=== block 1 ===
==> block_1/congestion_map.png <==
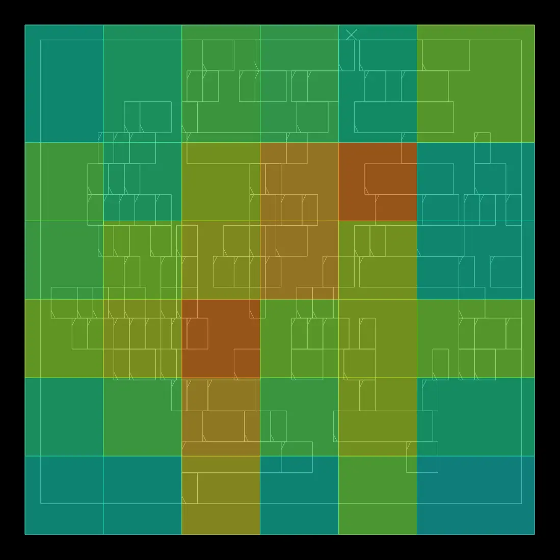

`src/rtl/cr16_cond_unit_pkg.sv`:
```
// Shared definitions for the CR16 condition unit.
// - Processor Status Register (PSR) width and status bit positions. The ALU
//   uses the same positions when it produces status.
// - The 16 CR16 condition codes used by Bcond/Jcond/Scond.
// - psr_merge(): masked PSR update, shared by the register path and the
//   forwarding path so that both use one definition of a write.
package cr16_cond_unit_pkg;

  localparam int unsigned PsrWidth  = 5;
  localparam int unsigned CondWidth = 4;

  // Status bit positions inside the PSR / ALU status word
  localparam int unsigned BitCarry    = 0;
  localparam int unsigned BitLow      = 1;
  localparam int unsigned BitFlag     = 2;
  localparam int unsigned BitZero     = 3;
  localparam int unsigned BitNegative = 4;

  typedef logic [PsrWidth-1:0]  psr_t;
  typedef logic [CondWidth-1:0] cond_t;

  typedef enum logic [CondWidth-1:0] {
    CondEq = 4'h0,  // Z
    CondNe = 4'h1,  // ~Z
    CondCs = 4'h2,  // C
    CondCc = 4'h3,  // ~C
    CondHi = 4'h4,  // L
    CondLs = 4'h5,  // ~L
    CondGt = 4'h6,  // N
    CondLe = 4'h7,  // ~N
    CondFs = 4'h8,  // F
    CondFc = 4'h9,  // ~F
    CondLo = 4'hA,  // ~L & ~Z
    CondHs = 4'hB,  // L | Z
    CondLt = 4'hC,  // ~N & ~Z
    CondGe = 4'hD,  // N | Z
    CondUc = 4'hE,  // always
    CondNv = 4'hF   // never
  } cond_e;

  // Bits with mask=1 take the new status, the rest keep the current PSR.
  function automatic psr_t psr_merge(psr_t cur, psr_t wdata, psr_t mask);
    return (cur & ~mask) | (wdata & mask);
  endfunction

endpackage

```
`src/rtl/cr16_cond_unit_if.sv`:
```
// Interface between the ALU status / branch control side and the condition
// unit.
// - status_we, status, status_mask : masked PSR write from the ALU
// - req_valid, cond, req_ready     : condition-evaluation request handshake
// - resp_valid, taken, resp_ready  : registered result handshake
// - psr                            : current PSR contents
// master = requester / ALU side, slave = the condition unit.
interface cr16_cond_unit_if;
  import cr16_cond_unit_pkg::*;

  logic  status_we;
  psr_t  status;
  psr_t  status_mask;
  logic  req_valid;
  cond_t cond;
  logic  req_ready;
  logic  resp_valid;
  logic  taken;
  logic  resp_ready;
  psr_t  psr;

  modport master (
    output status_we, status, status_mask, req_valid, cond, resp_ready,
    input  req_ready, resp_valid, taken, psr
  );

  modport slave (
    input  status_we, status, status_mask, req_valid, cond, resp_ready,
    output req_ready, resp_valid, taken, psr
  );

endinterface

```
`src/rtl/cr16_cond_eval.sv`:
```
// Purely combinational CR16 condition evaluator.
// Ports:
// - cond  in  4  condition code
// - flags in  5  PSR-format flags {N,Z,F,L,C}
// - taken out 1  1 when the condition holds
// Every one of the 16 codes is decoded, so no input value leaves taken
// undefined. Also instantiated by the Scond datapath.
module cr16_cond_eval
  import cr16_cond_unit_pkg::*;
(
  input  cond_t cond,
  input  psr_t  flags,
  output logic  taken
);

  logic flag_c;
  logic flag_l;
  logic flag_f;
  logic flag_z;
  logic flag_n;

  assign flag_c = flags[BitCarry];
  assign flag_l = flags[BitLow];
  assign flag_f = flags[BitFlag];
  assign flag_z = flags[BitZero];
  assign flag_n = flags[BitNegative];

  always_comb begin
    taken = 1'b0;
    case (cond_e'(cond))
      CondEq: taken = flag_z;
      CondNe: taken = ~flag_z;
      CondCs: taken = flag_c;
      CondCc: taken = ~flag_c;
      CondHi: taken = flag_l;
      CondLs: taken = ~flag_l;
      CondGt: taken = flag_n;
      CondLe: taken = ~flag_n;
      CondFs: taken = flag_f;
      CondFc: taken = ~flag_f;
      CondLo: taken = ~flag_l & ~flag_z;
      CondHs: taken = flag_l | flag_z;
      CondLt: taken = ~flag_n & ~flag_z;
      CondGe: taken = flag_n | flag_z;
      CondUc: taken = 1'b1;
      CondNv: taken = 1'b0;
    endcase
  end

endmodule

```
`src/rtl/cr16_cond_unit.sv`:
```
// CR16 condition unit: owns the PSR and answers condition-evaluation requests.
// Ports:
// - clk   in  clock, all state changes on the rising edge
// - reset in  synchronous active-high reset
// - bus   slave side of cr16_cond_unit_if (PSR write, request and response
//         handshakes, PSR readback)
// Parameters:
// - P_PSR_RESET : PSR value after reset
// - P_FORWARD   : 1 = a request accepted together with a PSR write evaluates
//                 the newly written flags; 0 = it evaluates the old PSR
// One registered result per accepted request, one cycle after acceptance.
// req_ready is combinational from resp_ready (no skid buffer), which keeps
// full throughput when the consumer is always ready.
module cr16_cond_unit
  import cr16_cond_unit_pkg::*;
#(
  parameter psr_t P_PSR_RESET = 5'b00000,
  parameter bit   P_FORWARD   = 1'b1
) (
  input logic             clk,
  input logic             reset,
  cr16_cond_unit_if.slave bus
);

  psr_t psr_q;
  psr_t psr_d;
  psr_t psr_merged;
  psr_t eval_flags;
  logic resp_valid_q;
  logic resp_valid_d;
  logic taken_q;
  logic taken_d;
  logic eval_taken;
  logic req_ready;
  logic accept;

  // PSR write path
  assign psr_merged = psr_merge(psr_q, bus.status, bus.status_mask);

  always_comb begin
    psr_d = psr_q;
    if (bus.status_we) begin
      psr_d = psr_merged;
    end
  end

  // Flag source for the evaluator: forward the write in flight if enabled
  always_comb begin
    eval_flags = psr_q;
    if (P_FORWARD && bus.status_we) begin
      eval_flags = psr_merged;
    end
  end

  cr16_cond_eval u_cond_eval (
    .cond  (bus.cond),
    .flags (eval_flags),
    .taken (eval_taken)
  );

  // Handshake: a slot is free when empty or when the held result leaves now
  assign req_ready = ~resp_valid_q | bus.resp_ready;
  assign accept    = bus.req_valid & req_ready;

  always_comb begin
    resp_valid_d = resp_valid_q;
    taken_d      = taken_q;
    if (accept) begin
      resp_valid_d = 1'b1;
      taken_d      = eval_taken;
    end else if (bus.resp_ready) begin
      resp_valid_d = 1'b0;
    end
  end

  always_ff @(posedge clk) begin
    if (reset) begin
      psr_q        <= P_PSR_RESET;
      resp_valid_q <= 1'b0;
      taken_q      <= 1'b0;
    end else begin
      psr_q        <= psr_d;
      resp_valid_q <= resp_valid_d;
      taken_q      <= taken_d;
    end
  end

  assign bus.req_ready  = req_ready;
  assign bus.resp_valid = resp_valid_q;
  assign bus.taken      = taken_q;
  assign bus.psr        = psr_q;

endmodule

```
`src/flat_wrapper.sv`:
```
// flat-port wrapper written by rule: the top's interface ports become plain ports
module cr16_cond_unit_flat import cr16_cond_unit_pkg::*;
#(
  parameter psr_t P_PSR_RESET = 5'b00000,
  parameter bit   P_FORWARD   = 1'b1
)
  (clk, reset, bus_status_we, bus_status, bus_status_mask, bus_req_valid, bus_cond, bus_resp_ready, bus_req_ready, bus_resp_valid, bus_taken, bus_psr);
  cr16_cond_unit_if bus_i ();
  input logic clk;
  input logic reset;
  input wire logic [$bits(bus_i.status_we)-1:0] bus_status_we;
  input wire logic [$bits(bus_i.status)-1:0] bus_status;
  input wire logic [$bits(bus_i.status_mask)-1:0] bus_status_mask;
  input wire logic [$bits(bus_i.req_valid)-1:0] bus_req_valid;
  input wire logic [$bits(bus_i.cond)-1:0] bus_cond;
  input wire logic [$bits(bus_i.resp_ready)-1:0] bus_resp_ready;
  output wire logic [$bits(bus_i.req_ready)-1:0] bus_req_ready;
  output wire logic [$bits(bus_i.resp_valid)-1:0] bus_resp_valid;
  output wire logic [$bits(bus_i.taken)-1:0] bus_taken;
  output wire logic [$bits(bus_i.psr)-1:0] bus_psr;
  assign bus_i.status_we = bus_status_we;
  assign bus_i.status = bus_status;
  assign bus_i.status_mask = bus_status_mask;
  assign bus_i.req_valid = bus_req_valid;
  assign bus_i.cond = bus_cond;
  assign bus_i.resp_ready = bus_resp_ready;
  assign bus_req_ready = bus_i.req_ready;
  assign bus_resp_valid = bus_i.resp_valid;
  assign bus_taken = bus_i.taken;
  assign bus_psr = bus_i.psr;
  cr16_cond_unit #(.P_PSR_RESET(P_PSR_RESET), .P_FORWARD(P_FORWARD)) u_core (.clk(clk), .reset(reset), .bus(bus_i));
endmodule
```
`config.mk`:
```
export PLATFORM = sky130hd
export DESIGN_NAME = cr16_cond_unit_flat
export DESIGN_NICKNAME = d
export VERILOG_FILES = /design/src/rtl/cr16_cond_unit_pkg.sv /design/src/rtl/cr16_cond_unit_if.sv /design/src/rtl/cr16_cond_eval.sv /design/src/rtl/cr16_cond_unit.sv /design/src/flat_wrapper.sv
export SDC_FILE = /design/constraint.sdc
export NUM_CORES = 1
export LEC_CHECK = 0
export ABC_AREA = 1
export CAP_MARGIN = 20
export CORE_MARGIN = 1
export CORE_UTILIZATION = 30
export DETAILED_ROUTE_END_ITERATION = 8
export DONT_BUFFER_PORTS = 1
export PLACE_DENSITY = 0.51
export SYNTH_ARGS = -nofsm -noshare
export SYNTH_HDL_FRONTEND = slang
export SYNTH_SLANG_ARGS = --single-unit
```
`constraint.sdc`:
```
create_clock -name clk -period 1 [get_ports clk]
set_clock_uncertainty 0.1 [all_clocks]
set_input_delay 0.1 -clock clk [delete_from_list [all_inputs] [get_ports clk]]
set_output_delay 0.1 -clock clk [all_outputs]
set_load 0.05 [all_outputs]
```
=== block 2 ===
**src/rtl/eggtimer_ctrl.sv**
```systemverilog
// Egg timer control FSM: owns the programmed BCD cook time, sequences the
// countdown counter (load/enable), and drives display select, LEDs and alarm.
module eggtimer_ctrl #(
  parameter int unsigned ALARM_SECONDS = 10
) (
  input  logic       clk,
  input  logic       reset,
  input  logic       pulse_1s,
  input  logic       btn_start,
  input  logic       btn_clear,
  input  logic       btn_sec_inc,
  input  logic       btn_min_inc,
  input  logic       count_zero,
  output logic [3:0] seconds_prog,
  output logic [3:0] tens_seconds_prog,
  output logic [3:0] minutes_prog,
  output logic [3:0] tens_minutes_prog,
  output logic       load_count,
  output logic       count_en,
  output logic       display_prog,
  output logic       timer_enabled_led,
  output logic       timer_on_led,
  output logic       alarm,
  output logic [1:0] dbg_state
);

  localparam logic [1:0] S_PROG  = 2'd0;
  localparam logic [1:0] S_RUN   = 2'd1;
  localparam logic [1:0] S_PAUSE = 2'd2;
  localparam logic [1:0] S_ALARM = 2'd3;

  localparam logic [3:0] ALARM_LAST = 4'(ALARM_SECONDS - 1);

  logic [1:0] state_q, state_d;
  logic [3:0] sec_u_q, sec_u_d;
  logic [3:0] sec_t_q, sec_t_d;
  logic [3:0] min_u_q, min_u_d;
  logic [3:0] min_t_q, min_t_d;
  logic       load_q, load_d;
  logic       flash_q, flash_d;
  logic [3:0] alarm_cnt_q, alarm_cnt_d;

  logic any_btn;
  logic prog_nonzero;

  assign any_btn      = btn_start | btn_clear | btn_sec_inc | btn_min_inc;
  assign prog_nonzero = |{sec_u_q, sec_t_q, min_u_q, min_t_q};

  always_comb begin
    state_d     = state_q;
    sec_u_d     = sec_u_q;
    sec_t_d     = sec_t_q;
    min_u_d     = min_u_q;
    min_t_d     = min_t_q;
    load_d      = 1'b0;
    flash_d     = flash_q;
    alarm_cnt_d = alarm_cnt_q;

    case (state_q)
      S_PROG: begin
        if (btn_clear) begin
          sec_u_d = 4'd0;
          sec_t_d = 4'd0;
          min_u_d = 4'd0;
          min_t_d = 4'd0;
        end else if (btn_start) begin
          // A zero cook time has nothing to count down, so start is swallowed.
          if (prog_nonzero) begin
            state_d = S_RUN;
            load_d  = 1'b1;
            flash_d = 1'b1;
          end
        end else begin
          if (btn_sec_inc) begin
            if (sec_u_q == 4'd9) begin
              sec_u_d = 4'd0;
              sec_t_d = (sec_t_q == 4'd5) ? 4'd0 : sec_t_q + 4'd1;
            end else begin
              sec_u_d = sec_u_q + 4'd1;
            end
          end
          if (btn_min_inc) begin
            if (min_u_q == 4'd9) begin
              min_u_d = 4'd0;
              min_t_d = (min_t_q == 4'd9) ? 4'd0 : min_t_q + 4'd1;
            end else begin
              min_u_d = min_u_q + 4'd1;
            end
          end
        end
      end

      S_RUN: begin
        flash_d = flash_q ^ pulse_1s;
        // During the load cycle the counter still shows its old value.
        if (btn_clear) begin
          state_d = S_PROG;
        end else if (count_zero && !load_q) begin
          state_d     = S_ALARM;
          alarm_cnt_d = 4'd0;
        end else if (btn_start) begin
          state_d = S_PAUSE;
        end
      end

      S_PAUSE: begin
        if (btn_clear) begin
          state_d = S_PROG;
        end else if (btn_start) begin
          state_d = S_RUN;
          flash_d = 1'b1;
        end
      end

      S_ALARM: begin
        if (any_btn) begin
          state_d = S_PROG;
        end else if (pulse_1s) begin
          alarm_cnt_d = alarm_cnt_q + 4'd1;
          if (alarm_cnt_q == ALARM_LAST) begin
            state_d = S_PROG;
          end
        end
      end

      default: state_d = S_PROG;
    endcase
  end

  always_ff @(posedge clk or posedge reset) begin
    if (reset) begin
      state_q     <= S_PROG;
      sec_u_q     <= 4'd0;
      sec_t_q     <= 4'd0;
      min_u_q     <= 4'd0;
      min_t_q     <= 4'd0;
      load_q      <= 1'b0;
      flash_q     <= 1'b0;
      alarm_cnt_q <= 4'd0;
    end else begin
      state_q     <= state_d;
      sec_u_q     <= sec_u_d;
      sec_t_q     <= sec_t_d;
      min_u_q     <= min_u_d;
      min_t_q     <= min_t_d;
      load_q      <= load_d;
      flash_q     <= flash_d;
      alarm_cnt_q <= alarm_cnt_d;
    end
  end

  assign seconds_prog      = sec_u_q;
  assign tens_seconds_prog = sec_t_q;
  assign minutes_prog      = min_u_q;
  assign tens_minutes_prog = min_t_q;
  assign load_count        = load_q;
  assign count_en          = (state_q == S_RUN) && !load_q;
  assign display_prog      = (state_q == S_PROG);
  assign timer_enabled_led = (state_q != S_PROG);
  assign timer_on_led      = ((state_q == S_RUN) && flash_q) || (state_q == S_PAUSE);
  assign alarm             = (state_q == S_ALARM);
  assign dbg_state         = state_q;

endmodule

```
**config.mk**
```make
export PLATFORM = sky130hd
export DESIGN_NAME = eggtimer_ctrl
export DESIGN_NICKNAME = d
export VERILOG_FILES = /design/src/rtl/eggtimer_ctrl.sv
export SDC_FILE = /design/constraint.sdc
export NUM_CORES = 1
export LEC_CHECK = 0
export CAP_MARGIN = 20
export CORE_UTILIZATION = 25
export CTS_CLUSTER_SIZE = 28
export DETAILED_ROUTE_END_ITERATION = 7
export GPL_TIMING_DRIVEN = 1
export MAX_ROUTING_LAYER = met4
export PLACE_DENSITY = 0.52
export SETUP_SLACK_MARGIN = 0.3
export SLEW_MARGIN = 40
export SYNTH_ARGS = -nofsm -noshare
export SYNTH_HDL_FRONTEND = slang
export SYNTH_SLANG_ARGS = --single-unit
```
**constraint.sdc**
```tcl
create_clock -name clk -period 2.8 [get_ports clk]
set_input_delay 0.56 -clock clk [delete_from_list [all_inputs] [get_ports clk]]
set_output_delay 0.56 -clock clk [all_outputs]
set_load 0.1 [all_outputs]
```

==> notes/layouts.md <==
Pictures saved along the way, in no particular order.

Signal wires on met1.
(a)
Bar = 20 um.
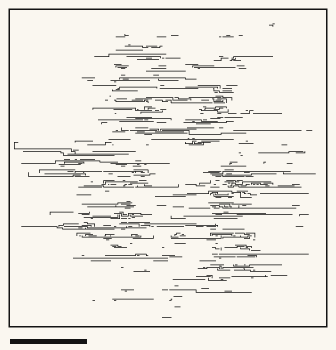
(b)
Bar = 10 um.
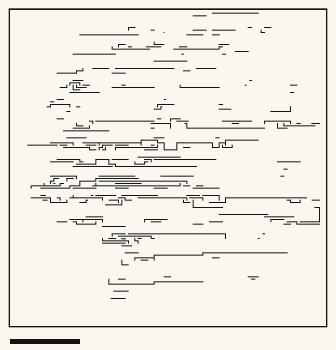
The one with the largest die is (a).
- block 2 = (a)
- block 1 = (b)

Key to (a):
share of all routed wire = 50%
nets with wire on the layer = 182

==> block_2/m2.png <==
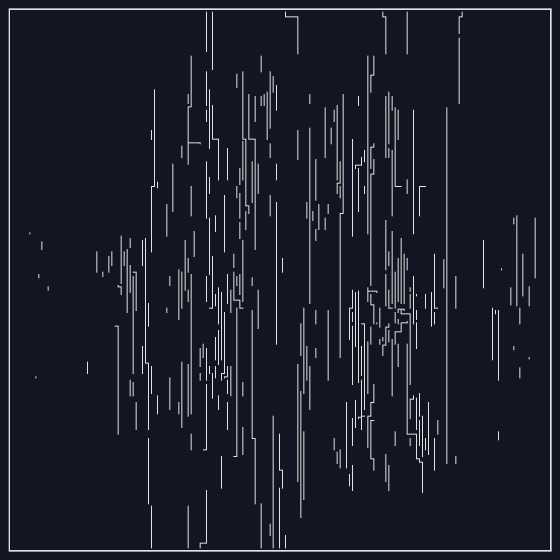
nets with wire on the layer = 179
main direction = vertical
wire length on this layer = 1640 um
share of all routed wire = 45%
met2 Use GR: 19.1%
DR vias: 1324
Detailed Route WL: 3660 um

==> flow_metrics.tcl, block 2 <==
# collected from the flow reports
set metrics [dict create \
    status "complete, no violations" \
    finalCritPeriodShare_pct 71.2 \
    clockBufferDepth 2 \
    gp_congestion 0.779 \
    rsz0062_at_grt "no" \
    clock_buffers 4 \
    cts_tree "yes" \
    arrival_ns 2.15 \
    core.rowCount 28 \
    overflow 0 \
    drc_errors 0 \
    tightest_slew_ns 0.528 \
    n_all_inverters 18 \
    reg2reg_slack_ns 1.03 \
    gr-usage-met1_pct 15.8 \
    path_max_fanout 9 \
    period_minus_slack_ns 1.99 \
    ys_warn_count 0 \
    ys_ff 24 \
    ys_cells 163 \
    critPathKind "input pin to flip-flop" \
    yosysChipArea_um2 1580 \
    top_usage_layer "met2" \
]
==> block_1/m2.png <==
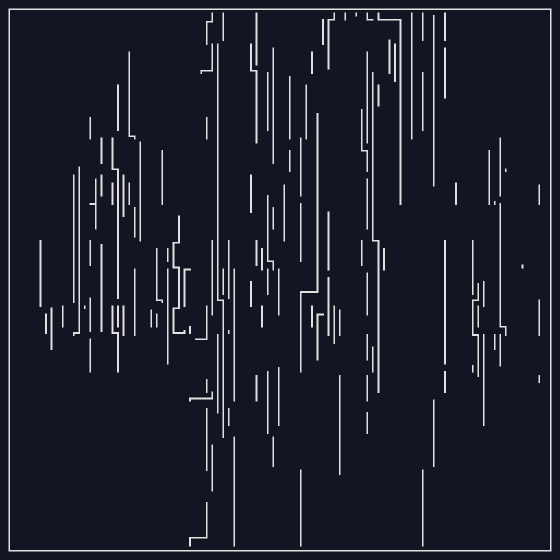
nets with wire on the layer = 106
longest straight run = 21.3 um
met2 Use GR: 18.8%
Detailed Route WL: 1280 um
DR vias: 629

## Picture notes: block_1/congestion_map.png
M1 GR Usage: 18.7%
M3 GR Usage: 1.60%
fin util: 43.0%
all-layer global routing usage: 13.3%
Avg WL per Cell: 9.25 um

==> flow_metrics.tcl, block 1 <==
# collected from the flow reports
set metrics [dict create \
    status "finished, violations left" \
    violations "DRC, hold timing, setup timing" \
    port_buffers 0 \
    path_buffers 2 \
    nWellTaps 25 \
    yosys.stat.seqShare_pct 25.5 \
    top_usage_layer "met2" \
    grt_pass1_wl_um 1920 \
    fin_setup_tns_ns -0.189 \
    crit_chain "inv_2 -> nand2_2 -> nand2_4 -> nor2_2 -> nor2_1 -> nand2_1 -> nor2_1 -> nand4_1 -> nand2_1 -> inv_1" \
    final-clk-cell-share_pct 3.54 \
    hold_class "input pin to flip-flop" \
    chipWidth_um 44.8 \
    die_area_um2 2010 \
    worstSetupStartpointType "flip-flop" \
    whs_ns -0.0449 \
    grt_pass1_vias 488 \
    cp_top_family "simple AND/OR/NAND/NOR gates" \
    regToRegEndpoint "u_core.bus.taken" \
    netlist_top_cells_count "nand2_1, inv_1, nor2_1" \
    reg2reg_slack_ns -0.19 \
    drive_above_1_share_pct 31.9 \
    ctsResizeCount 4 \
    postLayoutCellArea_um2 743 \
    synth_top_flop_cell "dfxtp_1" \
    postCtsSetupRepairBufs 0 \
    crit_path_top_delay_cell "dfxtp_4" \
    numCtsBuffers 3 \
    finalWorstSetupSlack_ns -0.189 \
    setup_viol 1 \
    finalCritPeriodShare_pct 119 \
    ys_cells 98 \
    hold_violations 1 \
    drc_errors 2 \
]

=== block 3 ===
==> block_3/m3.png <==
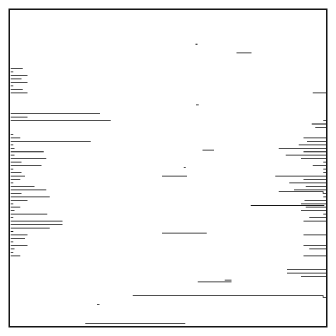

===== config.mk =====
export PLATFORM = sky130hd
export DESIGN_NAME = scr1_tcm_port_ctrl
export DESIGN_NICKNAME = d
export VERILOG_FILES = /design/src/rtl/scr1_tcm_port_ctrl.sv
export SDC_FILE = /design/constraint.sdc
export NUM_CORES = 1
export LEC_CHECK = 0
export CELL_PAD_IN_SITES_DETAIL_PLACEMENT = 1
export CELL_PAD_IN_SITES_GLOBAL_PLACEMENT = 2
export CORE_MARGIN = 3
export CORE_UTILIZATION = 19
export CTS_CLUSTER_DIAMETER = 60
export DETAILED_ROUTE_END_ITERATION = 16
export HOLD_SLACK_MARGIN = 0.02
export PLACE_DENSITY_LB_ADDON = 0.1
export SYNTH_ARGS = -nofsm -noshare
export SYNTH_HDL_FRONTEND = slang
export SYNTH_SLANG_ARGS = --single-unit

===== constraint.sdc =====
create_clock -name clk -period 2.05 [get_ports clk]
set_clock_uncertainty 0.05 [all_clocks]
set_input_delay 0.3075 -clock clk [delete_from_list [all_inputs] [get_ports clk]]
set_output_delay 0.3075 -clock clk [all_outputs]
set_load 0.02 [all_outputs]

===== src/rtl/scr1_tcm_port_ctrl.sv =====
// TCM port controller: single-cycle core request -> memory strobes, response one cycle later.
// Optional zero-init sequencer enabled by SCR1_TCM_INIT_EN.
module scr1_tcm_port_ctrl #(
  parameter int unsigned SCR1_WIDTH = 32,
  parameter int unsigned SCR1_SIZE  = 32'h0001_0000
) (
  input  logic                          clk,
  input  logic                          rst_n,
  input  logic                          i_req,
  output logic                          o_req_ack,
  input  logic                          i_cmd,
  input  logic [1:0]                    i_width,
  input  logic [31:0]                   i_addr,
  input  logic [SCR1_WIDTH-1:0]         i_wdata,
  output logic [SCR1_WIDTH-1:0]         o_rdata,
  output logic [1:0]                    o_resp,
  output logic                          o_rena,
  output logic                          o_wena,
  output logic [3:0]                    o_weba,
  output logic [$clog2(SCR1_SIZE)-3:0]  o_addra,
  output logic [SCR1_WIDTH-1:0]         o_dataa,
  input  logic [SCR1_WIDTH-1:0]         i_qa,
  output logic                          o_init_done
);

  localparam int unsigned AW  = $clog2(SCR1_SIZE);
  localparam int unsigned WAW = AW - 2;

  logic           w_ready;
  logic           w_init;
  logic [WAW-1:0] w_init_addr;
  logic           w_illegal;
  logic           w_accept;
  logic           w_legal;
  logic [1:0]     w_off;
  logic           w_unused_addr;

`ifdef SCR1_TCM_INIT_EN
  typedef enum logic {StInit, StReady} state_e;

  state_e         r_state;
  logic [WAW-1:0] r_cnt;

  always_ff @(posedge clk or negedge rst_n) begin
    if (!rst_n) begin
      r_state <= StInit;
      r_cnt   <= '0;
    end else begin
      case (r_state)
        StInit: begin
          if (r_cnt == WAW'(SCR1_SIZE / 4 - 1)) r_state <= StReady;
          else                                  r_cnt   <= r_cnt + 1'b1;
        end
        default: r_state <= StReady;
      endcase
    end
  end

  assign w_ready     = (r_state == StReady);
  assign w_init      = rst_n && (r_state == StInit);
  assign w_init_addr = r_cnt;
  assign o_init_done = w_ready;
`else
  // No sequencer: the port is usable as soon as reset is released.
  assign w_ready     = rst_n;
  assign w_init      = 1'b0;
  assign w_init_addr = '0;
  assign o_init_done = 1'b1;
`endif

  assign o_req_ack     = w_ready;
  assign w_off         = i_addr[1:0];
  assign w_unused_addr = ^i_addr[31:AW];

  assign w_illegal = (i_width == 2'b11)
                  || ((i_width == 2'b01) && i_addr[0])
                  || ((i_width == 2'b10) && (i_addr[1:0] != 2'b00));
  assign w_accept  = i_req && w_ready;
  assign w_legal   = w_accept && !w_illegal;

  always_comb begin
    o_rena  = 1'b0;
    o_wena  = 1'b0;
    o_weba  = 4'h0;
    o_addra = '0;
    o_dataa = '0;
    if (w_init) begin
      o_wena  = 1'b1;
      o_weba  = 4'hF;
      o_addra = w_init_addr;
    end else if (w_legal) begin
      o_addra = i_addr[AW-1:2];
      if (i_cmd) begin
        o_wena  = 1'b1;
        o_dataa = i_wdata << {w_off, 3'b000};
        case (i_width)
          2'b00:   o_weba = 4'b0001 << w_off;
          2'b01:   o_weba = 4'b0011 << w_off;
          default: o_weba = 4'b1111;
        endcase
      end else begin
        o_rena = 1'b1;
      end
    end
  end

  logic [1:0]            r_resp;
  logic                  r_rd;
  logic [1:0]            r_off;
  logic [1:0]            r_width;
  logic [SCR1_WIDTH-1:0] r_rdata;
  logic [SCR1_WIDTH-1:0] w_shift;
  logic [SCR1_WIDTH-1:0] w_rdata_fmt;

  assign w_shift = i_qa >> {r_off, 3'b000};

  always_comb begin
    case (r_width)
      2'b00:   w_rdata_fmt = {{(SCR1_WIDTH - 8){1'b0}}, w_shift[7:0]};
      2'b01:   w_rdata_fmt = {{(SCR1_WIDTH - 16){1'b0}}, w_shift[15:0]};
      default: w_rdata_fmt = w_shift;
    endcase
  end

  always_ff @(posedge clk or negedge rst_n) begin
    if (!rst_n) begin
      r_resp  <= 2'b00;
      r_rd    <= 1'b0;
      r_off   <= 2'b00;
      r_width <= 2'b00;
      r_rdata <= '0;
    end else begin
      r_resp <= w_accept ? (w_illegal ? 2'b10 : 2'b01) : 2'b00;
      r_rd   <= w_legal && !i_cmd;
      if (w_accept) begin
        r_off   <= w_off;
        r_width <= i_width;
      end
      if (r_rd) r_rdata <= w_rdata_fmt;
    end
  end

  // qa is only valid in the response cycle; r_rdata keeps it visible afterwards.
  assign o_rdata = r_rd ? w_rdata_fmt : r_rdata;
  assign o_resp  = r_resp;

endmodule


=== block 4 ===
--- src/rtl/count_range_monitor.sv ---
// count_range_monitor
//   Downstream checker for a free-running range counter that counts
//   LO..HI and wraps HI->LO. Every enabled cycle the count bus is sampled;
//   a legal wrap produces a one-cycle pulse and bumps a saturating tally.
//   Any out-of-range value or illegal step latches a sticky fault that holds
//   until clr or rst.
//
// Ports
//   clk         rising-edge clock
//   rst         synchronous reset, active-high (highest priority)
//   en          sample valid: count_in is evaluated only when en=1
//   clr         synchronous clear of statistics and fault, back to INIT
//   count_in    count value from the upstream counter (unsigned)
//   wrap_pulse  one-cycle pulse per legal HI->LO wrap
//   wrap_cnt    saturating number of legal wraps
//   wrap_sat    sticky, set when a wrap arrives while wrap_cnt is all-ones
//   fault       sticky fault flag
//   fault_code  01 out-of-range, 10 bad step, 00 none
//   fault_val   count_in value that caused the first fault
//   state       00 INIT, 01 TRACK, 10 FAULT
//
// Handshake: en is a plain sample-valid qualifier with no back-pressure;
// the monitor accepts a sample on every rising edge where en=1 and it is
// not in FAULT. All outputs are registered, so a sample's effect appears
// one cycle after the edge that captured it.

module count_range_monitor #(
    parameter int CNT_W  = 32,
    parameter int LO     = 18,
    parameter int HI     = 27,
    parameter int WRAP_W = 16
) (
    input  logic              clk,
    input  logic              rst,
    input  logic              en,
    input  logic              clr,
    input  logic [CNT_W-1:0]  count_in,
    output logic              wrap_pulse,
    output logic [WRAP_W-1:0] wrap_cnt,
    output logic              wrap_sat,
    output logic              fault,
    output logic [1:0]        fault_code,
    output logic [CNT_W-1:0]  fault_val,
    output logic [1:0]        state
);

    generate
        if (LO >= HI) begin : g_bad_range
            $error("count_range_monitor: LO must be strictly below HI");
        end
    endgenerate

    typedef enum logic [1:0] {
        ST_INIT  = 2'b00,
        ST_TRACK = 2'b01,
        ST_FAULT = 2'b10
    } state_t;

    localparam logic [CNT_W-1:0] LO_V = CNT_W'(LO);
    localparam logic [CNT_W-1:0] HI_V = CNT_W'(HI);

    localparam logic [1:0] CODE_RANGE = 2'b01;
    localparam logic [1:0] CODE_STEP  = 2'b10;

    state_t           cur_state;
    logic [CNT_W-1:0] prev;

    // One bit wider than the bus so prev+1 never aliases back to zero.
    logic [CNT_W:0]   prev_inc;
    logic             in_range;
    logic             is_step;

    assign prev_inc = {1'b0, prev} + 1'b1;
    assign in_range = (count_in >= LO_V) && (count_in <= HI_V);
    assign is_step  = (prev < HI_V) && ({1'b0, count_in} == prev_inc);

    assign state = cur_state;

    always_ff @(posedge clk) begin
        if (rst || clr) begin
            cur_state  <= ST_INIT;
            prev       <= '0;
            wrap_pulse <= 1'b0;
            wrap_cnt   <= '0;
            wrap_sat   <= 1'b0;
            fault      <= 1'b0;
            fault_code <= 2'b00;
            fault_val  <= '0;
        end else begin
            // Pulse defaults low; only a legal wrap below raises it.
            wrap_pulse <= 1'b0;
            if (en) begin
                case (cur_state)
                    ST_INIT: begin
                        if (in_range) begin
                            // First sample only seeds prev; it never wraps.
                            prev      <= count_in;
                            cur_state <= ST_TRACK;
                        end else begin
                            fault      <= 1'b1;
                            fault_code <= CODE_RANGE;
                            fault_val  <= count_in;
                            cur_state  <= ST_FAULT;
                        end
                    end
                    ST_TRACK: begin
                        if (!in_range) begin
                            fault      <= 1'b1;
                            fault_code <= CODE_RANGE;
                            fault_val  <= count_in;
                            cur_state  <= ST_FAULT;
                        end else if ((prev == HI_V) && (count_in == LO_V)) begin
                            wrap_pulse <= 1'b1;
                            prev       <= LO_V;
                            if (wrap_cnt == '1) begin
                                wrap_sat <= 1'b1;
                            end else begin
                                wrap_cnt <= wrap_cnt + 1'b1;
                            end
                        end else if (is_step) begin
                            prev <= count_in;
                        end else if (count_in == prev) begin
                            // Upstream stalled: legal hold, nothing changes.
                            prev <= prev;
                        end else begin
                            fault      <= 1'b1;
                            fault_code <= CODE_STEP;
                            fault_val  <= count_in;
                            cur_state  <= ST_FAULT;
                        end
                    end
                    default: begin
                        // FAULT: frozen until clr or rst.
                        cur_state <= cur_state;
                    end
                endcase
            end
        end
    end

endmodule
--- config.mk ---
export PLATFORM = sky130hd
export DESIGN_NAME = count_range_monitor
export DESIGN_NICKNAME = d
export VERILOG_FILES = /design/src/rtl/count_range_monitor.sv
export SDC_FILE = /design/constraint.sdc
export NUM_CORES = 1
export LEC_CHECK = 0
export ABC_AREA = 1
export CAP_MARGIN = 20
export CORE_AREA = 4 4 107 109
export CTS_CLUSTER_DIAMETER = 40
export CTS_CLUSTER_SIZE = 28
export DETAILED_ROUTE_END_ITERATION = 8
export DIE_AREA = 0 0 111 113
export GPL_ROUTABILITY_DRIVEN = 0
export HOLD_SLACK_MARGIN = 0.15
export PLACE_DENSITY = 0.84
export SLEW_MARGIN = 25
export SYNTH_ARGS = -nofsm -noshare
export SYNTH_HDL_FRONTEND = slang
export SYNTH_SLANG_ARGS = --single-unit
export TNS_END_PERCENT = 1
--- constraint.sdc ---
create_clock -name clk -period 4 [get_ports clk]
set_input_delay 0.4 -clock clk [delete_from_list [all_inputs] [get_ports clk]]
set_output_delay 0.4 -clock clk [all_outputs]
set_load 0.01 [all_outputs]

==> layout pictures side by side <==
Routing congestion map.
panel A
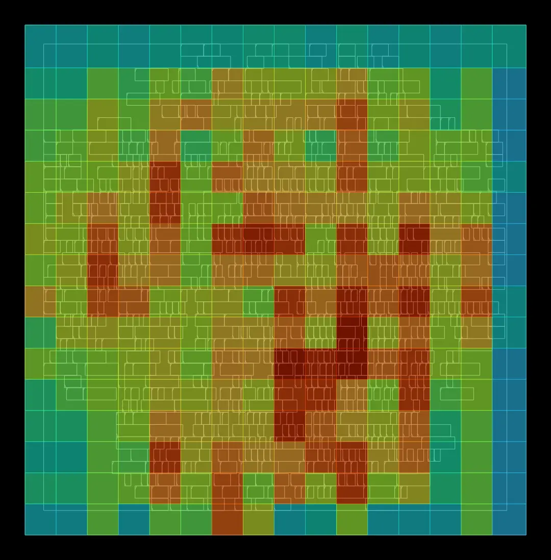
panel B
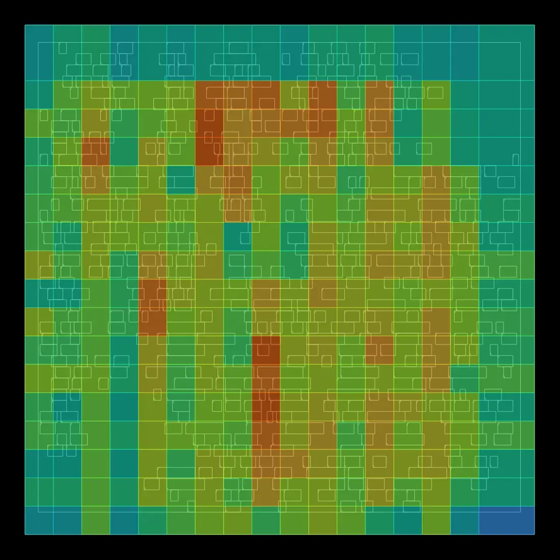
For block 3, see panel B.
For block 4, see panel A.
The one with the highest track usage is panel A.

==> block_4/m1.png <==
Bar = 20 um.
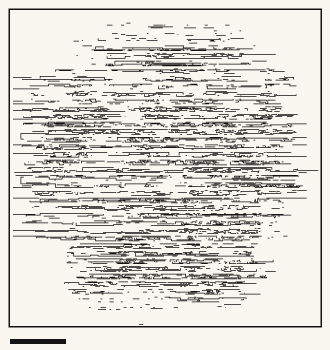
longest straight run = 28.5 um
nets with wire on the layer = 871
main direction = horizontal
share of all routed wire = 45%

==> flow_metrics.tcl, block 4 <==
# collected from the flow reports
set metrics [dict create \
    synth_top_flop_cell "dfxtp_1" \
    largest_cell_class "multi-input combinational cells" \
    cp_top_family "simple AND/OR/NAND/NOR gates" \
    cp-endpoint "fault_val[21]" \
    p_sw_share_pct 24.4 \
    seq_cells 87 \
    wl_met2_um 6640 \
    status "complete, no violations" \
    placed_cells 1028 \
    power_leader "registers" \
    seqCellArea_um2 1740 \
    worstSetupStartpointType "flip-flop" \
    critPathKind "flip-flop to flip-flop" \
    vias 5404 \
    clk_pin_slew_worst_paths_ns 0.08 \
    dp_slack_ns 0.596 \
    grt_max_degree 50 \
    area_growth_pct 24.0 \
    rsz0062_at_grt "no" \
    ys_ff 87 \
    top_usage_layer "met2" \
    area_leaders "dfxtp_1, nand2_1, nor2_1" \
    cts_tree "yes" \
    crit_chain "ha_1 -> nand3_2 -> nor2_2 -> nand2_1 -> nor2_1 -> nor2_1 -> a21oi_1 -> nand2_1 -> nor2_2 -> nand4_4 -> nand3_4 -> nand2_1 -> a21oi_1" \
    cp_slowest_stage_delay_ns 0.51 \
]
==> block_3/m1.png <==
Bar = 20 um.
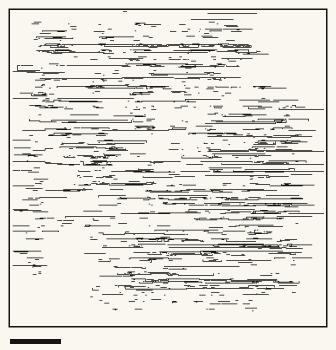
share of all routed wire = 42%
longest straight run = 43.7 um
nets with wire on the layer = 517

==> block_3/port_trees.png <==
Bar = 20 um.
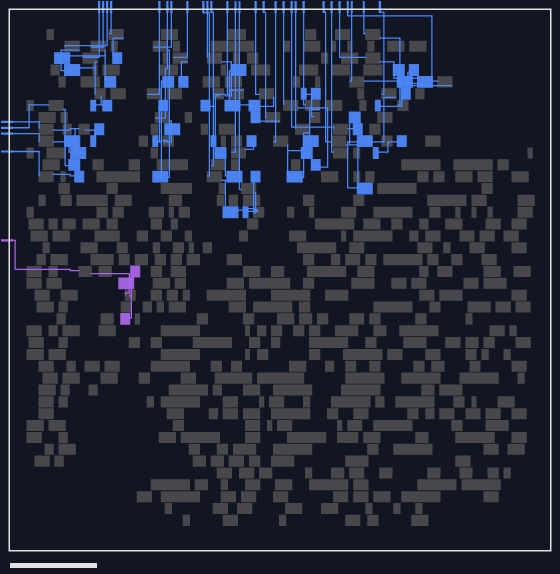
`i_cmd` -> purple  # bits 1, direction input, end cells 3, buffers 2, wire 49.5 um
`i_wdata` -> blue  # bits 32, direction input, end cells 48, buffers 40, wire 1180 um

About block_3/m3.png:
longest straight run = 74.5 um
nets with wire on the layer = 90
wire length on this layer = 851 um
Detailed Route WL: 12200 um
DR vias: 3072
M3 GR Usage: 3.77%

==> flow_metrics.tcl, block 3 <==
# collected from the flow reports
set metrics [dict create \
    drv_cap 0 \
    grt_pass1_vias 3423 \
    netlist_top_cells_count "dfrtp_1, mux2i_1, and2_1" \
    finalMaxSlewViolations 0 \
    lay_top_cells "clkdlybuf4s50_1, buf_4, dfrtp_1" \
    die_area_um2 15400 \
    topCombFamilyByArea "AND-OR/OR-AND gates" \
    edf_count 0 \
    warning_count 44 \
    die_h_um 124 \
    violations "setup timing" \
    num-nonclk-buffers 267 \
    status "finished, violations left" \
    setup_viol 2 \
    yosysTopAreaCellShare_pct 36.9 \
    ys_warn_count 0 \
    finalWorstSetupSlack_ns -0.0379 \
    clock_buffers 5 \
]

=== block 5 ===
==> block_5/congestion_map.png <==
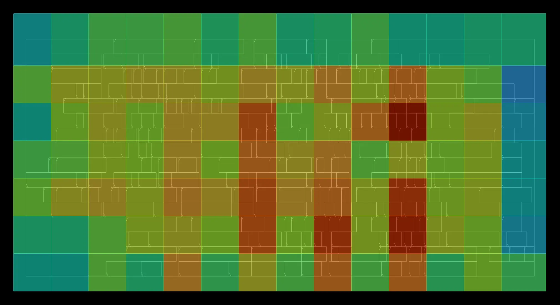

[config.mk]
export PLATFORM = sky130hd
export DESIGN_NAME = count_display_flat
export DESIGN_NICKNAME = d
export VERILOG_FILES = /design/src/rtl/count_display_if.sv /design/src/rtl/count_display.sv /design/src/flat_wrapper.sv
export SDC_FILE = /design/constraint.sdc
export NUM_CORES = 1
export LEC_CHECK = 0
export CORE_ASPECT_RATIO = 0.5
export CORE_MARGIN = 2
export CORE_UTILIZATION = 55
export DETAILED_ROUTE_END_ITERATION = 12
export PLACE_DENSITY_LB_ADDON = 0.3
export SYNTH_ARGS = -nofsm -noshare
export SYNTH_HDL_FRONTEND = slang
export SYNTH_SLANG_ARGS = --single-unit
export TNS_END_PERCENT = 10
[constraint.sdc]
create_clock -name mainClock -period 5.5 [get_ports mainClock]
set_input_delay 1.65 -clock mainClock [delete_from_list [all_inputs] [get_ports mainClock]]
set_output_delay 1.65 -clock mainClock [all_outputs]
set_load 0.005 [all_outputs]
[src/rtl/count_display_if.sv]
// Display-side bus of count_display: counter value and enable in,
// multiplexed seven-segment drive out (all outputs active-low).
interface count_display_if;
  logic [3:0] count;
  logic       enable;
  logic [3:0] an;
  logic [6:0] seg;
  logic       dp;

  modport master (output count, output enable, input an, input seg, input dp);
  modport slave  (input count, input enable, output an, output seg, output dp);
endinterface

[src/rtl/count_display.sv]
// Multiplexed 4-digit common-anode display for a 4-bit down-counter.
// D1:D0 decimal (leading zero blanked), D2 hex, D3 blank; the D0 decimal
// point flags a 15<-0 wrap for WRAP_FRAMES frames. The value is sampled
// once per frame so a frame never mixes two values.
module count_display #(
  parameter int SCAN_CYCLES = 50000,
  parameter int WRAP_FRAMES = 8
) (
  input  logic            mainClock,
  input  logic            reset,
  count_display_if.slave  bus
);

  localparam int RCW = $clog2(SCAN_CYCLES);
  localparam logic [RCW-1:0] RC_MAX = RCW'(SCAN_CYCLES - 1);
  localparam logic [7:0]     WRAP_LD = 8'(WRAP_FRAMES);
  localparam logic [6:0]     BLANK = 7'b1111111;

  typedef enum logic [1:0] {D0, D1, D2, D3} digit_e;

  logic [RCW-1:0] rc_q, rc_d;
  digit_e         di_q, di_d;
  logic [3:0]     sync1_q, sync1_d, sync2_q, sync2_d;
  logic [3:0]     shown_q, shown_d;
  logic [7:0]     wtimer_q, wtimer_d;
  logic [3:0]     an_q, an_d;
  logic [6:0]     seg_q, seg_d;
  logic           dp_q, dp_d;

  logic           digit_tick, frame_tick;
  logic [3:0]     dig;
  logic           dig_blank;

  function automatic logic [6:0] seg_code(input logic [3:0] v);
    case (v)
      4'h0: seg_code = 7'b1000000;
      4'h1: seg_code = 7'b1111001;
      4'h2: seg_code = 7'b0100100;
      4'h3: seg_code = 7'b0110000;
      4'h4: seg_code = 7'b0011001;
      4'h5: seg_code = 7'b0010010;
      4'h6: seg_code = 7'b0000010;
      4'h7: seg_code = 7'b1111000;
      4'h8: seg_code = 7'b0000000;
      4'h9: seg_code = 7'b0010000;
      4'hA: seg_code = 7'b0001000;
      4'hB: seg_code = 7'b0000011;
      4'hC: seg_code = 7'b1000110;
      4'hD: seg_code = 7'b0100001;
      4'hE: seg_code = 7'b0000110;
      default: seg_code = 7'b0001110;
    endcase
  endfunction

  // Next-state: synchronizer, scan timing, frame snapshot/wrap timer, output drive
  always_comb begin
    sync1_d    = bus.count;
    sync2_d    = sync1_q;
    digit_tick = (rc_q == RC_MAX);
    frame_tick = digit_tick && (di_q == D3);
    rc_d       = digit_tick ? '0 : rc_q + 1'b1;

    di_d = di_q;
    if (digit_tick) begin
      case (di_q)
        D0:      di_d = D1;
        D1:      di_d = D2;
        D2:      di_d = D3;
        default: di_d = D0;
      endcase
    end

    shown_d  = shown_q;
    wtimer_d = wtimer_q;
    if (frame_tick) begin
      shown_d = sync2_q;
      // Down-counter wrap seen between two snapshots; reload beats decrement
      if (shown_q == 4'd0 && sync2_q == 4'd15) wtimer_d = WRAP_LD;
      else if (wtimer_q != 8'd0)               wtimer_d = wtimer_q - 8'd1;
    end

    dig       = shown_q;
    dig_blank = 1'b0;
    case (di_q)
      D0:      dig = (shown_q >= 4'd10) ? shown_q - 4'd10 : shown_q;
      D1:      begin dig = 4'd1; dig_blank = (shown_q < 4'd10); end
      D2:      dig = shown_q;
      default: dig_blank = 1'b1;
    endcase

    an_d  = bus.enable ? ~(4'b0001 << di_q) : 4'b1111;
    seg_d = (!bus.enable || dig_blank) ? BLANK : seg_code(dig);
    dp_d  = !(bus.enable && di_q == D0 && wtimer_q != 8'd0);
  end

  // State and registered outputs; reset aborts any frame in progress
  always_ff @(posedge mainClock or negedge reset) begin
    if (!reset) begin
      rc_q     <= '0;
      di_q     <= D0;
      sync1_q  <= 4'd0;
      sync2_q  <= 4'd0;
      shown_q  <= 4'd0;
      wtimer_q <= 8'd0;
      an_q     <= 4'b1111;
      seg_q    <= BLANK;
      dp_q     <= 1'b1;
    end else begin
      rc_q     <= rc_d;
      di_q     <= di_d;
      sync1_q  <= sync1_d;
      sync2_q  <= sync2_d;
      shown_q  <= shown_d;
      wtimer_q <= wtimer_d;
      an_q     <= an_d;
      seg_q    <= seg_d;
      dp_q     <= dp_d;
    end
  end

  assign bus.an  = an_q;
  assign bus.seg = seg_q;
  assign bus.dp  = dp_q;

endmodule

[src/flat_wrapper.sv]
// flat-port wrapper written by rule: the top's interface ports become plain ports
module count_display_flat 
#(
  parameter int SCAN_CYCLES = 50000,
  parameter int WRAP_FRAMES = 8
)
  (mainClock, reset, bus_count, bus_enable, bus_an, bus_seg, bus_dp);
  count_display_if bus_i ();
  input  logic mainClock;
  input  logic reset;
  input wire logic [$bits(bus_i.count)-1:0] bus_count;
  input wire logic [$bits(bus_i.enable)-1:0] bus_enable;
  output wire logic [$bits(bus_i.an)-1:0] bus_an;
  output wire logic [$bits(bus_i.seg)-1:0] bus_seg;
  output wire logic [$bits(bus_i.dp)-1:0] bus_dp;
  assign bus_i.count = bus_count;
  assign bus_i.enable = bus_enable;
  assign bus_an = bus_i.an;
  assign bus_seg = bus_i.seg;
  assign bus_dp = bus_i.dp;
  count_display #(.SCAN_CYCLES(SCAN_CYCLES), .WRAP_FRAMES(WRAP_FRAMES)) u_core (.mainClock(mainClock), .reset(reset), .bus(bus_i));
endmodule
=== block 6 ===
[src/rtl/store_merge_unit.sv]
// Sub-word store path: sb/sh use read-modify-write on word memory, sw writes directly.
// Ports:
//   clk, reset            - clock, synchronous active-high reset
//   req, store_type       - store request (sampled in IDLE) and size (00 b, 01 h, 1x w)
//   addr, wdata           - byte address and store data (lane taken from low bits)
//   busy, done            - non-IDLE indicator, completion pulse
//   addr_err, bus_err     - misalignment pulse, memory timeout pulse
//   mem_addr, mem_rd/wr   - word-aligned memory address and strobes
//   mem_wdata, mem_rdata  - merged write word, read data
//   mem_ready             - memory acknowledge for current strobe
module store_merge_unit #(
   parameter int unsigned MAX_WAIT = 15,
   parameter int unsigned CNT_W    = 8
) (
   input  logic        clk,
   input  logic        reset,
   input  logic        req,
   input  logic [1:0]  store_type,
   input  logic [31:0] addr,
   input  logic [31:0] wdata,
   output logic        busy,
   output logic        done,
   output logic        addr_err,
   output logic        bus_err,
   output logic [31:0] mem_addr,
   output logic        mem_rd,
   output logic        mem_wr,
   output logic [31:0] mem_wdata,
   input  logic [31:0] mem_rdata,
   input  logic        mem_ready
);

   typedef enum logic [2:0] {IDLE, READ, WRITE, DONE, ERR} state_e;

   state_e             state_q, state_d;
   logic [CNT_W-1:0]   cnt_q, cnt_d;
   logic [31:0]        addr_q, addr_d;
   logic [1:0]         off_q, off_d;
   logic [15:0]        wdata_q, wdata_d;
   logic               byte_q, byte_d;
   logic [31:0]        merged_q, merged_d;
   logic               busy_q, done_q, addr_err_q, bus_err_q, rd_q, wr_q;
   logic               done_d, addr_err_d, bus_err_d;
   logic [31:0]        merge_c;
   logic               misalign_c;

   // Insert the latched lane into the read word, big-endian lane order.
   always_comb begin
      merge_c = mem_rdata;
      if (byte_q) begin
         case (off_q)
            2'd0:    merge_c[31:24] = wdata_q[7:0];
            2'd1:    merge_c[23:16] = wdata_q[7:0];
            2'd2:    merge_c[15:8]  = wdata_q[7:0];
            default: merge_c[7:0]   = wdata_q[7:0];
         endcase
      end else if (off_q[1]) begin
         merge_c[15:0] = wdata_q;
      end else begin
         merge_c[31:16] = wdata_q;
      end
   end

   // Halfword needs addr[0]=0; word (and reserved) needs addr[1:0]=0.
   always_comb begin
      case (store_type)
         2'b00:   misalign_c = 1'b0;
         2'b01:   misalign_c = addr[0];
         default: misalign_c = (addr[1:0] != 2'b00);
      endcase
   end

   // Next-state and registered-output computation.
   always_comb begin
      state_d    = state_q;
      cnt_d      = cnt_q;
      addr_d     = addr_q;
      off_d      = off_q;
      wdata_d    = wdata_q;
      byte_d     = byte_q;
      merged_d   = merged_q;
      done_d     = 1'b0;
      addr_err_d = 1'b0;
      bus_err_d  = 1'b0;
      case (state_q)
         IDLE: begin
            cnt_d = '0;
            if (req) begin
               addr_d  = {addr[31:2], 2'b00};
               off_d   = addr[1:0];
               wdata_d = wdata[15:0];
               byte_d  = (store_type == 2'b00);
               if (misalign_c) begin
                  state_d    = ERR;
                  addr_err_d = 1'b1;
               end else if (store_type[1] == 1'b0) begin
                  state_d = READ;
               end else begin
                  state_d  = WRITE;
                  merged_d = wdata;
               end
            end
         end
         READ: begin
            if (mem_ready) begin
               merged_d = merge_c;
               cnt_d    = '0;
               state_d  = WRITE;
            end else begin
               cnt_d = cnt_q + CNT_W'(1);
               if (cnt_d == CNT_W'(MAX_WAIT)) begin
                  state_d   = ERR;
                  bus_err_d = 1'b1;
               end
            end
         end
         WRITE: begin
            if (mem_ready) begin
               state_d = DONE;
               done_d  = 1'b1;
            end else begin
               cnt_d = cnt_q + CNT_W'(1);
               if (cnt_d == CNT_W'(MAX_WAIT)) begin
                  state_d   = ERR;
                  bus_err_d = 1'b1;
               end
            end
         end
         DONE:    state_d = IDLE;
         ERR:     state_d = IDLE;
         default: state_d = IDLE;
      endcase
   end

   // State, datapath and output registers.
   always_ff @(posedge clk) begin
      if (reset) begin
         state_q    <= IDLE;
         cnt_q      <= '0;
         addr_q     <= '0;
         off_q      <= '0;
         wdata_q    <= '0;
         byte_q     <= 1'b0;
         merged_q   <= '0;
         busy_q     <= 1'b0;
         done_q     <= 1'b0;
         addr_err_q <= 1'b0;
         bus_err_q  <= 1'b0;
         rd_q       <= 1'b0;
         wr_q       <= 1'b0;
      end else begin
         state_q    <= state_d;
         cnt_q      <= cnt_d;
         addr_q     <= addr_d;
         off_q      <= off_d;
         wdata_q    <= wdata_d;
         byte_q     <= byte_d;
         merged_q   <= merged_d;
         busy_q     <= (state_d != IDLE);
         done_q     <= done_d;
         addr_err_q <= addr_err_d;
         bus_err_q  <= bus_err_d;
         rd_q       <= (state_d == READ);
         wr_q       <= (state_d == WRITE);
      end
   end

   assign busy      = busy_q;
   assign done      = done_q;
   assign addr_err  = addr_err_q;
   assign bus_err   = bus_err_q;
   assign mem_addr  = addr_q;
   assign mem_rd    = rd_q;
   assign mem_wr    = wr_q;
   assign mem_wdata = merged_q;

endmodule

[config.mk]
export PLATFORM = sky130hd
export DESIGN_NAME = store_merge_unit
export DESIGN_NICKNAME = d
export VERILOG_FILES = /design/src/rtl/store_merge_unit.sv
export SDC_FILE = /design/constraint.sdc
export NUM_CORES = 1
export LEC_CHECK = 0
export CAP_MARGIN = 10
export CORE_MARGIN = 2
export CORE_UTILIZATION = 38
export DETAILED_ROUTE_END_ITERATION = 12
export PLACE_DENSITY = 0.77
export SLEW_MARGIN = 20
export SYNTH_ARGS = -nofsm -noshare
export SYNTH_HDL_FRONTEND = slang
export SYNTH_SLANG_ARGS = --single-unit
[constraint.sdc]
create_clock -name clk -period 2.75 [get_ports clk]
set_input_delay 0.55 -clock clk [delete_from_list [all_inputs] [get_ports clk]]
set_output_delay 0.55 -clock clk [all_outputs]
set_load 0.01 [all_outputs]
=== block 7 ===
**src/rtl/core_trace_buffer.sv**
```systemverilog
// rtl/core_trace_buffer.sv - retire trace FIFO with filter, counters and hang detect
// Optional per-entry cycle stamp when TRACE_TIMESTAMP_EN is defined.
module core_trace_buffer #(
    parameter int XLEN       = 32,
    parameter int DEPTH      = 16,
    parameter int HANG_LIMIT = 64
) (
    input  logic                       clk,
    input  logic                       reset,
    input  logic                       retire_valid,
    input  logic [XLEN-1:0]            PC_in,
    input  logic [31:0]                Instr_in,
    input  logic [4:0]                 rd_in,
    input  logic [XLEN-1:0]            Data_in,
    input  logic                       RegWrite_in,
    input  logic                       MemWrite_in,
    input  logic [1:0]                 mode,
    input  logic                       clear,
    output logic                       out_valid,
    input  logic                       out_ready,
    output logic [XLEN-1:0]            out_pc,
    output logic [31:0]                out_instr,
    output logic [XLEN-1:0]            out_data,
    output logic [4:0]                 out_rd,
    output logic [31:0]                out_stamp,
    output logic [$clog2(DEPTH):0]     count,
    output logic                       overflow,
    output logic                       hang,
    output logic [31:0]                cycle_cnt,
    output logic [31:0]                retire_cnt
);
    localparam int AW = $clog2(DEPTH);
    localparam int CW = AW + 1;
    localparam int HW = $clog2(HANG_LIMIT + 1);

    logic [XLEN-1:0] r_mem_pc    [DEPTH];
    logic [31:0]     r_mem_instr [DEPTH];
    logic [XLEN-1:0] r_mem_data  [DEPTH];
    logic [4:0]      r_mem_rd    [DEPTH];
`ifdef TRACE_TIMESTAMP_EN
    logic [31:0]     r_mem_stamp [DEPTH];
`endif

    logic [AW-1:0]   r_wptr;
    logic [AW-1:0]   r_rptr;
    logic [CW-1:0]   r_count;
    logic [31:0]     r_cycle_cnt;
    logic [31:0]     r_retire_cnt;
    logic [HW-1:0]   r_noprog_cnt;
    logic [XLEN-1:0] r_last_pc;
    logic            r_overflow;
    logic            r_hang;

    logic            w_filter;
    logic            w_capture;
    logic            w_full;
    logic            w_pop;
    logic            w_push;
    logic            w_noprog;

    always_comb begin
        w_filter = 1'b0;
        case (mode)
            2'b00:   w_filter = 1'b1;
            2'b01:   w_filter = RegWrite_in;
            2'b10:   w_filter = MemWrite_in;
            default: w_filter = 1'b0;
        endcase
    end

    assign w_capture = retire_valid & w_filter;
    assign w_full    = (r_count == CW'(DEPTH));
    assign w_pop     = (r_count != '0) & out_ready;
    // A pop frees the head slot in the same edge, so a full FIFO can still accept.
    assign w_push    = w_capture & (~w_full | w_pop);
    assign w_noprog  = ~retire_valid | (PC_in == r_last_pc);

    always_ff @(posedge clk) begin
        if (w_push && !clear) begin
            r_mem_pc[r_wptr]    <= PC_in;
            r_mem_instr[r_wptr] <= Instr_in;
            r_mem_data[r_wptr]  <= Data_in;
            r_mem_rd[r_wptr]    <= rd_in;
`ifdef TRACE_TIMESTAMP_EN
            r_mem_stamp[r_wptr] <= r_cycle_cnt;
`endif
        end
    end

    always_ff @(posedge clk or negedge reset) begin
        if (!reset) begin
            r_wptr       <= '0;
            r_rptr       <= '0;
            r_count      <= '0;
            r_cycle_cnt  <= '0;
            r_retire_cnt <= '0;
            r_noprog_cnt <= '0;
            r_last_pc    <= '0;
            r_overflow   <= 1'b0;
            r_hang       <= 1'b0;
        end else if (clear) begin
            r_wptr       <= '0;
            r_rptr       <= '0;
            r_count      <= '0;
            r_cycle_cnt  <= '0;
            r_retire_cnt <= '0;
            r_noprog_cnt <= '0;
            r_last_pc    <= '0;
            r_overflow   <= 1'b0;
            r_hang       <= 1'b0;
        end else begin
            r_cycle_cnt <= r_cycle_cnt + 32'd1;
            if (retire_valid) begin
                r_retire_cnt <= r_retire_cnt + 32'd1;
                r_last_pc    <= PC_in;
            end
            if (w_push) r_wptr <= r_wptr + AW'(1);
            if (w_pop)  r_rptr <= r_rptr + AW'(1);
            r_count <= r_count + CW'(w_push) - CW'(w_pop);
            if (w_capture && w_full && !w_pop) r_overflow <= 1'b1;
            if (w_noprog) begin
                if (r_noprog_cnt != HW'(HANG_LIMIT)) r_noprog_cnt <= r_noprog_cnt + HW'(1);
                if (r_noprog_cnt >= HW'(HANG_LIMIT - 1)) r_hang <= 1'b1;
            end else begin
                r_noprog_cnt <= '0;
            end
        end
    end

    assign out_valid  = (r_count != '0);
    assign out_pc     = r_mem_pc[r_rptr];
    assign out_instr  = r_mem_instr[r_rptr];
    assign out_data   = r_mem_data[r_rptr];
    assign out_rd     = r_mem_rd[r_rptr];
`ifdef TRACE_TIMESTAMP_EN
    assign out_stamp  = r_mem_stamp[r_rptr];
`else
    assign out_stamp  = 32'd0;
`endif
    assign count      = r_count;
    assign overflow   = r_overflow;
    assign hang       = r_hang;
    assign cycle_cnt  = r_cycle_cnt;
    assign retire_cnt = r_retire_cnt;
endmodule

```
**config.mk**
```make
export PLATFORM = sky130hd
export DESIGN_NAME = core_trace_buffer
export DESIGN_NICKNAME = d
export VERILOG_FILES = /design/src/rtl/core_trace_buffer.sv
export SDC_FILE = /design/constraint.sdc
export NUM_CORES = 1
export LEC_CHECK = 0
export CAP_MARGIN = 20
export CORE_MARGIN = 1
export CORE_UTILIZATION = 55
export CTS_BUF_LIST = sky130_fd_sc_hd__clkbuf_8
export CTS_CLUSTER_DIAMETER = 100
export CTS_CLUSTER_SIZE = 30
export DETAILED_ROUTE_END_ITERATION = 8
export PLACE_DENSITY = 0.83
export SETUP_SLACK_MARGIN = 0.15
export SYNTH_ARGS = -nofsm -noshare
export SYNTH_HDL_FRONTEND = slang
export SYNTH_SLANG_ARGS = --single-unit
```
**constraint.sdc**
```tcl
create_clock -name clk -period 9 [get_ports clk]
set_input_delay 1.8 -clock clk [delete_from_list [all_inputs] [get_ports clk]]
set_output_delay 1.8 -clock clk [all_outputs]
set_load 0.02 [all_outputs]
```
=== block 8 ===
**src/rtl/key_beep_tone.sv**
```systemverilog
// Key-selected square-wave tone generator: each press starts, switches or stops a tone.
// Optional macro BEEP_AUTO_OFF_EN ends a tone after TIMEOUT_CYC clocks of play.
module key_beep_tone #(
  parameter int KEY_NUM     = 4,
  parameter int IDX_W       = 2,
  parameter int CNT_W       = 18,
  parameter int BASE_HALF   = 191112,
  parameter int STEP        = 20000,
  parameter int TIMEOUT_CYC = 100000000
) (
  input  logic               sys_clk,
  input  logic               sys_rst_n,
  input  logic [KEY_NUM-1:0] key_filter,
  output logic               beep,
  output logic               beep_en,
  output logic [IDX_W-1:0]   tone_idx
);

  typedef enum logic {IDLE = 1'b0, PLAY = 1'b1} state_e;

  localparam logic [CNT_W-1:0] BASE_C = CNT_W'(BASE_HALF);
  localparam logic [CNT_W-1:0] STEP_C = CNT_W'(STEP);

  state_e             state_q, state_d;
  logic               beep_q, beep_d;
  logic               beep_en_q, beep_en_d;
  logic [IDX_W-1:0]   tone_q, tone_d;
  logic [CNT_W-1:0]   cnt_q, cnt_d;
  logic [KEY_NUM-1:0] key_d1_q, key_d1_d, key_d2_q, key_d2_d;
  logic               init_q;

  logic [KEY_NUM-1:0] press;
  logic               any_press;
  logic [IDX_W-1:0]   sel;
  logic [CNT_W-1:0]   half_m1;
  logic               timeout;
  logic               restart;

  // The first edge after reset loads both stages from the pins, so a key
  // already held low across reset release never looks like a fresh press.
  always_comb begin
    key_d1_d = key_filter;
    key_d2_d = init_q ? key_d1_q : key_filter;
  end

  always_comb begin
    press     = key_d2_q & ~key_d1_q;
    any_press = |press;
    sel       = '0;
    for (int k = KEY_NUM - 1; k >= 0; k--) begin
      if (press[k]) sel = IDX_W'(k);
    end
  end

  assign half_m1 = BASE_C - CNT_W'(tone_q) * STEP_C - CNT_W'(1);

`ifdef BEEP_AUTO_OFF_EN
  localparam int TO_W = (TIMEOUT_CYC > 1) ? $clog2(TIMEOUT_CYC) : 1;
  logic [TO_W-1:0] to_q, to_d;

  assign timeout = (state_q == PLAY) && (to_q == TO_W'(TIMEOUT_CYC - 1));

  always_comb begin
    to_d = to_q + TO_W'(1);
    if (state_q == IDLE || restart) to_d = '0;
  end

  always_ff @(posedge sys_clk or negedge sys_rst_n) begin
    if (!sys_rst_n) to_q <= '0;
    else            to_q <= to_d;
  end
`else
  logic unused_timeout_cfg;
  assign unused_timeout_cfg = ^TIMEOUT_CYC;
  assign timeout = 1'b0;
`endif

  // Press beats timeout, which beats the half-period wrap.
  always_comb begin
    state_d = state_q;
    beep_d  = beep_q;
    tone_d  = tone_q;
    cnt_d   = cnt_q;
    restart = 1'b0;
    if (state_q == IDLE) begin
      cnt_d  = '0;
      beep_d = 1'b0;
      if (any_press) begin
        state_d = PLAY;
        tone_d  = sel;
        beep_d  = 1'b1;
      end
    end else if (any_press) begin
      cnt_d = '0;
      if (sel == tone_q) begin
        state_d = IDLE;
        beep_d  = 1'b0;
      end else begin
        tone_d  = sel;
        beep_d  = 1'b1;
        restart = 1'b1;
      end
    end else if (timeout) begin
      state_d = IDLE;
      beep_d  = 1'b0;
      cnt_d   = '0;
    end else if (cnt_q == half_m1) begin
      cnt_d  = '0;
      beep_d = ~beep_q;
    end else begin
      cnt_d = cnt_q + CNT_W'(1);
    end
    beep_en_d = (state_d == PLAY);
  end

  always_ff @(posedge sys_clk or negedge sys_rst_n) begin
    if (!sys_rst_n) begin
      state_q   <= IDLE;
      beep_q    <= 1'b0;
      beep_en_q <= 1'b0;
      tone_q    <= '0;
      cnt_q     <= '0;
      key_d1_q  <= '1;
      key_d2_q  <= '1;
      init_q    <= 1'b0;
    end else begin
      state_q   <= state_d;
      beep_q    <= beep_d;
      beep_en_q <= beep_en_d;
      tone_q    <= tone_d;
      cnt_q     <= cnt_d;
      key_d1_q  <= key_d1_d;
      key_d2_q  <= key_d2_d;
      init_q    <= 1'b1;
    end
  end

  assign beep     = beep_q;
  assign beep_en  = beep_en_q;
  assign tone_idx = tone_q;

endmodule
```
**config.mk**
```make
export PLATFORM = sky130hd
export DESIGN_NAME = key_beep_tone
export DESIGN_NICKNAME = d
export VERILOG_FILES = /design/src/rtl/key_beep_tone.sv
export SDC_FILE = /design/constraint.sdc
export NUM_CORES = 1
export LEC_CHECK = 0
export ABC_CLOCK_PERIOD_IN_PS = 4100
export CAP_MARGIN = 40
export CORE_MARGIN = 3
export CORE_UTILIZATION = 35
export DETAILED_ROUTE_END_ITERATION = 10
export HOLD_SLACK_MARGIN = 0.05
export PLACE_DENSITY = 0.49
export REMOVE_ABC_BUFFERS = 1
export SETUP_SLACK_MARGIN = 0.2
export SYNTH_ARGS = -nofsm -noshare
export SYNTH_HDL_FRONTEND = slang
export SYNTH_SLANG_ARGS = --single-unit
```
**constraint.sdc**
```tcl
create_clock -name sys_clk -period 4.1 [get_ports sys_clk]
set_input_delay 0.82 -clock sys_clk [delete_from_list [all_inputs] [get_ports sys_clk]]
set_output_delay 0.82 -clock sys_clk [all_outputs]
set_load 0.05 [all_outputs]
```
=== block 9 ===
$ cat config.mk
export PLATFORM = sky130hd
export DESIGN_NAME = input_debounce_sync
export DESIGN_NICKNAME = d
export VERILOG_FILES = /design/src/rtl/input_debounce_sync.sv
export SDC_FILE = /design/constraint.sdc
export NUM_CORES = 1
export LEC_CHECK = 0
export CAP_MARGIN = 20
export CORE_AREA = 2 2 48 50
export CTS_CLUSTER_SIZE = 14
export DETAILED_ROUTE_END_ITERATION = 6
export DIE_AREA = 0 0 50 52
export PLACE_DENSITY = 0.78
export SETUP_SLACK_MARGIN = 0.5
export SLEW_MARGIN = 20
export SYNTH_ARGS = -nofsm -noshare
export SYNTH_HDL_FRONTEND = slang
export SYNTH_SLANG_ARGS = --single-unit
$ cat constraint.sdc
create_clock -name clk -period 2.3 [get_ports clk]
set_input_delay 0.69 -clock clk [delete_from_list [all_inputs] [get_ports clk]]
set_output_delay 0.69 -clock clk [all_outputs]
set_load 0.005 [all_outputs]
$ cat src/rtl/input_debounce_sync.sv
// Input conditioner: synchronises an asynchronous raw bit, debounces it with a
// counter-based FSM and presents a clean registered level plus edge strobes.
module input_debounce_sync #(
    parameter int SYNC_STAGES     = 2,
    parameter int DEBOUNCE_CYCLES = 16,
    parameter int CNT_W           = 8
) (
    input  logic       clk,
    input  logic       reset,
    input  logic       raw_in,
    input  logic       en,
    output logic       level_out,
    output logic       rise_pulse,
    output logic       fall_pulse,
    output logic       busy,
    output logic [7:0] glitch_cnt,
    output logic [1:0] state_dbg
);

    typedef enum logic [1:0] {
        STABLE_LO = 2'd0,
        PEND_HI   = 2'd1,
        STABLE_HI = 2'd2,
        PEND_LO   = 2'd3
    } state_t;

    localparam logic [CNT_W-1:0] CNT_LAST = CNT_W'(DEBOUNCE_CYCLES - 1);

    logic [SYNC_STAGES-1:0] sync_q;
    logic                   s;
    state_t                 state;
    logic [CNT_W-1:0]       cnt;

    // raw_in is consumed only by the first synchroniser flop.
    always_ff @(posedge clk or posedge reset) begin
        if (reset) begin
            sync_q <= '0;
        end else begin
            sync_q <= {sync_q[SYNC_STAGES-2:0], raw_in};
        end
    end

    assign s = sync_q[SYNC_STAGES-1];

    always_ff @(posedge clk or posedge reset) begin
        if (reset) begin
            state      <= STABLE_LO;
            cnt        <= '0;
            level_out  <= 1'b0;
            rise_pulse <= 1'b0;
            fall_pulse <= 1'b0;
            glitch_cnt <= 8'd0;
        end else begin
            rise_pulse <= 1'b0;
            fall_pulse <= 1'b0;
            case (state)
                STABLE_LO: begin
                    if (s) begin
                        state <= PEND_HI;
                        cnt   <= '0;
                    end
                end
                PEND_HI: begin
                    // An input reverting aborts the change even on en=0 cycles.
                    if (!s) begin
                        state <= STABLE_LO;
                        if (glitch_cnt != 8'hFF) glitch_cnt <= glitch_cnt + 8'd1;
                    end else if (en && cnt == CNT_LAST) begin
                        state      <= STABLE_HI;
                        level_out  <= 1'b1;
                        rise_pulse <= 1'b1;
                        cnt        <= '0;
                    end else if (en) begin
                        cnt <= cnt + CNT_W'(1);
                    end
                end
                STABLE_HI: begin
                    if (!s) begin
                        state <= PEND_LO;
                        cnt   <= '0;
                    end
                end
                PEND_LO: begin
                    if (s) begin
                        state <= STABLE_HI;
                        if (glitch_cnt != 8'hFF) glitch_cnt <= glitch_cnt + 8'd1;
                    end else if (en && cnt == CNT_LAST) begin
                        state      <= STABLE_LO;
                        level_out  <= 1'b0;
                        fall_pulse <= 1'b1;
                        cnt        <= '0;
                    end else if (en) begin
                        cnt <= cnt + CNT_W'(1);
                    end
                end
                default: begin
                    state <= STABLE_LO;
                    cnt   <= '0;
                end
            endcase
        end
    end

    assign busy      = (state == PEND_HI) || (state == PEND_LO);
    assign state_dbg = state;

endmodule
==> block_7/m2.png <==
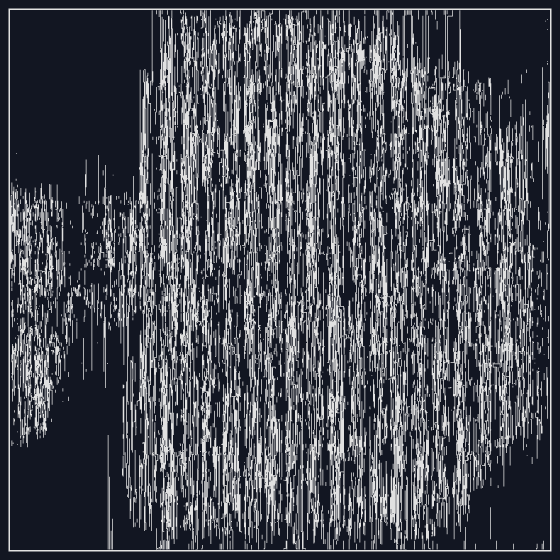
main direction = vertical
nets with wire on the layer = 3011
longest straight run = 118 um

==> flow_metrics.tcl, block 7 <==
# collected from the flow reports
set metrics [dict create \
    seq_power_mw 8.92 \
    total_power_mw 15.4 \
    finalCritPeriodShare_pct 64.9 \
    clock_buffers 70 \
    bufAreaShareNonClock_pct 4.69 \
    crit_path_end_kind "output port" \
    finalWorstSetupSlack_ns 3.16 \
    gp_congestion 0.782 \
    top_usage_layer "met2" \
    mux_share_pct 17.6 \
    grt_pass1_wl_um 204000 \
    synthXorXnorAreaFrac_pct 1.31 \
    drv_cap 0 \
    yosys.stat.seqShare_pct 77.1 \
    status "complete, no violations" \
    largestRegisters "r_mem_data: 512 flops, r_mem_instr: 512 flops, r_mem_pc: 512 flops" \
    n_all_inverters 14 \
    gr-usage-met1_pct 31.8 \
    cp_slowest_stage_delay_ns 1.14 \
    p_switching_mw 3.97 \
    core_region_area_um2 120000 \
    dr_wl_met3_um 11800 \
    sh_seq_area_pct 70.8 \
    p_sw_share_pct 25.7 \
    clockBufferDepth 3 \
    edf_count 1616 \
    nFillCells 7954 \
    dp_hpwl_um 78700 \
    overflow 0 \
    yosysChipArea_um2 66800 \
    drive_above_1_share_pct 21.4 \
    cp_top_family "buffers and inverters" \
]
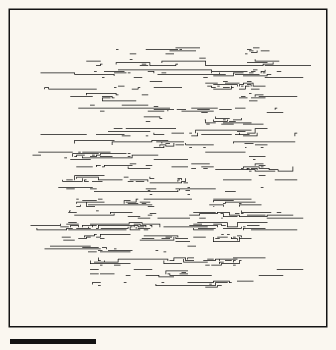
(block_8/m1.png)
Bar = 20 um.
nets with wire on the layer = 153
longest straight run = 21.6 um
share of all routed wire = 51%
main direction = horizontal
wire length on this layer = 1480 um

==> block_8/port_trees.png <==
Bar = 20 um.
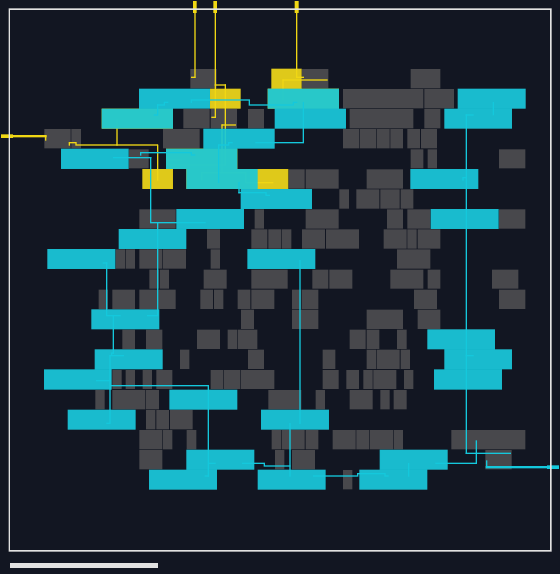
`sys_rst_n` -> cyan  # bits 1, direction input, end cells 31, buffers 3, wire 265 um
`key_filter` -> yellow  # bits 4, direction input, end cells 8, buffers 4, wire 111 um
IO Pins: 10
PortBufs: 9

==> flow_metrics.tcl, block 8 <==
# collected from the flow reports
set metrics [dict create \
    drt_iter0_drc 24 \
    reg2reg_from "tone_idx[0]" \
    netlist_area_um2 1580 \
    finalCritPeriodShare_pct 60.4 \
    wl_per_cell_um 13.7 \
    drv_cap 0 \
    drc_errors 0 \
    clkSinkCount 31 \
    fin_util_pct 44.5 \
    synth_top_flop_cell "dfrtp_1" \
    seq_power_mw 0.348 \
    syn_inst 146 \
    hold_violations 0 \
    ant_nets 0 \
    ys_warn_count 0 \
    num-nonclk-buffers 11 \
    status "complete, no violations" \
    nMultiInputCombCells 108 \
    clock_latency_ns 0.28 \
    seq_cells 31 \
    lay_top_count "nor2_1" \
    die_h_um 73.2 \
    yosys.stat.seqShare_pct 49.7 \
    simple_gate_area_share_pct 23.3 \
    nWellTaps 50 \
    whs_ns 0.515 \
    hold_class "flip-flop to flip-flop" \
    ctsResizeCount 0 \
    ys_ff 31 \
    fin_cells 213 \
    viasPerCell 5.01 \
    core_region_area_um2 4170 \
    fin_nets 173 \
    synth-compound-area-share_pct 3.40 \
    synth.avg_cell_area_um2 10.8 \
    area_growth_pct 17.3 \
    diodes 0 \
    cts_tree "yes" \
    top_usage_layer "met2" \
    finalMaxSlewViolations 0 \
    htree_levels 2 \
    sh_comb_area_pct 40.2 \
]
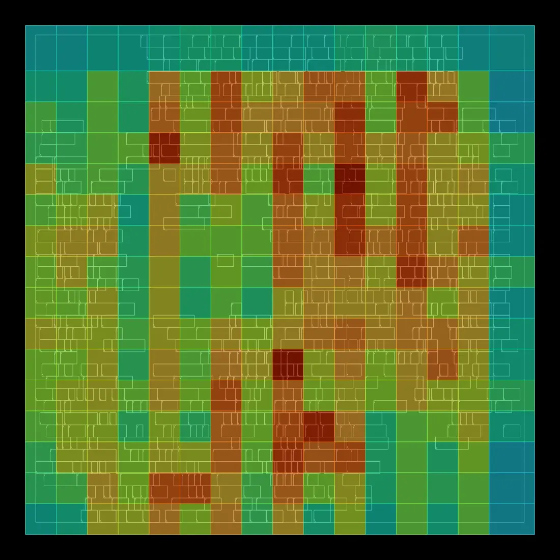
(block_6/congestion_map.png)
met2 Use GR: 35.9%
M1 GR Usage: 26.2%
M3 GR Usage: 4.84%
fin util: 56.7%
GRT Max-Usage Layer: met2

==> block_6/m4.png <==
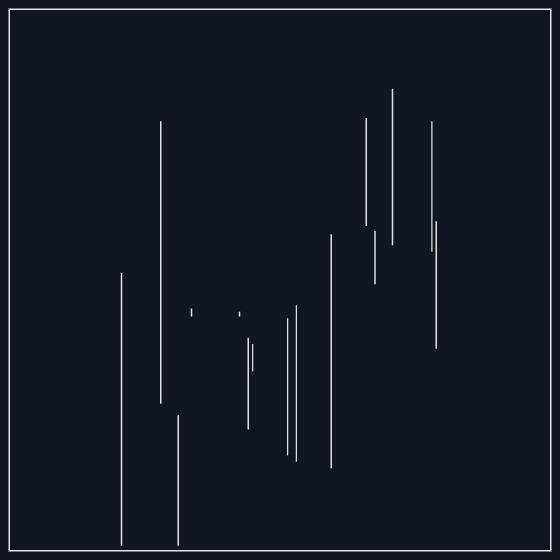
main direction = vertical
share of all routed wire = 2.9%
longest straight run = 59.2 um
wire length on this layer = 400 um
Detailed Route WL: 14000 um
DR vias: 4799

==> flow_metrics.tcl, block 6 <==
# collected from the flow reports
set metrics [dict create \
    yosys.stat.seqShare_pct 42.9 \
    clock_latency_ns 0.35 \
    yosysTopAreaCell "dfxtp_1" \
    synthXorXnorAreaFrac_pct 0.767 \
    ctsResizeCount 0 \
    whs_ns 0.454 \
    power_leader "registers" \
    grt_max_degree 67 \
    ant_nets 0 \
    cp-endpoint "mem_wr" \
    postLayoutCellArea_um2 6730 \
    synth_cell_type_count 46 \
    ys_ff 98 \
    fin_cells 881 \
    ys_warn_count 0 \
    crit_path_top_delay_cell "or4_4" \
    topCombFamilyByArea "AND-OR/OR-AND gates" \
    nMultiInputCombCells 435 \
    seq_power_mw 1.59 \
    gp_congestion 0.901 \
    regToRegEndpoint "mem_wr" \
    fin_setup_tns_ns 0 \
    arrival_ns 2.46 \
    p_switching_mw 1.01 \
    cts_root_buf "clkbuf_16" \
    simple_gate_area_share_pct 23.2 \
    required_ns 2.99 \
    rsz0062_at_grt "no" \
    status "complete, no violations" \
]
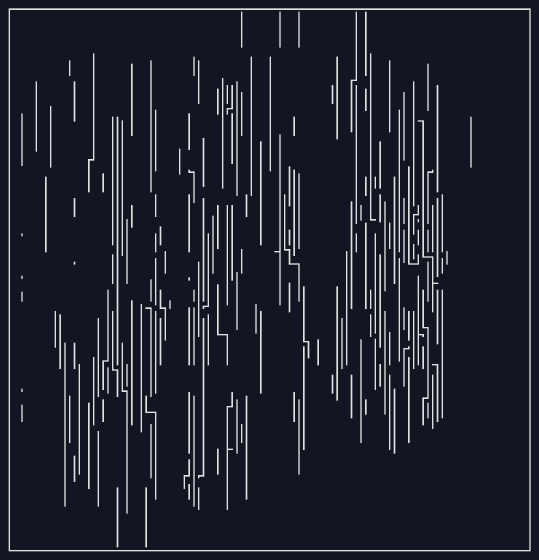
(block_9/m2.png)
main direction = vertical
nets with wire on the layer = 130
wire length on this layer = 1130 um

==> flow_metrics.tcl, block 9 <==
# collected from the flow reports
set metrics [dict create \
    synth_adder_area_share_pct 2.33 \
    totalWireLength_um 2170 \
    diodes 0 \
    finalWorstSetupSlack_ns 0.588 \
    dp_hpwl_um 1480 \
    drv_cap 0 \
    drt_iter0_drc 19 \
    mux_share_pct 1.05 \
    hold_end "sync_q[1]" \
    status "complete, no violations" \
    finalCritPeriodShare_pct 74.4 \
    power.share.clock_pct 17.4 \
    critPathKind "input pin to flip-flop" \
    netlist_top_cells_count "dfrtp_1, nand2_1, nor2_1" \
    antenna_found_initial 0 \
    most_common_cell "dfrtp_1" \
    synth_top_flop_cell "dfrtp_1" \
    fp_util_pct 51.0 \
    lay_top_cells "dfrtp_1, buf_4, dlygate4sd2_1" \
    yosys.stat.seqShare_pct 53.6 \
    hold_violations 0 \
    vias 867 \
    core.rowCount 17 \
    overflow 0 \
    postLayoutCellArea_um2 1410 \
    gr-usage-met1_pct 25.1 \
    combPwrFrac_pct 33.1 \
    reg2regPathDepth 5 \
    min_path_cells 0 \
    cts_root_buf "clkbuf_4" \
    core_region_area_um2 2110 \
]
==> block_5/m1.png <==
Bar = 20 um.
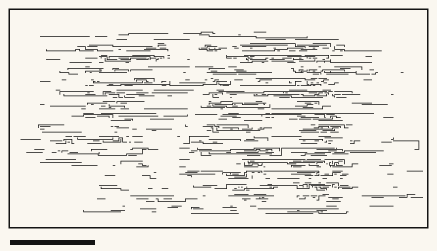
longest straight run = 23.9 um
share of all routed wire = 51%
M1 GR Usage: 25.2%
DR vias: 1728
Detailed Route WL: 4020 um

==> block_5/m3.png <==
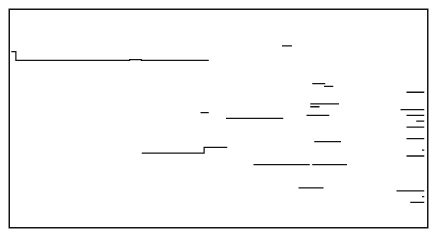
share of all routed wire = 4.3%
nets with wire on the layer = 22
M3 GR Usage: 4.92%

Notes on block_5/congestion_map.png above:
GRT Max-Usage Layer: met2
Avg WL per Cell: 13.1 um

==> flow_metrics.tcl, block 5 <==
# collected from the flow reports
set metrics [dict create \
    chipWidth_um 97.8 \
    dp_slack_ns 2.65 \
    pin_count 19 \
    synth.avg_cell_area_um2 10.4 \
    ys_ff 50 \
    power_density_nw_per_um2 227 \
    largest_cell_class "sequential cells" \
    sh_comb_area_pct 39.2 \
    overflow 0 \
    relSlewSlack_pct 15.7 \
    arrival_ns 1.32 \
    track_usage_pct 18.5 \
    cp_num_cells 1 \
    status "complete, no violations" \
    synthesis.nets 254 \
    synth_top_flop_cell "dfrtp_1" \
]


## Gallery

Met2 routing.
image #1
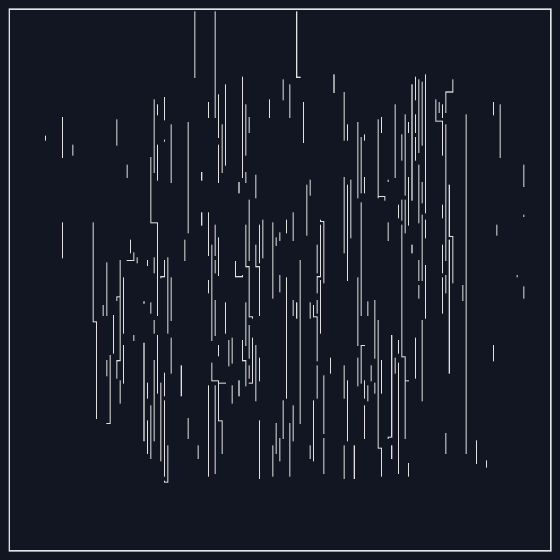
image #2
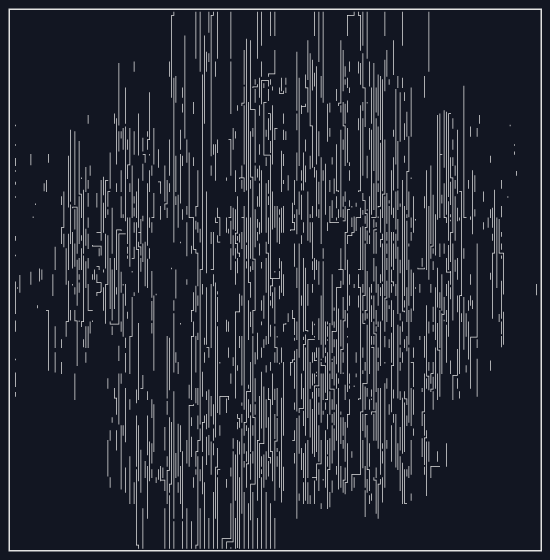
image #3
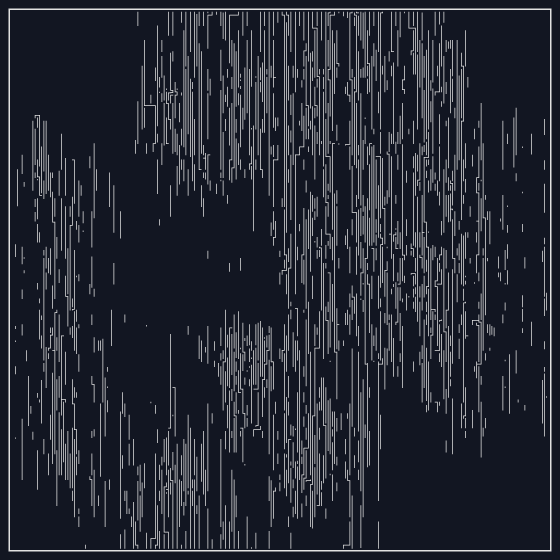
image #4
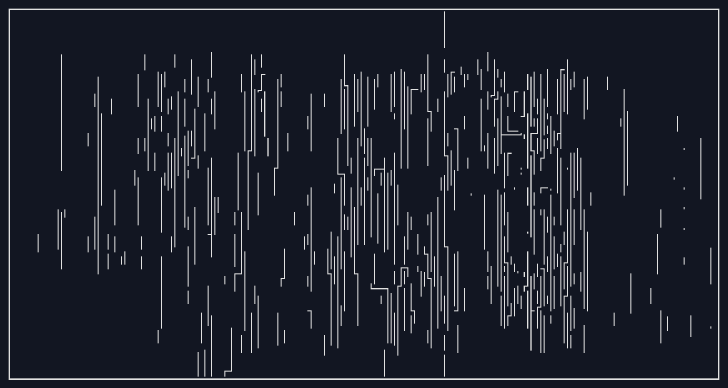
image #5
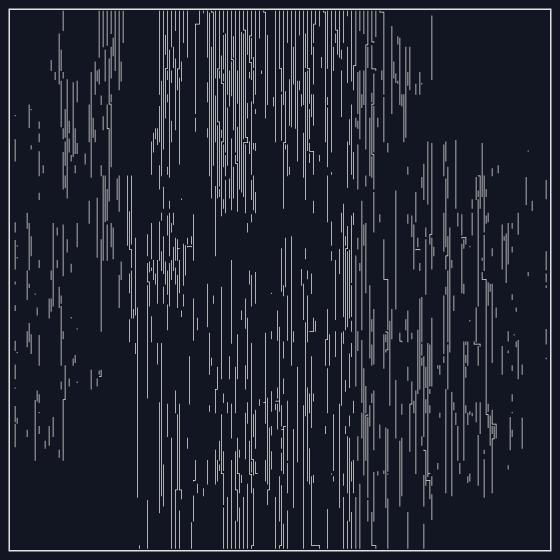
image #5 -> block 3
image #2 -> block 4
image #3 -> block 6
image #1 -> block 8
image #4 -> block 5

Key to image #2:
share of all routed wire = 46%
nets with wire on the layer = 725
wire length on this layer = 6640 um
main direction = vertical


==> layout pictures side by side <==
Signal wires on met1.
picture 1
Bar = 20 um.
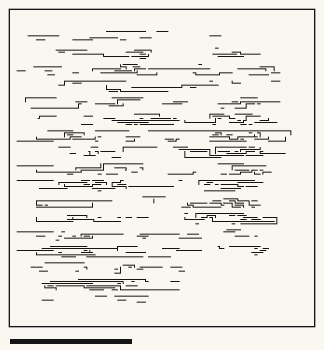
picture 2
Bar = 100 um.
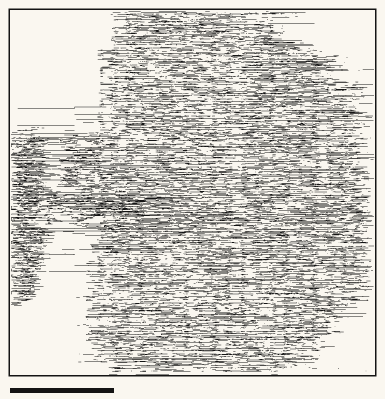
picture 3
Bar = 20 um.
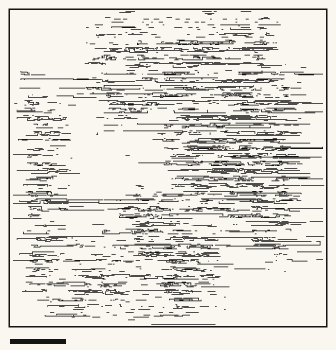
| picture | from |
|---|---|
| picture 3 | block 6 |
| picture 1 | block 9 |
| picture 2 | block 7 |

Key to picture 3:
longest straight run = 26.2 um
wire length on this layer = 5710 um
share of all routed wire = 41%
main direction = horizontal
nets with wire on the layer = 736

